# ---- block 1 ----
Block 1, sequential cells grouped by signal name:
Other sequential cells in the stronger grey, the rest of the logic in the fainter grey.
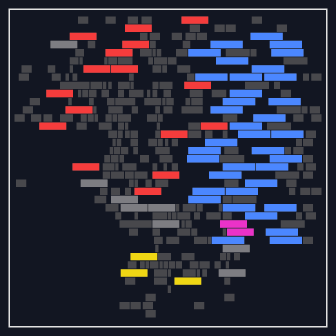

[src/rtl/adder_result_collector.sv]
// Collects {cout,sum} results from the two-nibble ripple adder into a show-ahead FIFO,
// keeping a running accumulation with sticky overflow and a per-block completion pulse.
module adder_result_collector #(
    parameter int unsigned DATA_W    = 8,
    parameter int unsigned DEPTH     = 4,
    parameter int unsigned ACC_W     = 16,
    parameter int unsigned BLOCK_LEN = 4
) (
    input  logic                     clk,
    input  logic                     rst_n,
    input  logic                     in_valid_i,
    output logic                     in_ready_o,
    input  logic [DATA_W-1:0]        in_sum_i,
    input  logic                     in_cout_i,
    output logic                     out_valid_o,
    input  logic                     out_ready_i,
    output logic [DATA_W:0]          out_word_o,
    input  logic                     acc_clear_i,
    output logic [ACC_W-1:0]         acc_o,
    output logic                     acc_ovf_o,
    output logic                     blk_done_o,
    output logic [$clog2(DEPTH):0]   level_o
);

    localparam int unsigned PtrW    = $clog2(DEPTH);
    localparam int unsigned LvlW    = PtrW + 1;
    localparam int unsigned WordW   = DATA_W + 1;
    localparam int unsigned AccPadW = ACC_W - WordW;
    localparam int unsigned CntW    = (BLOCK_LEN > 1) ? $clog2(BLOCK_LEN) : 1;

    typedef enum logic [1:0] {StEmpty, StPartial, StFull} state_e;

    state_e            state_q, state_d;
    logic [PtrW-1:0]   wr_ptr_q, wr_ptr_d;
    logic [PtrW-1:0]   rd_ptr_q, rd_ptr_d;
    logic [LvlW-1:0]   level_q, level_d;
    logic [WordW-1:0]  mem_q [DEPTH];
    logic [ACC_W-1:0]  acc_q, acc_d;
    logic              ovf_q, ovf_d;
    logic [CntW-1:0]   cnt_q, cnt_d;
    logic              blk_done_q, blk_done_d;

    logic              push;
    logic              pop;
    logic [WordW-1:0]  in_word;
    logic [ACC_W-1:0]  acc_base;
    logic [CntW-1:0]   cnt_base;
    logic [ACC_W:0]    acc_sum;

    assign in_word = {in_cout_i, in_sum_i};
    assign push    = in_valid_i & in_ready_o;
    assign pop     = out_valid_o & out_ready_i;

    // FSM state register
    always_ff @(posedge clk or negedge rst_n) begin
        if (!rst_n) begin
            state_q <= StEmpty;
        end else begin
            state_q <= state_d;
        end
    end

    // FSM next-state: occupancy class derived from level and handshakes
    always_comb begin
        state_d = state_q;
        unique case (state_q)
            StEmpty: begin
                if (push) begin
                    state_d = StPartial;
                end
            end
            StPartial: begin
                if (push && !pop && level_q == LvlW'(DEPTH - 1)) begin
                    state_d = StFull;
                end else if (pop && !push && level_q == LvlW'(1)) begin
                    state_d = StEmpty;
                end
            end
            StFull: begin
                if (pop) begin
                    state_d = StPartial;
                end
            end
            default: state_d = StEmpty;
        endcase
    end

    // FSM outputs: decoded from registered state only
    always_comb begin
        in_ready_o  = (state_q != StFull);
        out_valid_o = (state_q != StEmpty);
    end

    always_comb begin
        wr_ptr_d = push ? wr_ptr_q + PtrW'(1) : wr_ptr_q;
        rd_ptr_d = pop ? rd_ptr_q + PtrW'(1) : rd_ptr_q;
        level_d  = level_q;
        unique case ({push, pop})
            2'b10:   level_d = level_q + LvlW'(1);
            2'b01:   level_d = level_q - LvlW'(1);
            default: level_d = level_q;
        endcase
    end

    always_ff @(posedge clk or negedge rst_n) begin
        if (!rst_n) begin
            wr_ptr_q <= '0;
            rd_ptr_q <= '0;
            level_q  <= '0;
        end else begin
            wr_ptr_q <= wr_ptr_d;
            rd_ptr_q <= rd_ptr_d;
            level_q  <= level_d;
        end
    end

    // Storage carries no reset; the empty state masks the head to zero.
    always_ff @(posedge clk) begin
        if (push) begin
            mem_q[wr_ptr_q] <= in_word;
        end
    end

    // Clear takes effect before a same-cycle accept is added in.
    always_comb begin
        acc_base   = acc_clear_i ? '0 : acc_q;
        cnt_base   = acc_clear_i ? '0 : cnt_q;
        acc_sum    = {1'b0, acc_base} + {1'b0, {AccPadW{1'b0}}, in_word};
        acc_d      = acc_base;
        ovf_d      = acc_clear_i ? 1'b0 : ovf_q;
        cnt_d      = cnt_base;
        blk_done_d = 1'b0;
        if (push) begin
            acc_d = acc_sum[ACC_W-1:0];
            ovf_d = ovf_d | acc_sum[ACC_W];
            if (cnt_base == CntW'(BLOCK_LEN - 1)) begin
                cnt_d      = '0;
                blk_done_d = 1'b1;
            end else begin
                cnt_d = cnt_base + CntW'(1);
            end
        end
    end

    always_ff @(posedge clk or negedge rst_n) begin
        if (!rst_n) begin
            acc_q      <= '0;
            ovf_q      <= 1'b0;
            cnt_q      <= '0;
            blk_done_q <= 1'b0;
        end else begin
            acc_q      <= acc_d;
            ovf_q      <= ovf_d;
            cnt_q      <= cnt_d;
            blk_done_q <= blk_done_d;
        end
    end

    assign out_word_o = out_valid_o ? mem_q[rd_ptr_q] : '0;
    assign acc_o      = acc_q;
    assign acc_ovf_o  = ovf_q;
    assign blk_done_o = blk_done_q;
    assign level_o    = level_q;

endmodule

[config.mk]
export PLATFORM = sky130hd
export DESIGN_NAME = adder_result_collector
export DESIGN_NICKNAME = d
export VERILOG_FILES = /design/src/rtl/adder_result_collector.sv
export SDC_FILE = /design/constraint.sdc
export NUM_CORES = 1
export LEC_CHECK = 0
export CAP_MARGIN = 20
export CORE_UTILIZATION = 31
export DETAILED_ROUTE_END_ITERATION = 16
export SYNTH_ARGS = -nofsm -noshare
export SYNTH_HDL_FRONTEND = slang
export SYNTH_SLANG_ARGS = --single-unit
[constraint.sdc]
create_clock -name clk -period 5.8 [get_ports clk]
set_input_delay 1.16 -clock clk [delete_from_list [all_inputs] [get_ports clk]]
set_output_delay 1.16 -clock clk [all_outputs]
set_load 0.03 [all_outputs]
# ---- block 2 ----
[src/rtl/decode_stage.sv]
// RV32 decode stage: combinational decode on the input side feeding a two-entry
// elastic buffer (output register plus skid register) with valid/ready on both sides.
module decode_stage #(
  parameter int NREGS = 32,
  parameter bit M_EXT = 1'b0,
  localparam int RW = $clog2(NREGS)
) (
  input  logic          clk,
  input  logic          rst,
  input  logic          flush_i,
  input  logic          valid_i,
  output logic          ready_o,
  input  logic [31:0]   instruction_i,
  input  logic [31:0]   pc_i,
  output logic          valid_o,
  input  logic          ready_i,
  output logic [31:0]   pc_o,
  output logic [6:0]    opcode_o,
  output logic [2:0]    funct3_o,
  output logic [6:0]    funct7_o,
  output logic [RW-1:0] rs1_o,
  output logic [RW-1:0] rs2_o,
  output logic [RW-1:0] rd_o,
  output logic [31:0]   imm_o,
  output logic [2:0]    fmt_o,
  output logic          rs1_used_o,
  output logic          rs2_used_o,
  output logic          rd_we_o,
  output logic          illegal_o
);

  localparam logic [2:0] FMT_R = 3'd0, FMT_I = 3'd1, FMT_S = 3'd2, FMT_B = 3'd3,
                         FMT_U = 3'd4, FMT_J = 3'd5, FMT_X = 3'd7;

  typedef struct packed {
    logic [31:0]   pc;
    logic [6:0]    opcode;
    logic [2:0]    funct3;
    logic [6:0]    funct7;
    logic [RW-1:0] rs1;
    logic [RW-1:0] rs2;
    logic [RW-1:0] rd;
    logic [31:0]   imm;
    logic [2:0]    fmt;
    logic          rs1_used;
    logic          rs2_used;
    logic          rd_we;
    logic          illegal;
  } dec_t;

  dec_t dec_next;
  dec_t out_reg, skd_reg;
  logic out_valid_reg, skd_valid_reg;

  logic [31:0] ins;
  logic [6:0]  op, f7;
  logic [2:0]  f3, fmt_raw;
  logic        legal, is_sys, r1u, r2u, rdw;

  assign ins = instruction_i;
  assign op  = ins[6:0];
  assign f3  = ins[14:12];
  assign f7  = ins[31:25];

  always_comb begin
    legal   = 1'b1;
    is_sys  = 1'b0;
    fmt_raw = FMT_X;
    case (op)
      7'b0110011: begin
        fmt_raw = FMT_R;
        legal   = (f7 == 7'b0000000) ||
                  (f7 == 7'b0100000 && (f3 == 3'd0 || f3 == 3'd5)) ||
                  (f7 == 7'b0000001 && M_EXT);
      end
      7'b0010011: begin
        fmt_raw = FMT_I;
        legal   = !(f3 == 3'd1 && f7 != 7'b0000000) &&
                  !(f3 == 3'd5 && f7 != 7'b0000000 && f7 != 7'b0100000);
      end
      7'b0000011: begin
        fmt_raw = FMT_I;
        legal   = !(f3 == 3'd3 || f3 == 3'd6 || f3 == 3'd7);
      end
      7'b1100111: begin
        fmt_raw = FMT_I;
        legal   = (f3 == 3'd0);
      end
      7'b1110011: begin
        fmt_raw = FMT_I;
        is_sys  = 1'b1;
      end
      7'b0100011: begin
        fmt_raw = FMT_S;
        legal   = (f3 < 3'd3);
      end
      7'b1100011: begin
        fmt_raw = FMT_B;
        legal   = !(f3 == 3'd2 || f3 == 3'd3);
      end
      7'b0110111, 7'b0010111: fmt_raw = FMT_U;
      7'b1101111:             fmt_raw = FMT_J;
      default:                legal = 1'b0;
    endcase

    r1u = legal && !is_sys && (fmt_raw == FMT_R || fmt_raw == FMT_I ||
                               fmt_raw == FMT_S || fmt_raw == FMT_B);
    r2u = legal && (fmt_raw == FMT_R || fmt_raw == FMT_S || fmt_raw == FMT_B);
    rdw = legal && !is_sys && (ins[11:7] != 5'd0) &&
          (fmt_raw == FMT_R || fmt_raw == FMT_I || fmt_raw == FMT_U || fmt_raw == FMT_J);

    // A reduced register file cannot address x16..x31 in any field actually used.
    if (NREGS < 32 && ((r1u && ins[19]) || (r2u && ins[24]) || (rdw && ins[11]))) begin
      legal = 1'b0;
    end

    dec_next        = '0;
    dec_next.pc     = pc_i;
    dec_next.opcode = op;
    dec_next.funct3 = f3;
    dec_next.funct7 = f7;
    dec_next.rs1    = ins[15 +: RW];
    dec_next.rs2    = ins[20 +: RW];
    dec_next.rd     = ins[7 +: RW];
    dec_next.illegal = !legal;
    if (legal) begin
      dec_next.fmt      = fmt_raw;
      dec_next.rs1_used = r1u;
      dec_next.rs2_used = r2u;
      dec_next.rd_we    = rdw;
      case (fmt_raw)
        FMT_I:   dec_next.imm = {{20{ins[31]}}, ins[31:20]};
        FMT_S:   dec_next.imm = {{20{ins[31]}}, ins[31:25], ins[11:7]};
        FMT_B:   dec_next.imm = {{19{ins[31]}}, ins[31], ins[7], ins[30:25], ins[11:8], 1'b0};
        FMT_U:   dec_next.imm = {ins[31:12], 12'b0};
        FMT_J:   dec_next.imm = {{11{ins[31]}}, ins[31], ins[19:12], ins[20], ins[30:21], 1'b0};
        default: dec_next.imm = 32'd0;
      endcase
    end else begin
      dec_next.fmt = FMT_X;
    end
  end

  // OUT refills from SKD first; a new beat can only land in SKD while OUT is stalled.
  always_ff @(posedge clk) begin
    if (rst) begin
      out_reg       <= '0;
      skd_reg       <= '0;
      out_valid_reg <= 1'b0;
      skd_valid_reg <= 1'b0;
    end else if (flush_i) begin
      out_valid_reg <= 1'b0;
      skd_valid_reg <= 1'b0;
    end else if (!out_valid_reg || ready_i) begin
      if (skd_valid_reg) begin
        out_reg       <= skd_reg;
        out_valid_reg <= 1'b1;
        skd_valid_reg <= 1'b0;
      end else if (valid_i) begin
        out_reg       <= dec_next;
        out_valid_reg <= 1'b1;
      end else begin
        out_valid_reg <= 1'b0;
      end
    end else if (valid_i && !skd_valid_reg) begin
      skd_reg       <= dec_next;
      skd_valid_reg <= 1'b1;
    end
  end

  assign ready_o    = !skd_valid_reg;
  assign valid_o    = out_valid_reg;
  assign pc_o       = out_reg.pc;
  assign opcode_o   = out_reg.opcode;
  assign funct3_o   = out_reg.funct3;
  assign funct7_o   = out_reg.funct7;
  assign rs1_o      = out_reg.rs1;
  assign rs2_o      = out_reg.rs2;
  assign rd_o       = out_reg.rd;
  assign imm_o      = out_reg.imm;
  assign fmt_o      = out_reg.fmt;
  assign rs1_used_o = out_reg.rs1_used;
  assign rs2_used_o = out_reg.rs2_used;
  assign rd_we_o    = out_reg.rd_we;
  assign illegal_o  = out_reg.illegal;

endmodule

[config.mk]
export PLATFORM = sky130hd
export DESIGN_NAME = decode_stage
export DESIGN_NICKNAME = d
export VERILOG_FILES = /design/src/rtl/decode_stage.sv
export SDC_FILE = /design/constraint.sdc
export NUM_CORES = 1
export LEC_CHECK = 0
export CORE_ASPECT_RATIO = 2
export CORE_MARGIN = 2
export CORE_UTILIZATION = 56
export DETAILED_ROUTE_END_ITERATION = 10
export PLACE_DENSITY_LB_ADDON = 0.3
export REMOVE_ABC_BUFFERS = 1
export SETUP_SLACK_MARGIN = 0.4
export SLEW_MARGIN = 25
export SYNTH_ARGS = -nofsm -noshare
export SYNTH_HDL_FRONTEND = slang
export SYNTH_SLANG_ARGS = --single-unit
[constraint.sdc]
create_clock -name clk -period 5.3 [get_ports clk]
set_input_delay 0.795 -clock clk [delete_from_list [all_inputs] [get_ports clk]]
set_output_delay 0.795 -clock clk [all_outputs]
set_load 0.005 [all_outputs]
Block 1, clock wiring as the flow saved it:
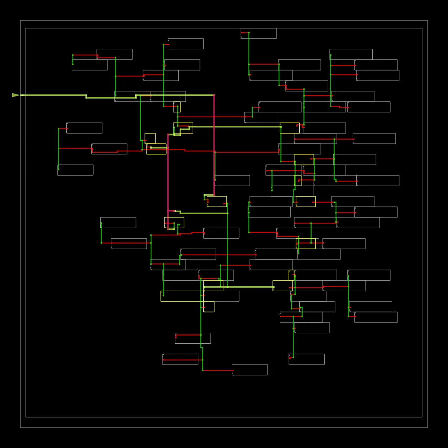
total CTS buffers: 9
sinks on the clock net: 65
# clk buffers: 11

## Picture notes: 'sequential cells grouped by signal name' of block 1
acc_o: marked red, sequential cells 16. level_o: marked yellow, sequential cells 3. mem_q: marked blue, sequential cells 36. rd_ptr_q: marked magenta, sequential cells 2.
Another 8 sequential cells are not coloured.

==> reports/metrics.cfg, block 1 <==
[power]
p_sw_frac=0.353
maxPowerGroup=combinational logic

[floorplanning]
dieArea_um2=11100
die_h_um=105
well_tap_count=136

[sta]
setup_viol=0
slew_headroom=0.550
rsz0062_at_grt=false
drv_slew=0

[synth]
ys_sh_simple=0.127
top_area_cell=edfxtp_1
synth_area_per_cell_um2=13.2
top_cells_by_count=edfxtp_1, dfrtp_1, ha_1
ys_sh_adder=0.0816

[outcome]
status=finished, final reports clean

[global_routing]
grt_usage=0.130
gr-total-overflow=0
grt_max_degree=30

[finish]
finalInstanceArea_um2=4100
comb_share=0.345
largest_register_ffs=36

[route]
drt-pass1-iter-count=6
met1_length_mm=3.07
dr_wl_met3_um=275
drc=0

[setup_path]
setup.worst_path.end=acc_o[11]$_DFF_PN0_
critPathRequiredTime_ps=6020

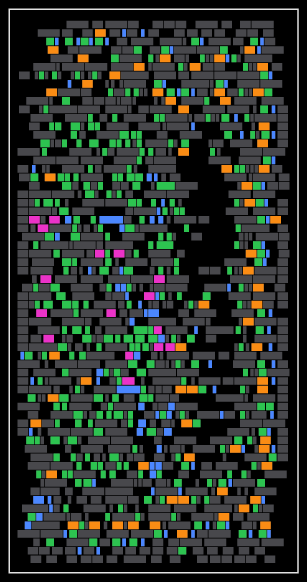
Block 2: gate families picked out
AND-OR and OR-AND gates: marked magenta, cells 16. inverting AOI/OAI gates: marked green, cells 285, where widely spread. multiplexers: marked orange, cells 64, where widely spread. NOR gates: marked blue, cells 105, where widely spread.

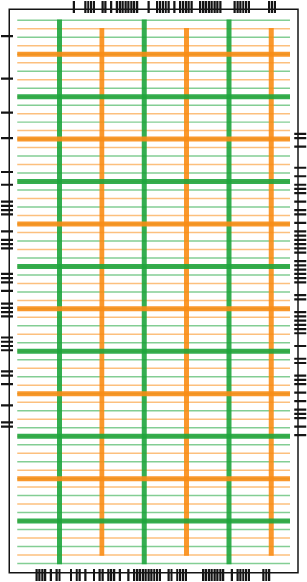
Block 2: power grid
Pins as bars on the die edge.
VSS: marked green. VDD: marked orange.
6 straps on met4. 12 straps on met5. 174 signal pins sit on the boundary.

==> reports/metrics.cfg, block 2 <==
[clock_network]
cts_tree=yes
cts_num_sinks=208
clock_path_buffers=3

[setup_path]
crit_path_start=skd_valid_reg$_SDFFE_PP0P_

[finish]
num-nonclk-inverters=4
buffer_area_frac=0.166
finalInstanceArea_um2=10900
final-clk-cell-share=0.0497

[outcome]
status=finished, final reports clean

[sta]
final.min_clock_period_ps=3740
drv_slew=0

[synth]
top_area_cell=dfxtp_1
top_cells_by_count=dfxtp_1, nand2_1, a21oi_1
synth-edff-count=0
mux_area_frac=0.0738

[power]
max-vdd-ir-drop_uv=318

[min_path]
hp-class=flop to flop

[floorplanning]
initCoreUtil=0.571


==> gallery <==
A small window of the routed layout.
image #1
Window x 0 to 50, y 110 to 160 um. Cells in grey, sequential cells in the stronger grey; small squares are vias.
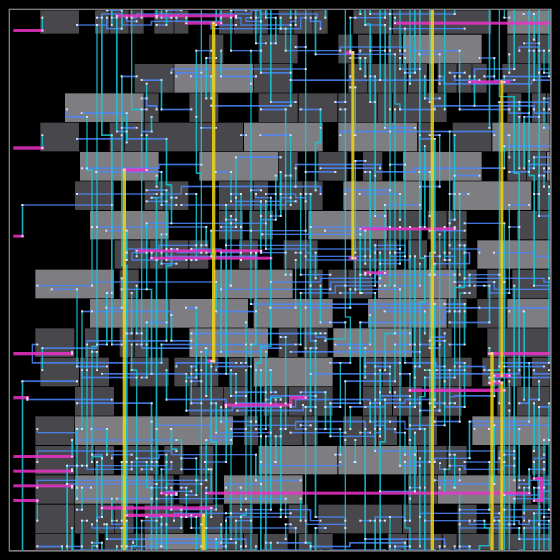
image #2
Window x 1 to 51, y 54 to 104 um. Cells in grey, sequential cells in the stronger grey; small squares are vias.
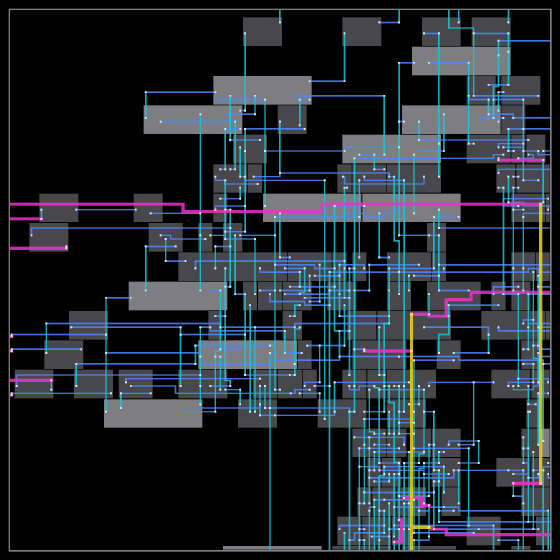
- image #1 = block 2
- image #2 = block 1

Key to image #1:
metal 1: marked blue. metal 3: marked magenta. metal 4: marked yellow. metal 2: marked cyan.
Netlist names of flops here include skd_reg (18), imm_o (13), funct7_o (2). Sequential cells in the window: 35. 201 logic cells have their middle in the window. Most frequent: dfxtp_1 (35), a21oi_1 (33), nand2_1 (32).


# ---- block 3 ----
Block 3, a small window of the routed layout:
Window x 0 to 50, y 81 to 131 um. Cells in grey, sequential cells in the stronger grey; small squares are vias.
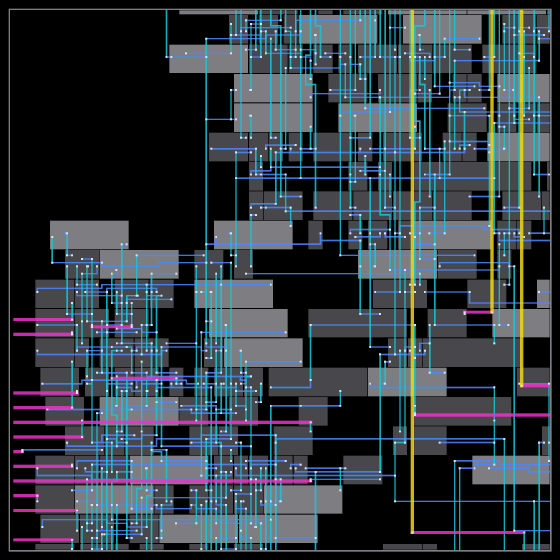

### src/rtl/fetch_stage.sv
`default_nettype none
// ============================================================================
// Module   : fetch_stage
// Purpose  : Instruction fetch stage. Issues one request at a time to the
//            instruction memory, presents the returned word to decode, and
//            follows redirects from execute. A squash flag discards the
//            response of a request that was overtaken by a redirect.
// Ports    : clk, reset (sync, active-low)
//            imem_req_valid/imem_req_ready/imem_addr   - request channel
//            imem_rsp_valid/imem_rdata                 - response channel
//            redirect_valid/redirect_pc                - control-flow change
//            inst_valid/inst/inst_pc/inst_ack          - decode interface
//            fetch_count                               - delivered count
// Revision : 1.0 - initial release
// ============================================================================
module fetch_stage #(
    parameter logic [31:0] RESET_PC = 32'h0000_0000
) (
    input  logic        clk,
    input  logic        reset,
    output logic        imem_req_valid,
    input  logic        imem_req_ready,
    output logic [31:0] imem_addr,
    input  logic        imem_rsp_valid,
    input  logic [31:0] imem_rdata,
    input  logic        redirect_valid,
    input  logic [31:0] redirect_pc,
    output logic        inst_valid,
    output logic [31:0] inst,
    output logic [31:0] inst_pc,
    input  logic        inst_ack,
    output logic [31:0] fetch_count
);

    typedef enum logic [1:0] {
        S_REQ  = 2'd0,
        S_WAIT = 2'd1,
        S_HOLD = 2'd2
    } state_t;

    state_t      state_q, state_d;
    logic [31:0] pc_q, pc_d;
    logic        squash_q, squash_d;
    logic [31:0] inst_q, inst_d;
    logic [31:0] inst_pc_q, inst_pc_d;
    logic [31:0] fetch_count_q, fetch_count_d;

    // Gating with reset keeps the request low during the reset cycle itself,
    // even before the state register has been initialised.
    assign imem_req_valid = (state_q == S_REQ) && !redirect_valid && reset;
    assign imem_addr      = pc_q;
    assign inst_valid     = (state_q == S_HOLD);
    assign inst           = inst_q;
    assign inst_pc        = inst_pc_q;
    assign fetch_count    = fetch_count_q;

    always_ff @(posedge clk) begin
        if (!reset) begin
            state_q       <= S_REQ;
            pc_q          <= RESET_PC;
            squash_q      <= 1'b0;
            inst_q        <= 32'h0;
            inst_pc_q     <= 32'h0;
            fetch_count_q <= 32'h0;
        end else begin
            state_q       <= state_d;
            pc_q          <= pc_d;
            squash_q      <= squash_d;
            inst_q        <= inst_d;
            inst_pc_q     <= inst_pc_d;
            fetch_count_q <= fetch_count_d;
        end
    end

    always_comb begin
        state_d       = state_q;
        pc_d          = pc_q;
        squash_d      = squash_q;
        inst_d        = inst_q;
        inst_pc_d     = inst_pc_q;
        fetch_count_d = fetch_count_q;

        case (state_q)
            S_REQ: begin
                // Responses arriving here are stray and are ignored.
                if (redirect_valid) begin
                    pc_d = redirect_pc;
                end else if (imem_req_ready) begin
                    state_d  = S_WAIT;
                    squash_d = 1'b0;
                end
            end

            S_WAIT: begin
                if (redirect_valid) begin
                    pc_d = redirect_pc;
                    if (imem_rsp_valid) begin
                        // Response lands together with the redirect: drop it
                        // and restart at the new PC.
                        squash_d = 1'b0;
                        state_d  = S_REQ;
                    end else begin
                        // Request still in flight: its data must be dropped
                        // when it eventually returns.
                        squash_d = 1'b1;
                    end
                end else if (imem_rsp_valid) begin
                    if (squash_q) begin
                        squash_d = 1'b0;
                        state_d  = S_REQ;
                    end else begin
                        inst_d    = imem_rdata;
                        inst_pc_d = pc_q;
                        pc_d      = pc_q + 32'd4;
                        state_d   = S_HOLD;
                    end
                end
            end

            S_HOLD: begin
                if (redirect_valid) begin
                    // A concurrent ack is not counted: the instruction is dead.
                    pc_d    = redirect_pc;
                    state_d = S_REQ;
                end else if (inst_ack) begin
                    fetch_count_d = fetch_count_q + 32'd1;
                    state_d       = S_REQ;
                end
            end

            default: begin
                state_d = S_REQ;
            end
        endcase
    end

endmodule
`default_nettype wire

### config.mk
export PLATFORM = sky130hd
export DESIGN_NAME = fetch_stage
export DESIGN_NICKNAME = d
export VERILOG_FILES = /design/src/rtl/fetch_stage.sv
export SDC_FILE = /design/constraint.sdc
export NUM_CORES = 1
export LEC_CHECK = 0
export CAP_MARGIN = 20
export CORE_ASPECT_RATIO = 1.4
export CORE_MARGIN = 2
export CORE_UTILIZATION = 45
export CTS_CLUSTER_DIAMETER = 100
export DETAILED_ROUTE_END_ITERATION = 10
export HOLD_SLACK_MARGIN = 0.15
export PLACE_DENSITY = 0.88
export SETUP_SLACK_MARGIN = 0.02
export SLEW_MARGIN = 20
export SYNTH_ARGS = -nofsm -noshare
export SYNTH_HDL_FRONTEND = slang
export SYNTH_SLANG_ARGS = --single-unit
### constraint.sdc
create_clock -name clk -period 2.5 [get_ports clk]
set_clock_uncertainty 0.1 [all_clocks]
set_input_delay 0.375 -clock clk [delete_from_list [all_inputs] [get_ports clk]]
set_output_delay 0.375 -clock clk [all_outputs]
set_load 0.02 [all_outputs]
# ---- block 4 ----
--- config.mk ---
export PLATFORM = sky130hd
export DESIGN_NAME = counter_priority_arb
export DESIGN_NICKNAME = d
export VERILOG_FILES = /design/src/rtl/counter_priority_arb_pkg.sv /design/src/rtl/counter_priority_arb_prio_pick.sv /design/src/rtl/counter_priority_arb.sv
export SDC_FILE = /design/constraint.sdc
export NUM_CORES = 1
export LEC_CHECK = 0
export CAP_MARGIN = 20
export CORE_MARGIN = 10
export CORE_UTILIZATION = 51
export DETAILED_ROUTE_END_ITERATION = 10
export GPL_ROUTABILITY_DRIVEN = 0
export PLACE_DENSITY = 0.8
export SLEW_MARGIN = 20
export SYNTH_ARGS = -nofsm -noshare
export SYNTH_HDL_FRONTEND = slang
export SYNTH_SLANG_ARGS = --single-unit
--- constraint.sdc ---
create_clock -name clk -period 2.78 [get_ports clk]
set_input_delay 0.556 -clock clk [delete_from_list [all_inputs] [get_ports clk]]
set_output_delay 0.556 -clock clk [all_outputs]
set_load 0.03 [all_outputs]
--- src/rtl/counter_priority_arb_pkg.sv ---
// counter_priority_arb_pkg: shared FSM encoding and default constants for the counter arbiter
package counter_priority_arb_pkg;
  typedef enum logic {IDLE, SERVE} state_t;
  localparam int NCH_DEF = 16;
  localparam int AW_DEF = 6;
  localparam logic [5:0] BASE_DEF = 6'o42;
endpackage

--- src/rtl/counter_priority_arb_prio_pick.sv ---
// prio_pick: first set request at or after a rotating start index
module prio_pick #(
  parameter int NCH = 16,
  localparam int IW = $clog2(NCH)
) (
  input  logic [NCH-1:0] req,
  input  logic [IW-1:0]  start,
  output logic [IW-1:0]  idx,
  output logic           valid
);
  // scan from the farthest slot back toward start so the nearest request wins
  always_comb begin
    idx = '0;
    for (int k = NCH - 1; k >= 0; k--)
      if (req[(int'(start) + k) % NCH]) idx = IW'((int'(start) + k) % NCH);
  end
  assign valid = |req;
endmodule

--- src/rtl/counter_priority_arb.sv ---
// counter_priority_arb: collects plus/minus counter requests and grants one memory cycle at a time
module counter_priority_arb
  import counter_priority_arb_pkg::*;
#(
  parameter int NCH = NCH_DEF,
  parameter int AW = AW_DEF,
  parameter logic [AW-1:0] BASE = AW'(BASE_DEF),
  parameter int RR = 0,
  localparam int IW = $clog2(NCH)
) (
  input  logic           clk,
  input  logic           rst,
  input  logic [NCH-1:0] REQP,
  input  logic [NCH-1:0] REQM,
  input  logic           CYST,
  input  logic           INHIB,
  input  logic           ACK,
  output logic [AW-1:0]  CAD,
  output logic           GNTV,
  output logic           INCP,
  output logic           INCM,
  output logic [NCH-1:0] PENDP,
  output logic [NCH-1:0] PENDM,
  output logic [NCH-1:0] LOST
);
  state_t state, state_n;
  logic [NCH-1:0] reqp_q, reqm_q, pendp, pendm, lost, pendp_n, pendm_n, lost_n;
  logic [NCH-1:0] ep, em, gsel, gp, gm;
  logic [IW-1:0] win, ptr, pick;
  logic armed, dir_p, pick_v, serve, grant;
  assign serve = state == SERVE;
  assign ep = armed ? REQP & ~reqp_q : '0;
  assign em = armed ? REQM & ~reqm_q : '0;
  assign gsel = serve ? NCH'(1) << win : '0;
  assign gp = dir_p ? gsel : '0;
  assign gm = dir_p ? '0 : gsel;
  prio_pick #(.NCH(NCH)) u_pick (
    .req(pendp | pendm),
    .start((RR != 0) ? ptr : IW'(0)),
    .idx(pick),
    .valid(pick_v)
  );
  assign grant = !serve && CYST && !INHIB && pick_v;
  // next state: ACK ends service, an uninhibited cycle start with work pending begins it
  always_comb begin
    state_n = serve ? (ACK ? IDLE : SERVE) : (grant ? SERVE : IDLE);
  end
  // pending bookkeeping: retire the granted flag on ACK, then fold in new edges against that value
  always_comb begin
    pendp_n = pendp;
    pendm_n = pendm;
    lost_n = lost;
    for (int i = 0; i < NCH; i++) begin
      if (ACK && gp[i]) pendp_n[i] = 1'b0;
      if (ACK && gm[i]) pendm_n[i] = 1'b0;
      if (ep[i] && !em[i]) begin
        if (pendm[i] && !gm[i]) pendm_n[i] = 1'b0;
        else if (pendp_n[i]) lost_n[i] = 1'b1;
        else pendp_n[i] = 1'b1;
      end
      if (em[i] && !ep[i]) begin
        if (pendp[i] && !gp[i]) pendp_n[i] = 1'b0;
        else if (pendm_n[i]) lost_n[i] = 1'b1;
        else pendm_n[i] = 1'b1;
      end
    end
  end
  // state, flags and latched grant; inputs high at reset release are absorbed without counting
  always_ff @(posedge clk or negedge rst) begin
    if (!rst) begin
      state <= IDLE;
      reqp_q <= '0;
      reqm_q <= '0;
      armed <= 1'b0;
      pendp <= '0;
      pendm <= '0;
      lost <= '0;
      win <= '0;
      dir_p <= 1'b0;
      ptr <= '0;
    end else begin
      state <= state_n;
      reqp_q <= REQP;
      reqm_q <= REQM;
      armed <= 1'b1;
      pendp <= pendp_n;
      pendm <= pendm_n;
      lost <= lost_n;
      if (grant) begin
        win <= pick;
        dir_p <= pendp[pick];
        ptr <= (pick == IW'(NCH - 1)) ? '0 : pick + 1'b1;
      end
    end
  end
  assign GNTV = serve;
  assign INCP = serve && dir_p;
  assign INCM = serve && !dir_p;
  assign CAD = serve ? BASE + AW'(win) : '0;
  assign PENDP = pendp;
  assign PENDM = pendm;
  assign LOST = lost;
endmodule

# ---- block 5 ----
File: config.mk
export PLATFORM = sky130hd
export DESIGN_NAME = seg7_scan_bcd
export DESIGN_NICKNAME = d
export VERILOG_FILES = /design/src/rtl/seg7_scan_bcd.sv
export SDC_FILE = /design/constraint.sdc
export NUM_CORES = 1
export LEC_CHECK = 0
export ABC_AREA = 1
export CORE_AREA = 10 10 107 109
export CTS_BUF_LIST = sky130_fd_sc_hd__clkbuf_4 sky130_fd_sc_hd__clkbuf_8 sky130_fd_sc_hd__clkbuf_16
export CTS_CLUSTER_DIAMETER = 30
export DETAILED_ROUTE_END_ITERATION = 12
export DIE_AREA = 0 0 117 119
export PLACE_DENSITY = 0.49
export SKIP_LAST_GASP = 1
export SLEW_MARGIN = 5
export SYNTH_ARGS = -nofsm -noshare
export SYNTH_HDL_FRONTEND = slang
export SYNTH_SLANG_ARGS = --single-unit
File: constraint.sdc
create_clock -name clk -period 2.88 [get_ports clk]
set_clock_uncertainty 0.2 [all_clocks]
set_input_delay 0.288 -clock clk [delete_from_list [all_inputs] [get_ports clk]]
set_output_delay 0.288 -clock clk [all_outputs]
set_load 0.005 [all_outputs]
File: src/rtl/seg7_scan_bcd.sv
// seg7_scan_bcd: binary value -> BCD (sequential shift-add-3) -> multiplexed
// active-low 7-segment display with optional leading-zero blanking and an
// overflow dash pattern. VAL_W is expected to be at most 64 bits.
module seg7_scan_bcd #(
  parameter int DIGITS   = 2,
  parameter int VAL_W    = 8,
  parameter int SCAN_DIV = 50000,
  parameter int BLANK_LZ = 1
) (
  input  logic              clk,
  input  logic              rst,
  input  logic [VAL_W-1:0]  value,
  input  logic              load,
  output logic              busy,
  output logic              overflow,
  output logic [0:6]        seg,
  output logic [DIGITS-1:0] an
);

  function automatic logic [63:0] pow10_m1(input int n);
    logic [63:0] p;
    p = 64'd1;
    for (int i = 0; i < n; i++) p = p * 64'd10;
    return p - 64'd1;
  endfunction

  // Active-high a..g pattern; nibble codes 10-15 map to all-off (blank).
  function automatic logic [0:6] seg7_decode(input logic [3:0] n);
    logic [0:6] s;
    case (n)
      4'd0:    s = 7'b1111110;
      4'd1:    s = 7'b0110000;
      4'd2:    s = 7'b1101101;
      4'd3:    s = 7'b1111001;
      4'd4:    s = 7'b0110011;
      4'd5:    s = 7'b1011011;
      4'd6:    s = 7'b1011111;
      4'd7:    s = 7'b1110000;
      4'd8:    s = 7'b1111111;
      4'd9:    s = 7'b1111011;
      default: s = 7'b0000000;
    endcase
    return s;
  endfunction

  localparam int          BW    = 4 * DIGITS;
  localparam int          CW    = (VAL_W > 1) ? $clog2(VAL_W) : 1;
  localparam int          DW    = (SCAN_DIV > 1) ? $clog2(SCAN_DIV) : 1;
  localparam int          IW    = (DIGITS > 1) ? $clog2(DIGITS) : 1;
  localparam logic [63:0] MAXV  = pow10_m1(DIGITS);
  localparam logic [0:6]  SEG_BLANK = 7'b1111111;
  localparam logic [0:6]  SEG_DASH  = 7'b1111110;

  typedef enum logic [1:0] {S_IDLE, S_SHIFT, S_DONE} state_t;

  state_t             r_state;
  logic [VAL_W-1:0]   r_shift;
  logic [BW-1:0]      r_bcd;
  logic [CW-1:0]      r_cnt;
  logic               r_ovf_next;
  logic [BW-1:0]      r_disp;
  logic               r_overflow;
  logic               r_disp_valid;
  logic               r_busy;

  logic [DW-1:0]      r_div;
  logic [IW-1:0]      r_idx;
  logic [DIGITS-1:0]  r_an;
  logic [0:6]         r_seg;

  logic               w_ovf;
  logic [BW-1:0]      w_bcd_adj;
  logic [BW+VAL_W-1:0] w_cat;
  logic               w_div_wrap;
  logic [IW-1:0]      w_idx_next;
  logic [DIGITS-1:0]  w_an_next;
  logic [DIGITS-1:0]  w_lz;
  logic [3:0]         w_nib;
  logic               w_lz_sel;
  logic [0:6]         w_seg_next;

  assign w_ovf = (64'(value) > MAXV);

  // Add-3 correction on every nibble >= 5 ahead of the shift.
  always_comb begin
    w_bcd_adj = r_bcd;
    for (int k = 0; k < DIGITS; k++) begin
      if (r_bcd[4*k +: 4] >= 4'd5) w_bcd_adj[4*k +: 4] = r_bcd[4*k +: 4] + 4'd3;
    end
  end

  // Top bit of the shifted concatenation falls off the end.
  assign w_cat = {w_bcd_adj, r_shift} << 1;

  // Conversion FSM: capture, VAL_W shift steps, then publish to the display.
  always_ff @(posedge clk) begin
    if (rst) begin
      r_state      <= S_IDLE;
      r_shift      <= '0;
      r_bcd        <= '0;
      r_cnt        <= '0;
      r_ovf_next   <= 1'b0;
      r_disp       <= '0;
      r_overflow   <= 1'b0;
      r_disp_valid <= 1'b0;
      r_busy       <= 1'b0;
    end else begin
      case (r_state)
        S_IDLE: begin
          if (load) begin
            r_shift    <= value;
            r_bcd      <= '0;
            r_cnt      <= '0;
            r_ovf_next <= w_ovf;
            r_busy     <= 1'b1;
            r_state    <= S_SHIFT;
          end
        end
        S_SHIFT: begin
          r_bcd   <= w_cat[BW+VAL_W-1:VAL_W];
          r_shift <= w_cat[VAL_W-1:0];
          r_cnt   <= r_cnt + 1'b1;
          if (r_cnt == CW'(VAL_W - 1)) r_state <= S_DONE;
        end
        S_DONE: begin
          r_disp       <= r_bcd;
          r_overflow   <= r_ovf_next;
          r_disp_valid <= 1'b1;
          r_busy       <= 1'b0;
          r_state      <= S_IDLE;
        end
        default: r_state <= S_IDLE;
      endcase
    end
  end

  assign w_div_wrap = (r_div == DW'(SCAN_DIV - 1));

  // Next scan index; seg and an are both decoded from it so they switch together.
  always_comb begin
    w_idx_next = r_idx;
    if (w_div_wrap) begin
      if (r_idx == IW'(DIGITS - 1)) w_idx_next = '0;
      else                          w_idx_next = r_idx + 1'b1;
    end
    w_an_next = '1;
    for (int k = 0; k < DIGITS; k++) begin
      if (IW'(k) == w_idx_next) w_an_next[k] = 1'b0;
    end
  end

  // A digit is a leading zero when it and every digit above it are zero.
  always_comb begin
    logic w_run;
    w_run = 1'b1;
    w_lz  = '0;
    for (int k = DIGITS - 1; k >= 0; k--) begin
      w_run   = w_run & (r_disp[4*k +: 4] == 4'd0);
      w_lz[k] = w_run;
    end
  end

  // Select and encode the digit that becomes active on the next edge.
  always_comb begin
    w_nib    = 4'd0;
    w_lz_sel = 1'b0;
    for (int k = 0; k < DIGITS; k++) begin
      if (IW'(k) == w_idx_next) begin
        w_nib    = r_disp[4*k +: 4];
        w_lz_sel = w_lz[k];
      end
    end
    if (!r_disp_valid)
      w_seg_next = SEG_BLANK;
    else if (r_overflow)
      w_seg_next = SEG_DASH;
    else if ((BLANK_LZ != 0) && (w_idx_next != '0) && w_lz_sel)
      w_seg_next = SEG_BLANK;
    else
      w_seg_next = ~seg7_decode(w_nib);
  end

  // Scan divider, digit index and registered display outputs.
  always_ff @(posedge clk) begin
    if (rst) begin
      r_div <= '0;
      r_idx <= '0;
      r_an  <= '1;
      r_seg <= SEG_BLANK;
    end else begin
      r_div <= w_div_wrap ? '0 : r_div + 1'b1;
      r_idx <= w_idx_next;
      r_an  <= w_an_next;
      r_seg <= w_seg_next;
    end
  end

  assign busy     = r_busy;
  assign overflow = r_overflow;
  assign seg      = r_seg;
  assign an       = r_an;

endmodule

# ---- block 6 ----
==> src/rtl/pool2d_engine_if.sv <==
// Bundle of start/config, source-read and destination-write signals for the
// 2x2/stride-2 pooling engine. The master side is the controller plus the two
// SRAMs (it supplies config and read data); the slave side is the engine.
interface pool2d_engine_if #(
    parameter int DW   = 8,
    parameter int CH   = 4,
    parameter int AW   = 16,
    parameter int DIMW = 10
);
    logic                 start;
    logic                 mode;
    logic [DIMW-1:0]      in_h;
    logic [DIMW-1:0]      in_w;
    logic [AW-1:0]        src_base;
    logic [AW-1:0]        dst_base;
    logic [AW-1:0]        src_addr;
    logic [CH*DW-1:0]     src_rdata;
    logic                 dst_wen;
    logic [AW-1:0]        dst_addr;
    logic [CH*DW-1:0]     dst_wdata;
    logic                 busy;
    logic                 done;

    modport master (
        output start, mode, in_h, in_w, src_base, dst_base, src_rdata,
        input  src_addr, dst_wen, dst_addr, dst_wdata, busy, done
    );

    modport slave (
        input  start, mode, in_h, in_w, src_base, dst_base, src_rdata,
        output src_addr, dst_wen, dst_addr, dst_wdata, busy, done
    );
endinterface

==> src/rtl/pool2d_engine.sv <==
// 2x2 / stride-2 pooling engine (max or floor-average per signed lane).
// Each output pixel walks six states: four source reads (F0..F3), a result
// state that captures the last word, and a single destination write (WR).
module pool2d_engine #(
    parameter int DW   = 8,
    parameter int CH   = 4,
    parameter int AW   = 16,
    parameter int DIMW = 10
) (
    input  logic             clk,
    input  logic             rst,
    pool2d_engine_if.slave   bus
);

    localparam int WW = CH * DW;
    localparam logic [DIMW-1:0] DIM_ONE  = DIMW'(1);
    localparam logic [AW-1:0]   ADDR_ONE = AW'(1);
    localparam logic [AW-1:0]   ADDR_TWO = AW'(2);

    typedef enum logic [2:0] {
        S_IDLE, S_F0, S_F1, S_F2, S_F3, S_RES, S_WR, S_DONE
    } state_t;

    state_t          state_reg, state_next;
    logic            mode_reg, mode_next;
    logic [AW-1:0]   in_w_reg, in_w_next;          // row pitch, zero-extended
    logic [DIMW-1:0] out_h_reg, out_h_next;
    logic [DIMW-1:0] out_w_reg, out_w_next;
    logic [DIMW-1:0] row_cnt_reg, row_cnt_next;
    logic [DIMW-1:0] col_cnt_reg, col_cnt_next;
    logic [AW-1:0]   row_addr_reg, row_addr_next;  // A(2r, 0)
    logic [AW-1:0]   pix_addr_reg, pix_addr_next;  // A(2r, 2c)
    logic [AW-1:0]   dst_ptr_reg, dst_ptr_next;    // dst_base + r*out_w + c
    logic [AW-1:0]   src_addr_reg, src_addr_next;
    logic [WW-1:0]   d0_reg, d0_next;
    logic [WW-1:0]   d1_reg, d1_next;
    logic [WW-1:0]   d2_reg, d2_next;
    logic            dst_wen_reg, dst_wen_next;
    logic [AW-1:0]   dst_addr_reg, dst_addr_next;
    logic [WW-1:0]   dst_wdata_reg, dst_wdata_next;

    logic [WW-1:0]   result_w;

    // Per-lane pooling; the fourth sample comes straight from the SRAM read
    // port in RES, so no d3 register is needed.
    generate
        for (genvar gi = 0; gi < CH; gi++) begin : g_lane
            logic signed [DW-1:0]   a_w, b_w, c_w, d_w;
            logic signed [DW-1:0]   m01_w, m23_w, max_w;
            logic signed [DW+1:0]   sum_w;

            assign a_w   = d0_reg[gi*DW +: DW];
            assign b_w   = d1_reg[gi*DW +: DW];
            assign c_w   = d2_reg[gi*DW +: DW];
            assign d_w   = bus.src_rdata[gi*DW +: DW];
            assign m01_w = (a_w > b_w) ? a_w : b_w;
            assign m23_w = (c_w > d_w) ? c_w : d_w;
            assign max_w = (m01_w > m23_w) ? m01_w : m23_w;
            // Two guard bits make the four-term sum exact; >>> floors.
            assign sum_w = {{2{a_w[DW-1]}}, a_w} + {{2{b_w[DW-1]}}, b_w}
                         + {{2{c_w[DW-1]}}, c_w} + {{2{d_w[DW-1]}}, d_w};
            assign result_w[gi*DW +: DW] = mode_reg ? DW'(sum_w >>> 2) : max_w;
        end
    endgenerate

    // State and datapath registers, cleared asynchronously so an abort
    // leaves nothing half-done for the next job.
    always_ff @(posedge clk or negedge rst) begin
        if (!rst) begin
            state_reg     <= S_IDLE;
            mode_reg      <= 1'b0;
            in_w_reg      <= '0;
            out_h_reg     <= '0;
            out_w_reg     <= '0;
            row_cnt_reg   <= '0;
            col_cnt_reg   <= '0;
            row_addr_reg  <= '0;
            pix_addr_reg  <= '0;
            dst_ptr_reg   <= '0;
            src_addr_reg  <= '0;
            d0_reg        <= '0;
            d1_reg        <= '0;
            d2_reg        <= '0;
            dst_wen_reg   <= 1'b0;
            dst_addr_reg  <= '0;
            dst_wdata_reg <= '0;
        end else begin
            state_reg     <= state_next;
            mode_reg      <= mode_next;
            in_w_reg      <= in_w_next;
            out_h_reg     <= out_h_next;
            out_w_reg     <= out_w_next;
            row_cnt_reg   <= row_cnt_next;
            col_cnt_reg   <= col_cnt_next;
            row_addr_reg  <= row_addr_next;
            pix_addr_reg  <= pix_addr_next;
            dst_ptr_reg   <= dst_ptr_next;
            src_addr_reg  <= src_addr_next;
            d0_reg        <= d0_next;
            d1_reg        <= d1_next;
            d2_reg        <= d2_next;
            dst_wen_reg   <= dst_wen_next;
            dst_addr_reg  <= dst_addr_next;
            dst_wdata_reg <= dst_wdata_next;
        end
    end

    // Next-state and next-register logic. Addresses are computed one state
    // early so the registered src_addr is valid for the whole named state.
    always_comb begin
        state_next     = state_reg;
        mode_next      = mode_reg;
        in_w_next      = in_w_reg;
        out_h_next     = out_h_reg;
        out_w_next     = out_w_reg;
        row_cnt_next   = row_cnt_reg;
        col_cnt_next   = col_cnt_reg;
        row_addr_next  = row_addr_reg;
        pix_addr_next  = pix_addr_reg;
        dst_ptr_next   = dst_ptr_reg;
        src_addr_next  = src_addr_reg;
        d0_next        = d0_reg;
        d1_next        = d1_reg;
        d2_next        = d2_reg;
        dst_wen_next   = 1'b0;
        dst_addr_next  = dst_addr_reg;
        dst_wdata_next = dst_wdata_reg;

        case (state_reg)
            S_IDLE: begin
                if (bus.start) begin
                    mode_next     = bus.mode;
                    in_w_next     = AW'(bus.in_w);
                    out_h_next    = bus.in_h >> 1;
                    out_w_next    = bus.in_w >> 1;
                    row_cnt_next  = '0;
                    col_cnt_next  = '0;
                    row_addr_next = bus.src_base;
                    pix_addr_next = bus.src_base;
                    dst_ptr_next  = bus.dst_base;
                    // Empty output: skip straight to DONE without touching
                    // the source address.
                    if (((bus.in_h >> 1) == '0) || ((bus.in_w >> 1) == '0)) begin
                        state_next = S_DONE;
                    end else begin
                        src_addr_next = bus.src_base;
                        state_next    = S_F0;
                    end
                end
            end
            S_F0: begin
                src_addr_next = src_addr_reg + ADDR_ONE;
                state_next    = S_F1;
            end
            S_F1: begin
                d0_next       = bus.src_rdata;
                // Step from (2r,2c+1) down one row and back one column.
                src_addr_next = src_addr_reg + in_w_reg - ADDR_ONE;
                state_next    = S_F2;
            end
            S_F2: begin
                d1_next       = bus.src_rdata;
                src_addr_next = src_addr_reg + ADDR_ONE;
                state_next    = S_F3;
            end
            S_F3: begin
                d2_next    = bus.src_rdata;
                state_next = S_RES;
            end
            S_RES: begin
                dst_wen_next   = 1'b1;
                dst_addr_next  = dst_ptr_reg;
                dst_wdata_next = result_w;
                dst_ptr_next   = dst_ptr_reg + ADDR_ONE;
                state_next     = S_WR;
            end
            S_WR: begin
                if (col_cnt_reg == (out_w_reg - DIM_ONE)) begin
                    if (row_cnt_reg == (out_h_reg - DIM_ONE)) begin
                        state_next = S_DONE;
                    end else begin
                        row_cnt_next  = row_cnt_reg + DIM_ONE;
                        col_cnt_next  = '0;
                        row_addr_next = row_addr_reg + (in_w_reg << 1);
                        pix_addr_next = row_addr_reg + (in_w_reg << 1);
                        src_addr_next = row_addr_reg + (in_w_reg << 1);
                        state_next    = S_F0;
                    end
                end else begin
                    col_cnt_next  = col_cnt_reg + DIM_ONE;
                    pix_addr_next = pix_addr_reg + ADDR_TWO;
                    src_addr_next = pix_addr_reg + ADDR_TWO;
                    state_next    = S_F0;
                end
            end
            S_DONE: begin
                state_next = S_IDLE;
            end
            default: begin
                state_next = S_IDLE;
            end
        endcase
    end

    assign bus.src_addr  = src_addr_reg;
    assign bus.dst_wen   = dst_wen_reg;
    assign bus.dst_addr  = dst_addr_reg;
    assign bus.dst_wdata = dst_wdata_reg;
    assign bus.busy      = (state_reg != S_IDLE) && (state_reg != S_DONE);
    assign bus.done      = (state_reg == S_DONE);

endmodule
==> src/flat_wrapper.sv <==
// flat-port wrapper written by rule: the top's interface ports become plain ports
module pool2d_engine_flat 
#(
    parameter int DW   = 8,
    parameter int CH   = 4,
    parameter int AW   = 16,
    parameter int DIMW = 10
)
  (clk, rst, bus_start, bus_mode, bus_in_h, bus_in_w, bus_src_base, bus_dst_base, bus_src_rdata, bus_src_addr, bus_dst_wen, bus_dst_addr, bus_dst_wdata, bus_busy, bus_done);
  pool2d_engine_if #(.DW(DW), .CH(CH), .AW(AW), .DIMW(DIMW)) bus_i ();
  input  logic clk;
  input  logic rst;
  input wire logic [$bits(bus_i.start)-1:0] bus_start;
  input wire logic [$bits(bus_i.mode)-1:0] bus_mode;
  input wire logic [$bits(bus_i.in_h)-1:0] bus_in_h;
  input wire logic [$bits(bus_i.in_w)-1:0] bus_in_w;
  input wire logic [$bits(bus_i.src_base)-1:0] bus_src_base;
  input wire logic [$bits(bus_i.dst_base)-1:0] bus_dst_base;
  input wire logic [$bits(bus_i.src_rdata)-1:0] bus_src_rdata;
  output wire logic [$bits(bus_i.src_addr)-1:0] bus_src_addr;
  output wire logic [$bits(bus_i.dst_wen)-1:0] bus_dst_wen;
  output wire logic [$bits(bus_i.dst_addr)-1:0] bus_dst_addr;
  output wire logic [$bits(bus_i.dst_wdata)-1:0] bus_dst_wdata;
  output wire logic [$bits(bus_i.busy)-1:0] bus_busy;
  output wire logic [$bits(bus_i.done)-1:0] bus_done;
  assign bus_i.start = bus_start;
  assign bus_i.mode = bus_mode;
  assign bus_i.in_h = bus_in_h;
  assign bus_i.in_w = bus_in_w;
  assign bus_i.src_base = bus_src_base;
  assign bus_i.dst_base = bus_dst_base;
  assign bus_i.src_rdata = bus_src_rdata;
  assign bus_src_addr = bus_i.src_addr;
  assign bus_dst_wen = bus_i.dst_wen;
  assign bus_dst_addr = bus_i.dst_addr;
  assign bus_dst_wdata = bus_i.dst_wdata;
  assign bus_busy = bus_i.busy;
  assign bus_done = bus_i.done;
  pool2d_engine #(.DW(DW), .CH(CH), .AW(AW), .DIMW(DIMW)) u_core (.clk(clk), .rst(rst), .bus(bus_i));
endmodule
==> config.mk <==
export PLATFORM = sky130hd
export DESIGN_NAME = pool2d_engine_flat
export DESIGN_NICKNAME = d
export VERILOG_FILES = /design/src/rtl/pool2d_engine_if.sv /design/src/rtl/pool2d_engine.sv /design/src/flat_wrapper.sv
export SDC_FILE = /design/constraint.sdc
export NUM_CORES = 1
export LEC_CHECK = 0
export CORE_UTILIZATION = 45
export CTS_CLUSTER_SIZE = 16
export DETAILED_ROUTE_END_ITERATION = 8
export GPL_ROUTABILITY_DRIVEN = 0
export PLACE_DENSITY_LB_ADDON = 0.25
export SETUP_SLACK_MARGIN = 0.05
export SLEW_MARGIN = 20
export SYNTH_ARGS = -nofsm -noshare
export SYNTH_HDL_FRONTEND = slang
export SYNTH_SLANG_ARGS = --single-unit
==> constraint.sdc <==
create_clock -name clk -period 8.9 [get_ports clk]
set_input_delay 0.89 -clock clk [delete_from_list [all_inputs] [get_ports clk]]
set_output_delay 0.89 -clock clk [all_outputs]
set_load 0.005 [all_outputs]
Block 6, gate families picked out:
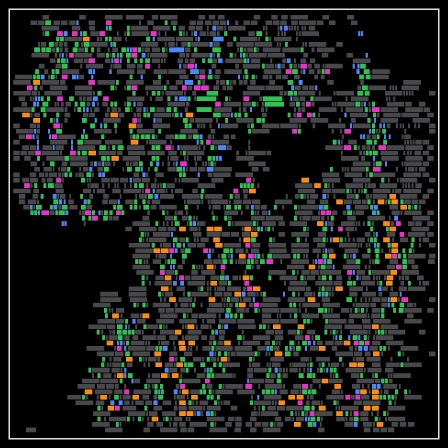
multiplexers: marked orange, cells 105. inverting AOI/OAI gates: marked green, cells 544, where widely spread. AND-OR and OR-AND gates: marked magenta, cells 91, where widely spread. NOR gates: marked blue, cells 220, where widely spread.

==> reports/metrics.cfg, block 6 <==
[outcome]
status=finished, final reports clean

[setup_path]
critical_path.max_stage_delay_ps=750
crit_buf_inv=2
start_kind=input pin
end_kind=flop

[job]
warnings=67

[finish]
mostFrequentLayoutCells=nand2_1, inv_1, dfrtp_1
nClkBuffers=44
layout_top_cell=nand2_1

[sta]
tns_ps=0
slew_headroom=0.320

[clock_network]
path_clk_slew_ps=60

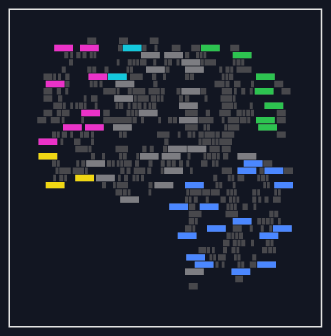
Block 5: sequential cells grouped by signal name
Other sequential cells in the stronger grey, the rest of the logic in the fainter grey.
seg: marked green, sequential cells 7, where north-east. r_state: marked cyan, sequential cells 2. r_div: marked blue, sequential cells 16. r_cnt: marked yellow, sequential cells 3. r_shift: marked magenta, sequential cells 8.

==> reports/metrics.cfg, block 5 <==
[global_routing]
met1_usage=0.110
grt_max_degree=26

[route]
dr.max_layer_used=met4
drt-pass1-iter-count=4
dr_wl_met3_um=187
drt-wirelength-per-cell_um=11.1

[finish]
comb_share=0.403
drive_gt1_frac=0.109
finalInstanceArea_um2=3300
seq_cells=59
diodes=0

[job]
warnings=32

[sta]
final.min_clock_period_ps=2370
setup_viol=0

[synth]
mux_area_frac=0
ys_cells=365
topCombFamilyByArea=simple AND/OR/NAND/NOR gates
flop_cell=dfxtp_1

[setup_path]
cpMostUsedCell=nand2_1
start_kind=flop

[clock_network]
cts_setup_buffers=0

[outcome]
status=finished, final reports clean

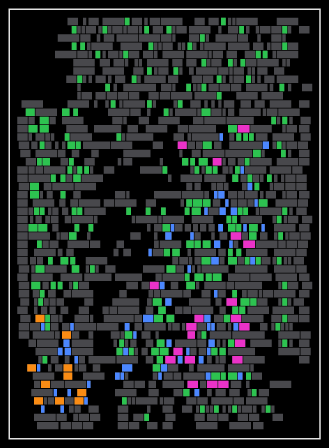
Block 3: gate families picked out
inverting AOI/OAI gates: marked green, cells 187, where widely spread. NOR gates: marked blue, cells 61. XOR/XNOR gates: marked orange, cells 10, where south-west. AND-OR and OR-AND gates: marked magenta, cells 20.
dominant logic cell type in the layout: clkdlybuf4s50_1
fin cells: 1164
Comb area share: 0.348

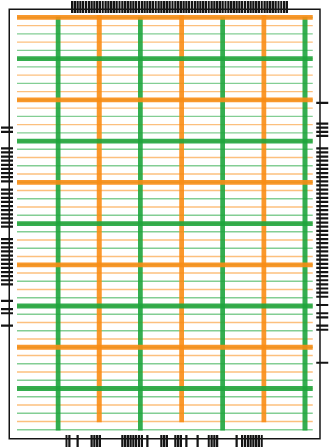
Block 3: power grid
Pins as bars on the die edge.
VDD: marked orange. VSS: marked green.
The core has 50 rows. 7 straps on met4. 51 met1 rails follow the rows.

## Picture notes: 'a small window of the routed layout' of block 3
metal 2: marked cyan. metal 1: marked blue. metal 4: marked yellow. metal 3: marked magenta.
Sequential cells in the window: 25. Netlist names of flops here include fetch_count (10), inst (10), inst_pc (5). Most frequent: clkdlybuf4s50_1 (32), nand2_1 (31), dfxtp_1 (25). 142 logic cells have their middle in the window.

==> reports/metrics.cfg, block 3 <==
[outcome]
status=finished, final reports clean

[synth]
ys_ff=131
top_area_cell=dfxtp_1

[floorplanning]
ios=200

[placed_design]
preCtsSetupSlack_ps=-85.5
portBuffers=199

[setup_path]
start_kind=flop
end_kind=primary output
r2r_cells=4

[route]
drt-wirelength-per-cell_um=16.7

[sta]
final.min_clock_period_ps=2370

[global_routing]
grt_pass1_wl_mm=30.2

[finish]
nFillCells=1121

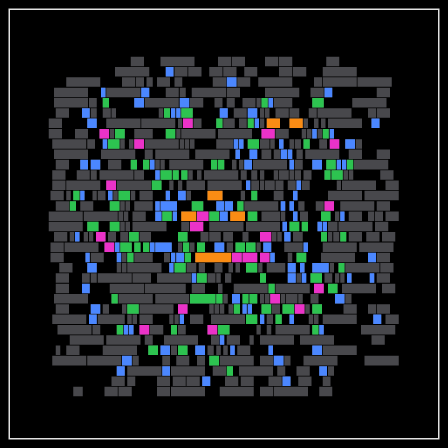
Block 4: gate families picked out
multiplexers: marked orange, cells 6, where centre. inverting AOI/OAI gates: marked green, cells 82. AND-OR and OR-AND gates: marked magenta, cells 21. NOR gates: marked blue, cells 108.
dominant logic cell type in the layout: clkdlybuf4s50_1
fin cells: 697
Comb area share: 0.378

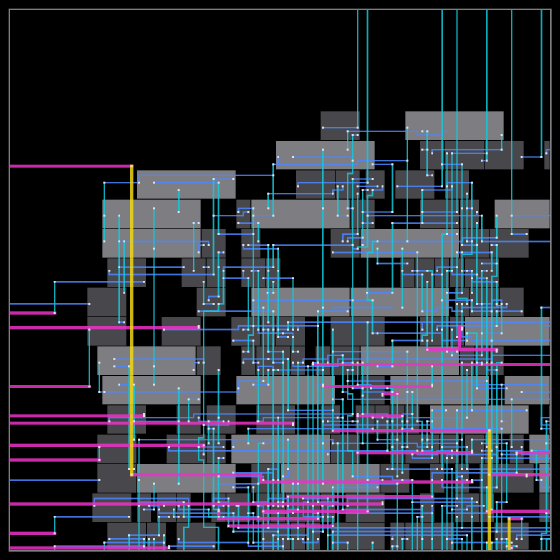
Block 4: a small window of the routed layout
Window x 3 to 53, y 60 to 110 um. Cells in grey, sequential cells in the stronger grey; small squares are vias.
metal 2: marked cyan. metal 4: marked yellow. metal 1: marked blue. metal 3: marked magenta.
Netlist names of flops here include reqm_q (5), PENDM (4), PENDP (4). Most frequent: nand2_1 (22), dfrtp_1 (20), clkdlybuf4s50_1 (20). Sequential cells in the window: 20. 120 logic cells have their middle in the window.

==> reports/metrics.cfg, block 4 <==
[synth]
ys_cells=487
synthArstFlopShare=1.00
syn_area_um2=4400
syn-num-nets=525
xor_area_frac=0.00199
topCombFamilyByArea=simple AND/OR/NAND/NOR gates

[sta]
setup_slack_ps=135
hold_viol=0
final.min_clock_period_ps=2640
slew_headroom=0.386

[finish]
dominant_cells=flip-flops and latches
diodes=0
buffers=102
flop_area_um2=2180
seq_share=0.383

[global_routing]
grt_max_degree=50

[setup_path]
cp_slowest_cell=clkdlybuf4s50_1
critical_path.max_stage_delay_ps=750

[clock_network]
cts_num_sinks=87
cts-hold-fix-buffers=0
root_buffer=clkbuf_8

[outcome]
status=finished, final reports clean

[route]
drc=0
met1_length_mm=5.27


## Gallery

Clock wiring as the flow saved it.
picture 1
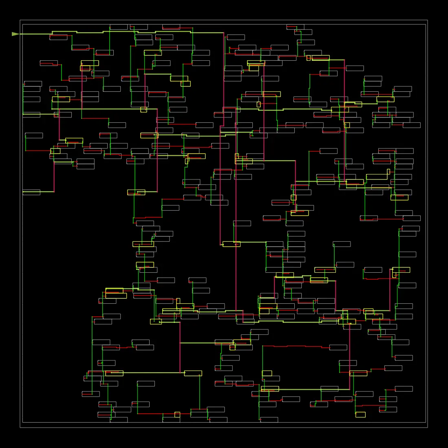
picture 2
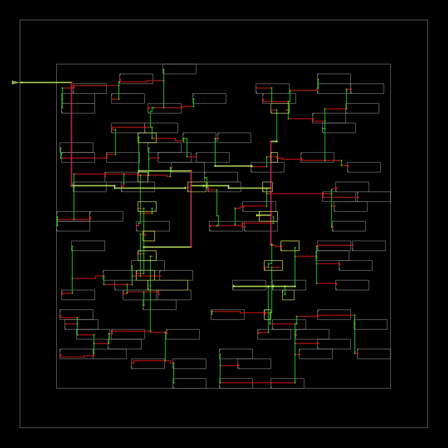
picture 3
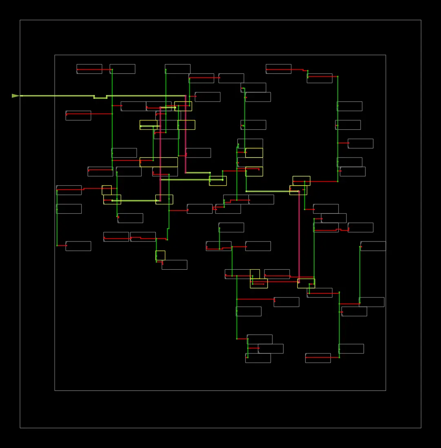
picture 4
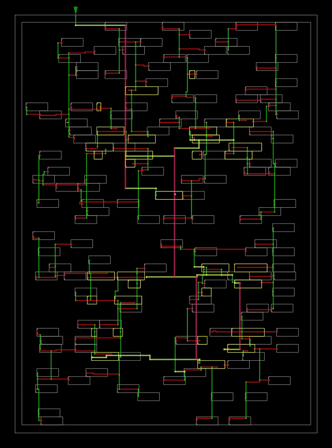
Block 3 is picture 4.
Block 6 is picture 1.
Block 5 is picture 3.
Block 4 is picture 2.
The one with the most sequential cells is picture 1.


# ---- block 7 ----
Block 7, a small window of the routed layout:
Window x 0 to 50, y 27 to 77 um. Cells in grey, sequential cells in the stronger grey; small squares are vias.
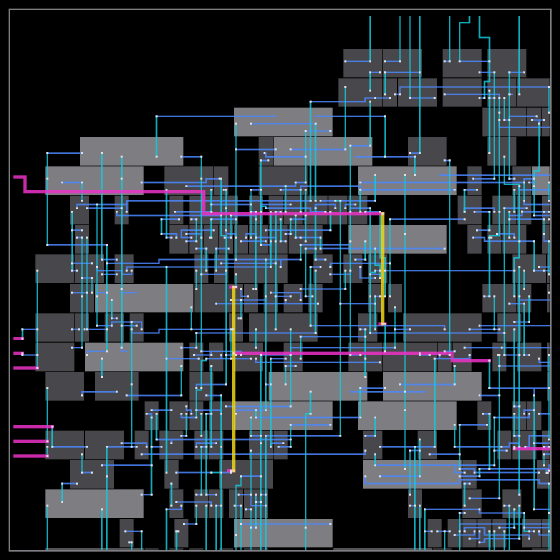

`config.mk`:
```
export PLATFORM = sky130hd
export DESIGN_NAME = seq_detect_ctrl
export DESIGN_NICKNAME = d
export VERILOG_FILES = /design/src/rtl/seq_detect_ctrl.sv
export SDC_FILE = /design/constraint.sdc
export NUM_CORES = 1
export LEC_CHECK = 0
export ABC_AREA = 1
export CAP_MARGIN = 20
export CORE_MARGIN = 2
export CORE_UTILIZATION = 40
export CTS_CLUSTER_SIZE = 10
export DETAILED_ROUTE_END_ITERATION = 7
export SYNTH_ARGS = -nofsm -noshare
export SYNTH_HDL_FRONTEND = slang
export SYNTH_SLANG_ARGS = --single-unit
```
`constraint.sdc`:
```
create_clock -name clock -period 2.6 [get_ports clock]
set_clock_uncertainty 0.05 [all_clocks]
set_input_delay 0.39 -clock clock [delete_from_list [all_inputs] [get_ports clock]]
set_output_delay 0.39 -clock clock [all_outputs]
set_load 0.02 [all_outputs]
```
`src/rtl/seq_detect_ctrl.sv`:
```
// Programmable serial pattern detector: host loads pattern/length/overlap/threshold,
// arms detection on a qualified bit stream, counts matches and halts at threshold.
module seq_detect_ctrl #(
  parameter int PAT_W = 5,
  parameter int CNT_W = 8,
  parameter int LEN_W = $clog2(PAT_W + 1)
) (
  input  logic             clock,
  input  logic             reset,
  input  logic             cfg_valid,
  output logic             cfg_ready,
  input  logic [PAT_W-1:0] cfg_pattern,
  input  logic [LEN_W-1:0] cfg_len,
  input  logic             cfg_overlap,
  input  logic [CNT_W-1:0] cfg_thresh,
  input  logic             start,
  input  logic             stop,
  input  logic             i_valid,
  input  logic             i,
  output logic             out,
  output logic [CNT_W-1:0] match_count,
  output logic             busy,
  output logic             done
);

  localparam logic [1:0] ST_IDLE   = 2'd0;
  localparam logic [1:0] ST_ARMED  = 2'd1;
  localparam logic [1:0] ST_HALTED = 2'd2;

  localparam logic [LEN_W-1:0] LEN_MAX = LEN_W'(PAT_W);
  localparam logic [LEN_W-1:0] LEN_ONE = {{(LEN_W-1){1'b0}}, 1'b1};
  localparam logic [CNT_W-1:0] CNT_MAX = {CNT_W{1'b1}};
  localparam logic [CNT_W-1:0] CNT_ONE = {{(CNT_W-1){1'b0}}, 1'b1};

  logic [1:0]       state_r;
  logic [PAT_W-1:0] pattern_r;
  logic [LEN_W-1:0] len_r;
  logic             overlap_r;
  logic [CNT_W-1:0] thresh_r;
  logic [PAT_W-1:0] history_r;
  logic [LEN_W-1:0] fill_r;
  logic             out_r;
  logic [CNT_W-1:0] match_count_r;

  logic [LEN_W-1:0] len_clamp_s;
  logic [PAT_W-1:0] hist_next_s;
  logic [PAT_W-1:0] mask_s;
  logic [LEN_W:0]   fill_inc_s;
  logic [LEN_W-1:0] fill_sat_s;
  logic             hit_s;
  logic [CNT_W-1:0] cnt_inc_s;

  // Next-value datapath: clamped length, shifted history, match test, saturating count.
  always_comb begin
    len_clamp_s = cfg_len;
    if (cfg_len == {LEN_W{1'b0}}) begin
      len_clamp_s = LEN_ONE;
    end else if (cfg_len > LEN_MAX) begin
      len_clamp_s = LEN_MAX;
    end else begin
      len_clamp_s = cfg_len;
    end
    hist_next_s = {history_r[PAT_W-2:0], i};
    mask_s      = {PAT_W{1'b0}};
    for (int k = 0; k < PAT_W; k++) begin
      mask_s[k] = (k < int'(len_r));
    end
    fill_inc_s = {1'b0, fill_r} + {{LEN_W{1'b0}}, 1'b1};
    if (fill_inc_s >= {1'b0, len_r}) begin
      fill_sat_s = len_r;
    end else begin
      fill_sat_s = fill_inc_s[LEN_W-1:0];
    end
    // The match is judged on the post-shift history, qualified by how many bits have filled.
    hit_s = (fill_inc_s >= {1'b0, len_r}) &&
            (((hist_next_s ^ pattern_r) & mask_s) == {PAT_W{1'b0}});
    if (match_count_r == CNT_MAX) begin
      cnt_inc_s = CNT_MAX;
    end else begin
      cnt_inc_s = match_count_r + CNT_ONE;
    end
  end

  // Control state, configuration capture and detection datapath registers.
  always_ff @(posedge clock or posedge reset) begin
    if (reset) begin
      state_r       <= ST_IDLE;
      pattern_r     <= {PAT_W{1'b0}};
      len_r         <= LEN_ONE;
      overlap_r     <= 1'b0;
      thresh_r      <= {CNT_W{1'b0}};
      history_r     <= {PAT_W{1'b0}};
      fill_r        <= {LEN_W{1'b0}};
      out_r         <= 1'b0;
      match_count_r <= {CNT_W{1'b0}};
    end else begin
      out_r <= 1'b0;
      if ((state_r == ST_IDLE) && cfg_valid) begin
        pattern_r <= cfg_pattern;
        len_r     <= len_clamp_s;
        overlap_r <= cfg_overlap;
        thresh_r  <= cfg_thresh;
      end
      if (stop) begin
        state_r   <= ST_IDLE;
        history_r <= {PAT_W{1'b0}};
        fill_r    <= {LEN_W{1'b0}};
      end else begin
        case (state_r)
          ST_IDLE, ST_HALTED: begin
            if (start) begin
              state_r       <= ST_ARMED;
              history_r     <= {PAT_W{1'b0}};
              fill_r        <= {LEN_W{1'b0}};
              match_count_r <= {CNT_W{1'b0}};
            end
          end
          ST_ARMED: begin
            if (i_valid) begin
              history_r <= hist_next_s;
              if (hit_s) begin
                out_r         <= 1'b1;
                match_count_r <= cnt_inc_s;
                fill_r        <= overlap_r ? fill_sat_s : {LEN_W{1'b0}};
                if ((thresh_r != {CNT_W{1'b0}}) && (cnt_inc_s == thresh_r)) begin
                  state_r <= ST_HALTED;
                end
              end else begin
                fill_r <= fill_sat_s;
              end
            end
          end
          default: begin
            state_r <= ST_IDLE;
          end
        endcase
      end
    end
  end

  assign out         = out_r;
  assign match_count = match_count_r;
  assign busy        = (state_r == ST_ARMED);
  assign done        = (state_r == ST_HALTED);
  assign cfg_ready   = (state_r == ST_IDLE);

endmodule

```
# ---- block 8 ----
==> src/rtl/systolic_pe_v2_if.sv <==
// systolic_pe_v2_if: operand, psum and qualifier bundle around one PE.
// master drives the i_* side; slave is the processing element.
interface systolic_pe_v2_if #(
  parameter int DATA_W = 16,
  parameter int ACC_W  = 32
);
  logic [1:0]        i_mode;
  logic              i_swap;
  logic [ACC_W-1:0]  i_top;
  logic              i_top_valid;
  logic [DATA_W-1:0] i_left;
  logic              i_left_valid;
  logic [ACC_W-1:0]  o_bot;
  logic              o_bot_valid;
  logic [DATA_W-1:0] o_right;
  logic              o_right_valid;
  logic              o_busy;

  modport master (
    output i_mode, i_swap,
    output i_top, i_top_valid,
    output i_left, i_left_valid,
    input  o_bot, o_bot_valid,
    input  o_right, o_right_valid,
    input  o_busy
  );

  modport slave (
    input  i_mode, i_swap,
    input  i_top, i_top_valid,
    input  i_left, i_left_valid,
    output o_bot, o_bot_valid,
    output o_right, o_right_valid,
    output o_busy
  );
endinterface

==> src/rtl/systolic_pe_v2.sv <==
// systolic_pe_v2: signed MAC cell for a 2-D systolic array.
// Modes: weight load, weight-stationary, output-stationary, drain.
module systolic_pe_v2 #(
  parameter int DATA_W  = 16,
  parameter int ACC_W   = 32,
  parameter int MUL_LAT = 2,
  parameter bit SAT_EN  = 1'b1
) (
  input logic             clk,
  input logic             rst,
  systolic_pe_v2_if.slave pe
);
  localparam int PW = 2 * DATA_W;
  localparam int PD = MUL_LAT - 1;

  typedef enum logic [1:0] {
    M_LOAD  = 2'b00,
    M_WS    = 2'b01,
    M_OS    = 2'b10,
    M_DRAIN = 2'b11
  } mode_e;

  mode_e                    w_mode;
  logic signed [DATA_W-1:0] r_shadow;
  logic signed [DATA_W-1:0] r_active;
  logic signed [ACC_W-1:0]  r_acc;
  logic                     r_drained;
  logic                     w_iss;
  logic signed [DATA_W-1:0] w_ma;
  logic signed [DATA_W-1:0] w_mb;
  logic signed [PW-1:0]     w_prod;
  logic                     w_tv;
  logic                     w_tws;
  logic signed [PW-1:0]     w_tp;
  logic signed [ACC_W-1:0]  w_ta;
  logic                     w_busy;
  logic signed [ACC_W-1:0]  w_ws_res;
  logic signed [ACC_W-1:0]  w_os_res;

  function automatic logic signed [ACC_W-1:0] f_fit(
    input logic signed [ACC_W-1:0] a,
    input logic signed [ACC_W-1:0] b
  );
    logic signed [ACC_W:0] s;
    s = (ACC_W+1)'(a) + (ACC_W+1)'(b);
    if (SAT_EN && (s[ACC_W] != s[ACC_W-1]))
      return s[ACC_W] ? {1'b1, {(ACC_W-1){1'b0}}}
                      : {1'b0, {(ACC_W-1){1'b1}}};
    return s[ACC_W-1:0];
  endfunction

  assign w_mode = mode_e'(pe.i_mode);
  assign w_iss  = pe.i_left_valid & pe.i_top_valid &
                  (w_mode == M_WS || w_mode == M_OS);
  assign w_ma   = pe.i_left;
  assign w_mb   = (w_mode == M_WS) ? r_active
                                   : pe.i_top[DATA_W-1:0];
  assign w_prod = PW'(w_ma) * PW'(w_mb);

  // weight is folded into the product at issue, so later swaps cannot leak in
  if (PD == 0) begin : g_direct
    assign w_tv   = w_iss;
    assign w_tws  = (w_mode == M_WS);
    assign w_tp   = w_prod;
    assign w_ta   = pe.i_top;
    assign w_busy = 1'b0;
  end else begin : g_pipe
    logic [PD-1:0]           r_v;
    logic [PD-1:0]           r_ws;
    logic signed [PW-1:0]    r_p [PD];
    logic signed [ACC_W-1:0] r_a [PD];

    always_ff @(posedge clk or negedge rst) begin
      if (!rst) begin
        r_v  <= '0;
        r_ws <= '0;
        for (int i = 0; i < PD; i++) begin
          r_p[i] <= '0;
          r_a[i] <= '0;
        end
      end else begin
        r_v[0]  <= w_iss;
        r_ws[0] <= (w_mode == M_WS);
        r_p[0]  <= w_prod;
        r_a[0]  <= pe.i_top;
        for (int i = 1; i < PD; i++) begin
          r_v[i]  <= r_v[i-1];
          r_ws[i] <= r_ws[i-1];
          r_p[i]  <= r_p[i-1];
          r_a[i]  <= r_a[i-1];
        end
      end
    end

    assign w_tv   = r_v[PD-1];
    assign w_tws  = r_ws[PD-1];
    assign w_tp   = r_p[PD-1];
    assign w_ta   = r_a[PD-1];
    assign w_busy = |r_v;
  end

  assign w_ws_res = f_fit(w_ta, ACC_W'(w_tp));
  assign w_os_res = f_fit(r_acc, ACC_W'(w_tp));
  assign pe.o_busy = w_busy;

  always_ff @(posedge clk or negedge rst) begin
    if (!rst) begin
      pe.o_right       <= '0;
      pe.o_right_valid <= 1'b0;
      pe.o_bot         <= '0;
      pe.o_bot_valid   <= 1'b0;
      r_shadow         <= '0;
      r_active         <= '0;
      r_acc            <= '0;
      r_drained        <= 1'b0;
    end else begin
      pe.o_right       <= pe.i_left;
      pe.o_right_valid <= pe.i_left_valid;
      if (pe.i_swap)
        r_active <= r_shadow;
      if (w_mode == M_LOAD && pe.i_top_valid)
        r_shadow <= pe.i_top[DATA_W-1:0];
      if (w_tv && !w_tws)
        r_acc <= w_os_res;
      r_drained <= 1'b0;
      unique case (w_mode)
        M_LOAD: begin
          pe.o_bot <= ACC_W'(pe.i_top[DATA_W-1:0]);
          pe.o_bot_valid <= pe.i_top_valid;
        end
        M_WS: begin
          pe.o_bot_valid <= w_tv & w_tws;
          if (w_tv && w_tws)
            pe.o_bot <= w_ws_res;
        end
        M_OS: begin
          pe.o_bot       <= pe.i_top;
          pe.o_bot_valid <= pe.i_top_valid;
        end
        M_DRAIN: begin
          r_drained <= r_drained;
          if (r_drained) begin
            pe.o_bot       <= pe.i_top;
            pe.o_bot_valid <= pe.i_top_valid;
          end else if (w_busy) begin
            pe.o_bot_valid <= 1'b0;
          end else begin
            pe.o_bot       <= r_acc;
            pe.o_bot_valid <= 1'b1;
            r_acc          <= '0;
            r_drained      <= 1'b1;
          end
        end
      endcase
    end
  end
endmodule

==> src/flat_wrapper.sv <==
// flat-port wrapper written by rule: the top's interface ports become plain ports
module systolic_pe_v2_flat 
#(
  parameter int DATA_W  = 16,
  parameter int ACC_W   = 32,
  parameter int MUL_LAT = 2,
  parameter bit SAT_EN  = 1'b1
)
  (clk, rst, pe_i_mode, pe_i_swap, pe_i_top, pe_i_top_valid, pe_i_left, pe_i_left_valid, pe_o_bot, pe_o_bot_valid, pe_o_right, pe_o_right_valid, pe_o_busy);
  systolic_pe_v2_if #(.DATA_W(DATA_W), .ACC_W(ACC_W)) pe_i ();
  input logic clk;
  input logic rst;
  input wire logic [$bits(pe_i.i_mode)-1:0] pe_i_mode;
  input wire logic [$bits(pe_i.i_swap)-1:0] pe_i_swap;
  input wire logic [$bits(pe_i.i_top)-1:0] pe_i_top;
  input wire logic [$bits(pe_i.i_top_valid)-1:0] pe_i_top_valid;
  input wire logic [$bits(pe_i.i_left)-1:0] pe_i_left;
  input wire logic [$bits(pe_i.i_left_valid)-1:0] pe_i_left_valid;
  output wire logic [$bits(pe_i.o_bot)-1:0] pe_o_bot;
  output wire logic [$bits(pe_i.o_bot_valid)-1:0] pe_o_bot_valid;
  output wire logic [$bits(pe_i.o_right)-1:0] pe_o_right;
  output wire logic [$bits(pe_i.o_right_valid)-1:0] pe_o_right_valid;
  output wire logic [$bits(pe_i.o_busy)-1:0] pe_o_busy;
  assign pe_i.i_mode = pe_i_mode;
  assign pe_i.i_swap = pe_i_swap;
  assign pe_i.i_top = pe_i_top;
  assign pe_i.i_top_valid = pe_i_top_valid;
  assign pe_i.i_left = pe_i_left;
  assign pe_i.i_left_valid = pe_i_left_valid;
  assign pe_o_bot = pe_i.o_bot;
  assign pe_o_bot_valid = pe_i.o_bot_valid;
  assign pe_o_right = pe_i.o_right;
  assign pe_o_right_valid = pe_i.o_right_valid;
  assign pe_o_busy = pe_i.o_busy;
  systolic_pe_v2 #(.DATA_W(DATA_W), .ACC_W(ACC_W), .MUL_LAT(MUL_LAT), .SAT_EN(SAT_EN)) u_core (.clk(clk), .rst(rst), .pe(pe_i));
endmodule
==> config.mk <==
export PLATFORM = sky130hd
export DESIGN_NAME = systolic_pe_v2_flat
export DESIGN_NICKNAME = d
export VERILOG_FILES = /design/src/rtl/systolic_pe_v2_if.sv /design/src/rtl/systolic_pe_v2.sv /design/src/flat_wrapper.sv
export SDC_FILE = /design/constraint.sdc
export NUM_CORES = 1
export LEC_CHECK = 0
export ABC_AREA = 1
export CORE_UTILIZATION = 50
export CTS_BUF_LIST = sky130_fd_sc_hd__clkbuf_4 sky130_fd_sc_hd__clkbuf_8 sky130_fd_sc_hd__clkbuf_16
export DETAILED_ROUTE_END_ITERATION = 8
export GPL_ROUTABILITY_DRIVEN = 1
export HOLD_SLACK_MARGIN = 0.15
export PLACE_DENSITY_LB_ADDON = 0.1
export SKIP_LAST_GASP = 1
export SYNTH_ARGS = -nofsm -noshare
export SYNTH_HDL_FRONTEND = slang
export SYNTH_SLANG_ARGS = --single-unit
==> constraint.sdc <==
create_clock -name clk -period 7.21 [get_ports clk]
set_clock_uncertainty 0.05 [all_clocks]
set_input_delay 1.442 -clock clk [delete_from_list [all_inputs] [get_ports clk]]
set_output_delay 1.442 -clock clk [all_outputs]
set_load 0.03 [all_outputs]
# ---- block 9 ----
[src/rtl/benes_route_sequencer.sv]
`default_nettype none
// ============================================================================
// Module   : benes_route_sequencer
// Function : Queues Benes routing configurations and applies them one at a
//            time to the interconnect. Each route is held for a fixed
//            network-settle period, then for a programmable data window.
// Revision : 1.0  initial release
// ============================================================================
module benes_route_sequencer #(
    parameter int STAGE_NUM   = 7,
    parameter int SWITCH_NUM  = 8,
    parameter int CFG_DEPTH   = 4,
    parameter int NET_LATENCY = 7,
    parameter int HOLD_W      = 8
) (
    input  logic                            S_AXI_ACLK,
    input  logic                            S_AXI_ARESETN,
    input  logic                            i_cfg_valid,
    output logic                            o_cfg_ready,
    input  logic [STAGE_NUM*SWITCH_NUM-1:0] i_cfg_module_sel,
    input  logic [STAGE_NUM*SWITCH_NUM-1:0] i_cfg_slot_sel,
    input  logic [HOLD_W-1:0]               i_cfg_hold,
    input  logic                            i_enable,
    input  logic                            i_abort,
    output logic [STAGE_NUM*SWITCH_NUM-1:0] o_module_select,
    output logic [STAGE_NUM*SWITCH_NUM-1:0] o_slot_select,
    output logic                            o_window,
    output logic                            o_done,
    output logic                            o_busy,
    output logic [$clog2(CFG_DEPTH):0]      o_fifo_count
);

    localparam int c_SEL_W = STAGE_NUM * SWITCH_NUM;
    localparam int c_PTR_W = $clog2(CFG_DEPTH);
    localparam int c_CNT_W = $clog2(CFG_DEPTH) + 1;
    localparam int c_SET_W = $clog2(NET_LATENCY) + 1;

    localparam logic [c_PTR_W-1:0] c_PTR_ONE     = c_PTR_W'(1);
    localparam logic [c_CNT_W-1:0] c_CNT_ONE     = c_CNT_W'(1);
    localparam logic [c_CNT_W-1:0] c_CNT_FULL    = c_CNT_W'(CFG_DEPTH);
    localparam logic [c_SET_W-1:0] c_SET_ONE     = c_SET_W'(1);
    localparam logic [c_SET_W-1:0] c_SETTLE_LAST = c_SET_W'(NET_LATENCY - 1);
    localparam logic [HOLD_W-1:0]  c_HOLD_ONE    = HOLD_W'(1);

    typedef enum logic [1:0] {
        S_IDLE   = 2'd0,
        S_SETTLE = 2'd1,
        S_HOLD   = 2'd2
    } state_t;

    // Route FIFO storage
    logic [c_SEL_W-1:0] r_fifo_mod  [CFG_DEPTH];
    logic [c_SEL_W-1:0] r_fifo_slot [CFG_DEPTH];
    logic [HOLD_W-1:0]  r_fifo_hold [CFG_DEPTH];
    logic [c_PTR_W-1:0] r_wr_ptr;
    logic [c_PTR_W-1:0] r_rd_ptr;
    logic [c_CNT_W-1:0] r_count;

    // Sequencer state
    state_t             r_state;
    logic [c_SET_W-1:0] r_settle_cnt;
    logic [HOLD_W-1:0]  r_hold_cnt;
    logic [c_SEL_W-1:0] r_module_sel;
    logic [c_SEL_W-1:0] r_slot_sel;

    logic w_push;
    logic w_pop;
    logic w_last_hold;
    logic w_can_start;

    // Ready is purely from the occupancy; a same-cycle pop does not free a slot.
    assign o_cfg_ready = (r_count != c_CNT_FULL);
    assign w_push      = i_cfg_valid && o_cfg_ready && !i_abort;
    assign w_last_hold = (r_state == S_HOLD) && (r_hold_cnt == '0);
    assign w_can_start = i_enable && (r_count != '0);
    // A new route is loaded from IDLE, or straight out of the last window cycle.
    assign w_pop       = !i_abort && w_can_start && ((r_state == S_IDLE) || w_last_hold);

    assign o_module_select = r_module_sel;
    assign o_slot_select   = r_slot_sel;
    assign o_window        = (r_state == S_HOLD);
    assign o_done          = w_last_hold;
    assign o_busy          = (r_state != S_IDLE);
    assign o_fifo_count    = r_count;

    // FIFO payload write; contents need no reset since occupancy gates reads.
    always_ff @(posedge S_AXI_ACLK) begin
        if (w_push) begin
            r_fifo_mod[r_wr_ptr]  <= i_cfg_module_sel;
            r_fifo_slot[r_wr_ptr] <= i_cfg_slot_sel;
            r_fifo_hold[r_wr_ptr] <= i_cfg_hold;
        end
    end

    // FIFO pointers and occupancy; abort flushes everything.
    always_ff @(posedge S_AXI_ACLK or negedge S_AXI_ARESETN) begin
        if (!S_AXI_ARESETN) begin
            r_wr_ptr <= '0;
            r_rd_ptr <= '0;
            r_count  <= '0;
        end else if (i_abort) begin
            r_wr_ptr <= '0;
            r_rd_ptr <= '0;
            r_count  <= '0;
        end else begin
            if (w_push) begin
                r_wr_ptr <= r_wr_ptr + c_PTR_ONE;
            end
            if (w_pop) begin
                r_rd_ptr <= r_rd_ptr + c_PTR_ONE;
            end
            case ({w_push, w_pop})
                2'b10:   r_count <= r_count + c_CNT_ONE;
                2'b01:   r_count <= r_count - c_CNT_ONE;
                default: r_count <= r_count;
            endcase
        end
    end

    // Route FSM: load selects on pop, settle NET_LATENCY cycles, then hold window.
    always_ff @(posedge S_AXI_ACLK or negedge S_AXI_ARESETN) begin
        if (!S_AXI_ARESETN) begin
            r_state      <= S_IDLE;
            r_settle_cnt <= '0;
            r_hold_cnt   <= '0;
            r_module_sel <= '0;
            r_slot_sel   <= '0;
        end else if (i_abort) begin
            // Selects deliberately keep their value so the route stays in place.
            r_state <= S_IDLE;
        end else begin
            if (w_pop) begin
                r_module_sel <= r_fifo_mod[r_rd_ptr];
                r_slot_sel   <= r_fifo_slot[r_rd_ptr];
                r_hold_cnt   <= r_fifo_hold[r_rd_ptr];
                r_settle_cnt <= '0;
                r_state      <= S_SETTLE;
            end else begin
                case (r_state)
                    S_IDLE: begin
                        r_state <= S_IDLE;
                    end
                    S_SETTLE: begin
                        r_settle_cnt <= r_settle_cnt + c_SET_ONE;
                        if (r_settle_cnt == c_SETTLE_LAST) begin
                            r_state <= S_HOLD;
                        end
                    end
                    S_HOLD: begin
                        if (r_hold_cnt == '0) begin
                            r_state <= S_IDLE;
                        end else begin
                            r_hold_cnt <= r_hold_cnt - c_HOLD_ONE;
                        end
                    end
                    default: begin
                        r_state <= S_IDLE;
                    end
                endcase
            end
        end
    end

endmodule
`default_nettype wire

[config.mk]
export PLATFORM = sky130hd
export DESIGN_NAME = benes_route_sequencer
export DESIGN_NICKNAME = d
export VERILOG_FILES = /design/src/rtl/benes_route_sequencer.sv
export SDC_FILE = /design/constraint.sdc
export NUM_CORES = 1
export LEC_CHECK = 0
export CAP_MARGIN = 40
export CORE_MARGIN = 10
export CORE_UTILIZATION = 56
export DETAILED_ROUTE_END_ITERATION = 12
export PLACE_DENSITY = 0.79
export SYNTH_ARGS = -nofsm -noshare
export SYNTH_HDL_FRONTEND = slang
export SYNTH_SLANG_ARGS = --single-unit
export TNS_END_PERCENT = 5
[constraint.sdc]
create_clock -name S_AXI_ACLK -period 4.67 [get_ports S_AXI_ACLK]
set_input_delay 0.934 -clock S_AXI_ACLK [delete_from_list [all_inputs] [get_ports S_AXI_ACLK]]
set_output_delay 0.934 -clock S_AXI_ACLK [all_outputs]
set_load 0.01 [all_outputs]
# ---- block 10 ----
$ cat src/rtl/floatingpointpkg.sv
// Shared floating-point types for the adder and its request-side issuer:
// the IEEE-754 single-precision view, the issuer state encoding and the counter width.
package floatingpointpkg;

    typedef struct packed {
        logic        sign;
        logic [7:0]  exponent;
        logic [22:0] mantissa;
    } float;

    typedef enum logic [1:0] {
        IDLE = 2'd0,
        GO   = 2'd1,
        WAIT = 2'd2,
        HOLD = 2'd3
    } issuer_state_t;

    localparam int ISSUER_CNT_W = 16;

    // Subtraction is performed by the adder as A + (-B).
    function automatic float apply_sub(float b, logic sub);
        float r;
        r      = b;
        r.sign = b.sign ^ sub;
        return r;
    endfunction

endpackage

$ cat src/rtl/fp_sat_counter.sv
// Up-counter that sticks at all-ones instead of wrapping; cleared only by reset.
module fp_sat_counter #(
    parameter int W = 16
) (
    input  logic         clk_i,
    input  logic         rst_i,
    input  logic         inc_i,
    output logic [W-1:0] count_o
);

    logic [W-1:0] count_q;
    logic [W-1:0] count_d;

    always_comb begin
        count_d = count_q;
        if (inc_i && (count_q != {W{1'b1}})) begin
            count_d = count_q + W'(1);
        end
    end

    always_ff @(posedge clk_i or posedge rst_i) begin
        if (rst_i) begin
            count_q <= '0;
        end else begin
            count_q <= count_d;
        end
    end

    assign count_o = count_q;

endmodule

$ cat src/rtl/fp_add_issuer.sv
// Drives one operation at a time into a fixed-latency FP adder and returns the result.
// Optional statistics counters are built only when FP_ADD_ISSUER_STATS_EN is defined.
module fp_add_issuer
    import floatingpointpkg::*;
#(
    parameter int ADD_LATENCY = 4
) (
    input  logic                    Clock,
    input  logic                    Reset,
    input  logic                    ReqValid,
    output logic                    ReqReady,
    input  float                    ReqA,
    input  float                    ReqB,
    input  logic                    ReqSub,
    output float                    AddendA,
    output float                    AddendB,
    output logic                    Go,
    input  float                    Result,
    input  logic                    Zero,
    input  logic                    Inf,
    input  logic                    Nan,
    output logic                    RspValid,
    input  logic                    RspReady,
    output float                    RspResult,
    output logic                    RspZero,
    output logic                    RspInf,
    output logic                    RspNan,
    output logic                    Busy,
    output logic [ISSUER_CNT_W-1:0] IssueCount,
    output logic [ISSUER_CNT_W-1:0] NanCount,
    output issuer_state_t           DbgState
);

    generate
        if (ADD_LATENCY < 0 || ADD_LATENCY > 15) begin : g_bad_latency
            $error("fp_add_issuer: ADD_LATENCY must be within 0..15");
        end
    endgenerate

    localparam logic [3:0] CNT_LOAD = (ADD_LATENCY > 0) ? 4'(ADD_LATENCY - 1) : 4'd0;

    issuer_state_t state_q, state_d;
    logic [3:0]    cnt_q, cnt_d;
    float          addend_a_q, addend_a_d;
    float          addend_b_q, addend_b_d;
    float          rsp_result_q, rsp_result_d;
    logic [2:0]    rsp_flags_q, rsp_flags_d;

    logic go;
    logic capture;
    logic accept;
    logic req_ready;
    logic rsp_valid;

    // Both handshakes transfer on a cycle where valid and ready are high together;
    // a valid, once raised, holds its payload until that transfer cycle.
    always_comb begin
        state_d      = state_q;
        cnt_d        = cnt_q;
        addend_a_d   = addend_a_q;
        addend_b_d   = addend_b_q;
        rsp_result_d = rsp_result_q;
        rsp_flags_d  = rsp_flags_q;
        go           = 1'b0;
        capture      = 1'b0;
        accept       = 1'b0;
        req_ready    = 1'b0;
        rsp_valid    = 1'b0;

        case (state_q)
            IDLE: begin
                req_ready = 1'b1;
                if (ReqValid) begin
                    accept  = 1'b1;
                    state_d = GO;
                end
            end
            GO: begin
                go = 1'b1;
                if (ADD_LATENCY == 0) begin
                    capture = 1'b1;
                    state_d = HOLD;
                end else begin
                    cnt_d   = CNT_LOAD;
                    state_d = WAIT;
                end
            end
            WAIT: begin
                if (cnt_q == 4'd0) begin
                    capture = 1'b1;
                    state_d = HOLD;
                end else begin
                    cnt_d = cnt_q - 4'd1;
                end
            end
            HOLD: begin
                rsp_valid = 1'b1;
                req_ready = RspReady;
                if (RspReady) begin
                    if (ReqValid) begin
                        accept  = 1'b1;
                        state_d = GO;
                    end else begin
                        state_d = IDLE;
                    end
                end
            end
            default: state_d = IDLE;
        endcase

        if (accept) begin
            addend_a_d = ReqA;
            addend_b_d = apply_sub(ReqB, ReqSub);
        end
        if (capture) begin
            rsp_result_d = Result;
            rsp_flags_d  = {Zero, Inf, Nan};
        end
    end

    always_ff @(posedge Clock or posedge Reset) begin
        if (Reset) begin
            state_q      <= IDLE;
            cnt_q        <= '0;
            addend_a_q   <= '0;
            addend_b_q   <= '0;
            rsp_result_q <= '0;
            rsp_flags_q  <= '0;
        end else begin
            state_q      <= state_d;
            cnt_q        <= cnt_d;
            addend_a_q   <= addend_a_d;
            addend_b_q   <= addend_b_d;
            rsp_result_q <= rsp_result_d;
            rsp_flags_q  <= rsp_flags_d;
        end
    end

    assign ReqReady  = req_ready;
    assign Go        = go;
    assign RspValid  = rsp_valid;
    assign Busy      = (state_q != IDLE);
    assign AddendA   = addend_a_q;
    assign AddendB   = addend_b_q;
    assign RspResult = rsp_result_q;
    assign RspZero   = rsp_flags_q[2];
    assign RspInf    = rsp_flags_q[1];
    assign RspNan    = rsp_flags_q[0];
    assign DbgState  = state_q;

`ifdef FP_ADD_ISSUER_STATS_EN
    fp_sat_counter #(
        .W(ISSUER_CNT_W)
    ) u_issue_cnt (
        .clk_i  (Clock),
        .rst_i  (Reset),
        .inc_i  (go),
        .count_o(IssueCount)
    );

    fp_sat_counter #(
        .W(ISSUER_CNT_W)
    ) u_nan_cnt (
        .clk_i  (Clock),
        .rst_i  (Reset),
        .inc_i  (capture & Nan),
        .count_o(NanCount)
    );
`else
    assign IssueCount = '0;
    assign NanCount   = '0;
`endif

endmodule

$ cat config.mk
export PLATFORM = sky130hd
export DESIGN_NAME = fp_add_issuer
export DESIGN_NICKNAME = d
export VERILOG_FILES = /design/src/rtl/floatingpointpkg.sv /design/src/rtl/fp_sat_counter.sv /design/src/rtl/fp_add_issuer.sv
export SDC_FILE = /design/constraint.sdc
export NUM_CORES = 1
export LEC_CHECK = 0
export ABC_AREA = 1
export CORE_MARGIN = 4
export CORE_UTILIZATION = 36
export DETAILED_ROUTE_END_ITERATION = 8
export PLACE_DENSITY = 0.77
export SLEW_MARGIN = 20
export SYNTH_ARGS = -nofsm -noshare
export SYNTH_HDL_FRONTEND = slang
export SYNTH_SLANG_ARGS = --single-unit
export TNS_END_PERCENT = 10
$ cat constraint.sdc
create_clock -name Clock -period 3.1 [get_ports Clock]
set_input_delay 0.62 -clock Clock [delete_from_list [all_inputs] [get_ports Clock]]
set_output_delay 0.62 -clock Clock [all_outputs]
set_load 0.02 [all_outputs]

==> screenshots <==
Clock wiring as the flow saved it.
Plate I
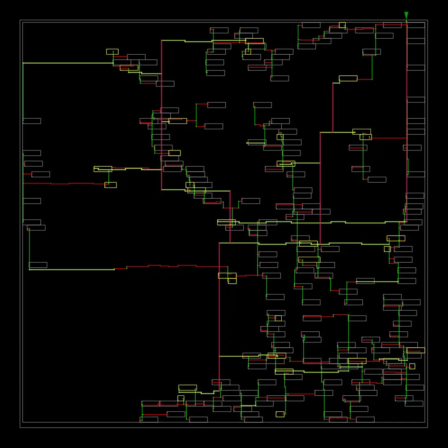
Plate II
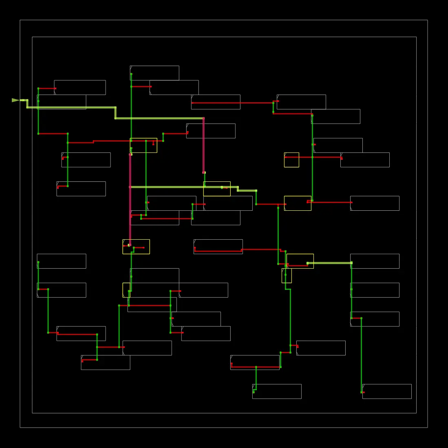
Plate III
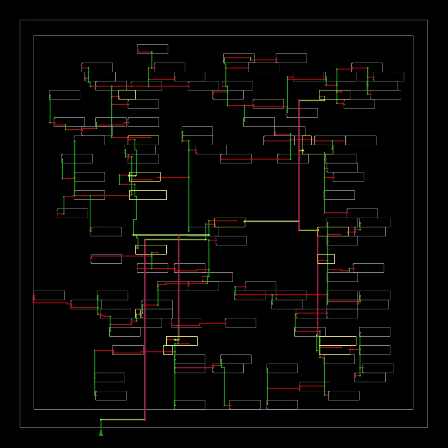
Plate IV
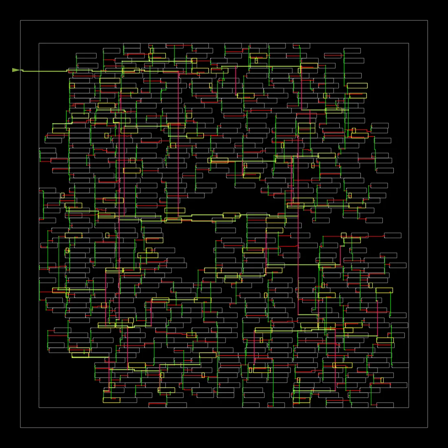
Of these, most clock buffers: Plate IV
Of these, fewest sequential cells: Plate II
| from | picture |
|---|---|
| block 8 | Plate I |
| block 7 | Plate II |
| block 10 | Plate III |
| block 9 | Plate IV |

Block 9, power grid:
Pins as bars on the die edge.
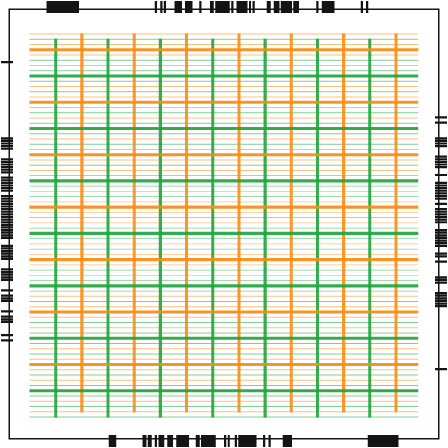
VSS: marked green. VDD: marked orange.
14 straps on met4. 74 met1 rails follow the rows. 244 signal pins sit on the boundary. 14 straps on met5.

==> reports/metrics.cfg, block 9 <==
[outcome]
status=finished, final reports clean

[min_path]
hp-class=input pin to asynchronous set/reset pin

[global_routing]
grt_pass1_vias=12700
use_met2=0.322

[finish]
dominant_cells=flip-flops and latches
reg_top3=r_fifo_mod (224), r_fifo_slot (224)
comb_area_um2=4720
seq_share=0.633
drive_gt1_frac=0.160
flop_area_um2=17700

[setup_path]
end_kind=primary output
rrSetupSlack_ps=1990
critPathRequiredTime_ps=3740

[synth]
compound_area_frac=0.00674
syn-num-nets=1380
xor_area_frac=0.00384
ys_ff=613

[route]
drtIter0Drc=929
dr.max_layer_used=met5
dr_wl_met3_mm=2.91

[floorplanning]
ios=244
core_area_um2=40000
well_tap_count=525

[clock_network]
cts-hold-fix-buffers=0

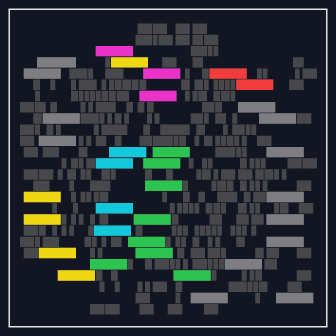
Block 7: sequential cells grouped by signal name
Other sequential cells in the stronger grey, the rest of the logic in the fainter grey.
pattern_r: marked yellow, sequential cells 5. state_r: marked red, sequential cells 2. history_r: marked cyan, sequential cells 4. fill_r: marked magenta, sequential cells 3. thresh_r: marked green, sequential cells 8.
Another 13 sequential cells are not coloured.

About 'a small window of the routed layout' of block 7:
metal 1: marked blue. metal 2: marked cyan. metal 4: marked yellow. metal 3: marked magenta.
146 logic cells have their middle in the window. Netlist names of flops here include fill_r (3), history_r (3), len_r (3). Most frequent: nand2_1 (26), inv_1 (23). Sequential cells in the window: 15.

==> reports/metrics.cfg, block 7 <==
[outcome]
status=finished, final reports clean

[sta]
final.min_clock_period_ps=2220
slew_headroom=0.679
setup_slack_ps=377
fmax_ghz=0.450
worstMarginPinSlew_ps=480

[setup_path]
rrSetupSlack_ps=380
crit_buf_inv=0
cp_slowest_cell=dfrtp_1
cp_max_fo=8
critPathArrivalTime_ps=2340
cpMostUsedCell=nand2_1

[finish]
comb_area_um2=1030
dominant_cells=logic gates
seq_share=0.335
area_growth_pct=24.2

[clock_network]
cts_resized=0
cts_num_sinks=35

[route]
via_per_inst=4.80
drt-wirelength-per-cell_um=11.0
wl_met2_mm=2.04
final_antenna_net_count=0

[floorplanning]
rows=26
die_h_um=76.6

[synth]
synth.most_common_cell=nand2_1
flop_cell=dfrtp_1

[job]
drv_cap=0

[global_routing]
met1_usage=0.192

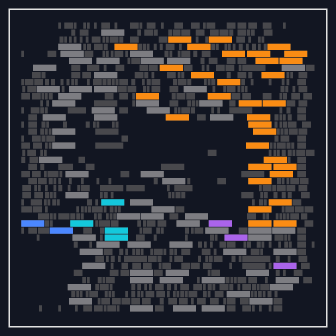
Block 10: sequential cells grouped by signal name
Other sequential cells in the stronger grey, the rest of the logic in the fainter grey.
AddendB: marked orange, sequential cells 32. rsp_flags_q: marked purple, sequential cells 3. cnt_q: marked cyan, sequential cells 4. DbgState: marked blue, sequential cells 2.

==> reports/metrics.cfg, block 10 <==
[synth]
top_area_cell=dfrtp_1
area_leaders=dfrtp_1, nand2_1, nand3_1
ys_sh_simple=0.229
xor_area_frac=0.00377

[finish]
layout.nets=829
final_util=0.557
seq_share=0.374
finalInstanceArea_um2=7030
buffers=214
diodes=0

[placed_design]
preCtsSetupSlack_ps=417

[sta]
hold_viol=0

[job]
drv_cap=0

[global_routing]
gr-total-overflow=0

[floorplanning]
rows=41

[clock_network]
cts_made_buffers=9
clock_path_buffers=2
htreeDepth=3

[route]
drt-pass1-iter-count=5
dr_wl_met3_um=615
drc=0

[outcome]
status=finished, final reports clean

[min_path]
min_from=AddendB[0]$_DFFE_PP0P_

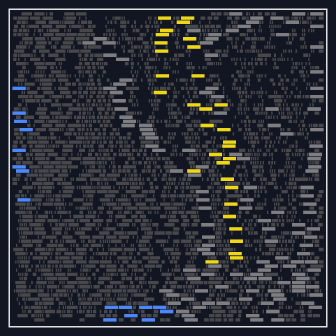
Block 8: sequential cells grouped by signal name
Other sequential cells in the stronger grey, the rest of the logic in the fainter grey.
u_core.pe.o_right: marked blue, sequential cells 16. u_core.r_acc: marked yellow, sequential cells 32.
Another 133 sequential cells are not coloured.

==> reports/metrics.cfg, block 8 <==
[outcome]
status=finished, final reports clean

[route]
dr.max_layer_used=met4
final_antenna_net_count=0

[finish]
num-nonclk-inverters=509
final-clk-cell-share=0.0236

[global_routing]
antenna_found_initial=0
grt_max_degree=87

[sta]
drv_slew=0
tns_ps=0
post-route-period-util=0.980

[min_path]
holdPathStages=2

[synth]
syn_area_um2=21200

[floorplanning]
initCoreUtil=0.507



==> layout pictures side by side <==
A small window of the routed layout.
panel A
Window x 29 to 79, y 136 to 186 um. Cells in grey, sequential cells in the stronger grey; small squares are vias.
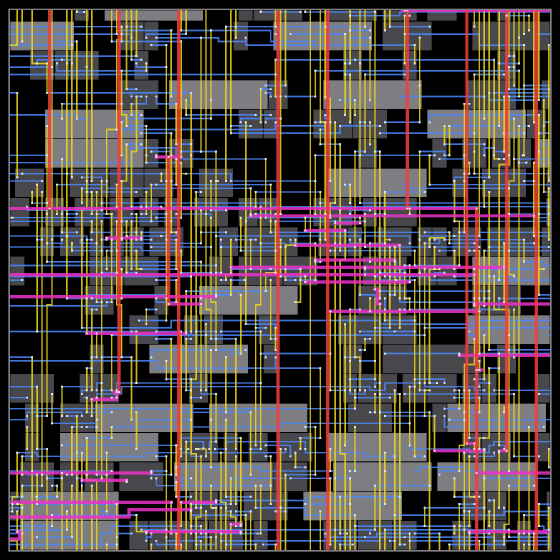
panel B
Window x 27 to 77, y 131 to 181 um. Cells in grey, sequential cells in the stronger grey; small squares are vias.
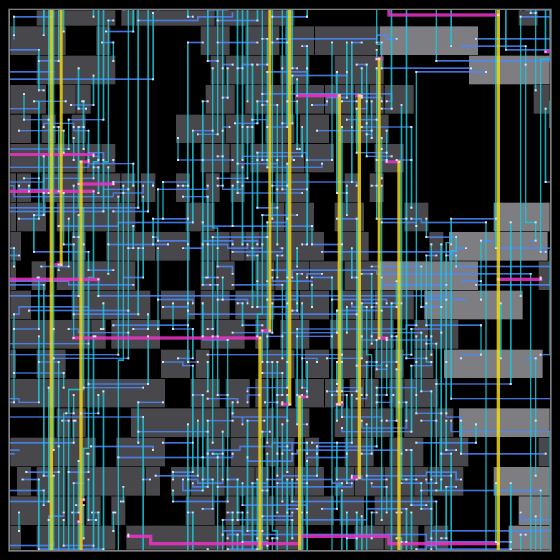
panel C
Window x 5 to 55, y 66 to 116 um. Cells in grey, sequential cells in the stronger grey; small squares are vias.
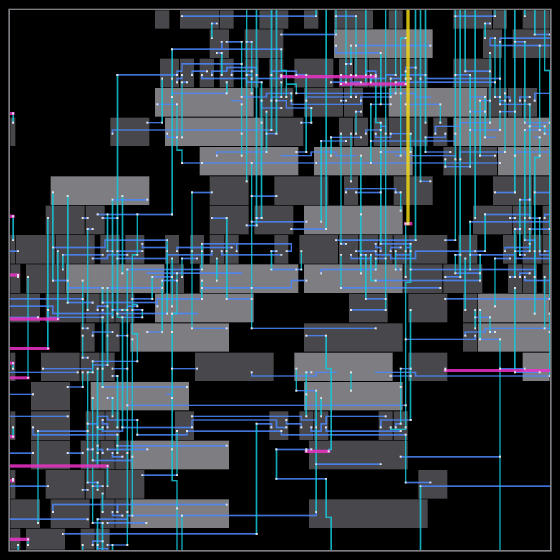
panel D
Window x 30 to 80, y 141 to 191 um. Cells in grey, sequential cells in the stronger grey; small squares are vias.
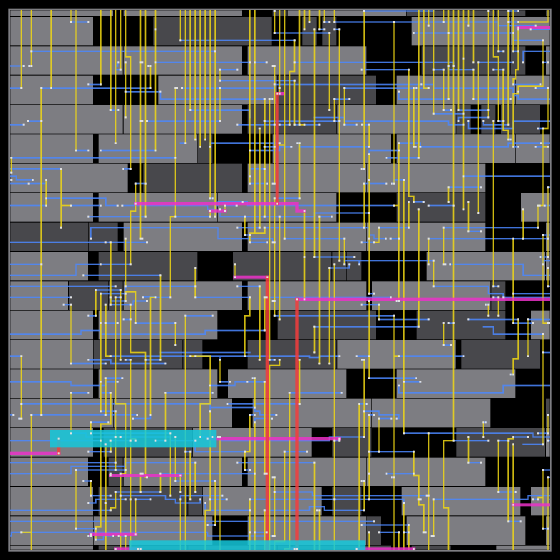
panel E
Window x 4 to 54, y 64 to 114 um. Cells in grey, sequential cells in the stronger grey; small squares are vias.
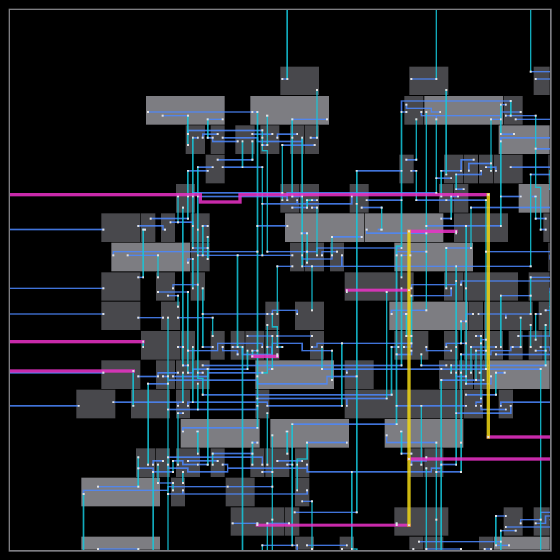
| from | picture |
|---|---|
| block 6 | panel A |
| block 9 | panel D |
| block 10 | panel C |
| block 5 | panel E |
| block 8 | panel B |


==> screenshots <==
Power grid.
Pins as bars on the die edge.
shot_01.png
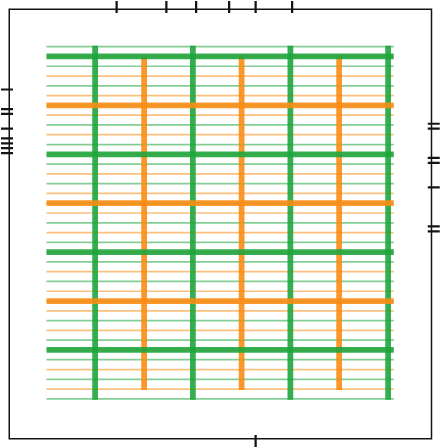
shot_02.png
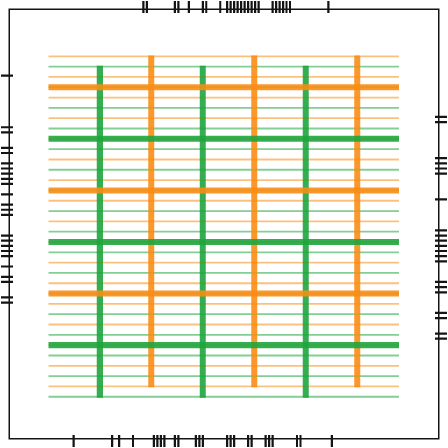
shot_03.png
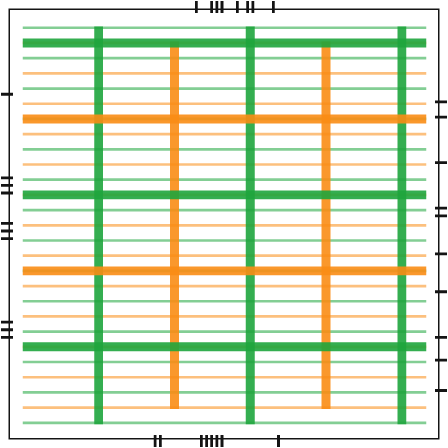
shot_04.png
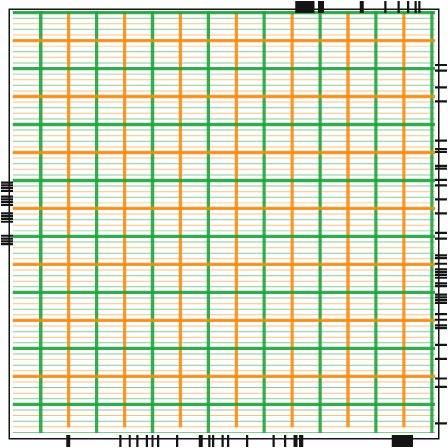
shot_05.png
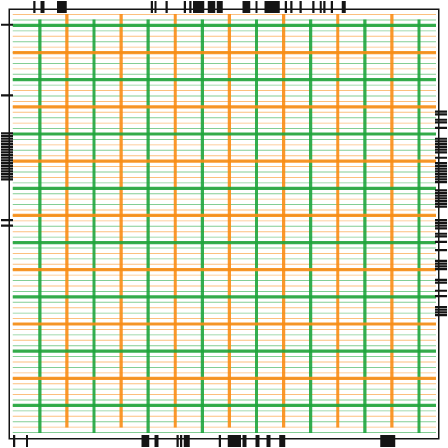
shot_06.png
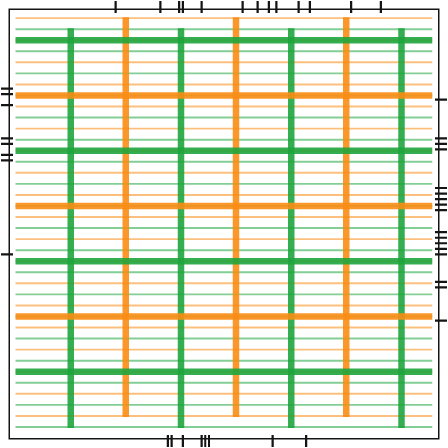
shot_03.png: block 7
shot_01.png: block 5
shot_04.png: block 8
shot_02.png: block 4
shot_06.png: block 1
shot_05.png: block 6

Key to shot_03.png:
VDD: marked orange. VSS: marked green.
36 signal pins sit on the boundary. 27 met1 rails follow the rows.

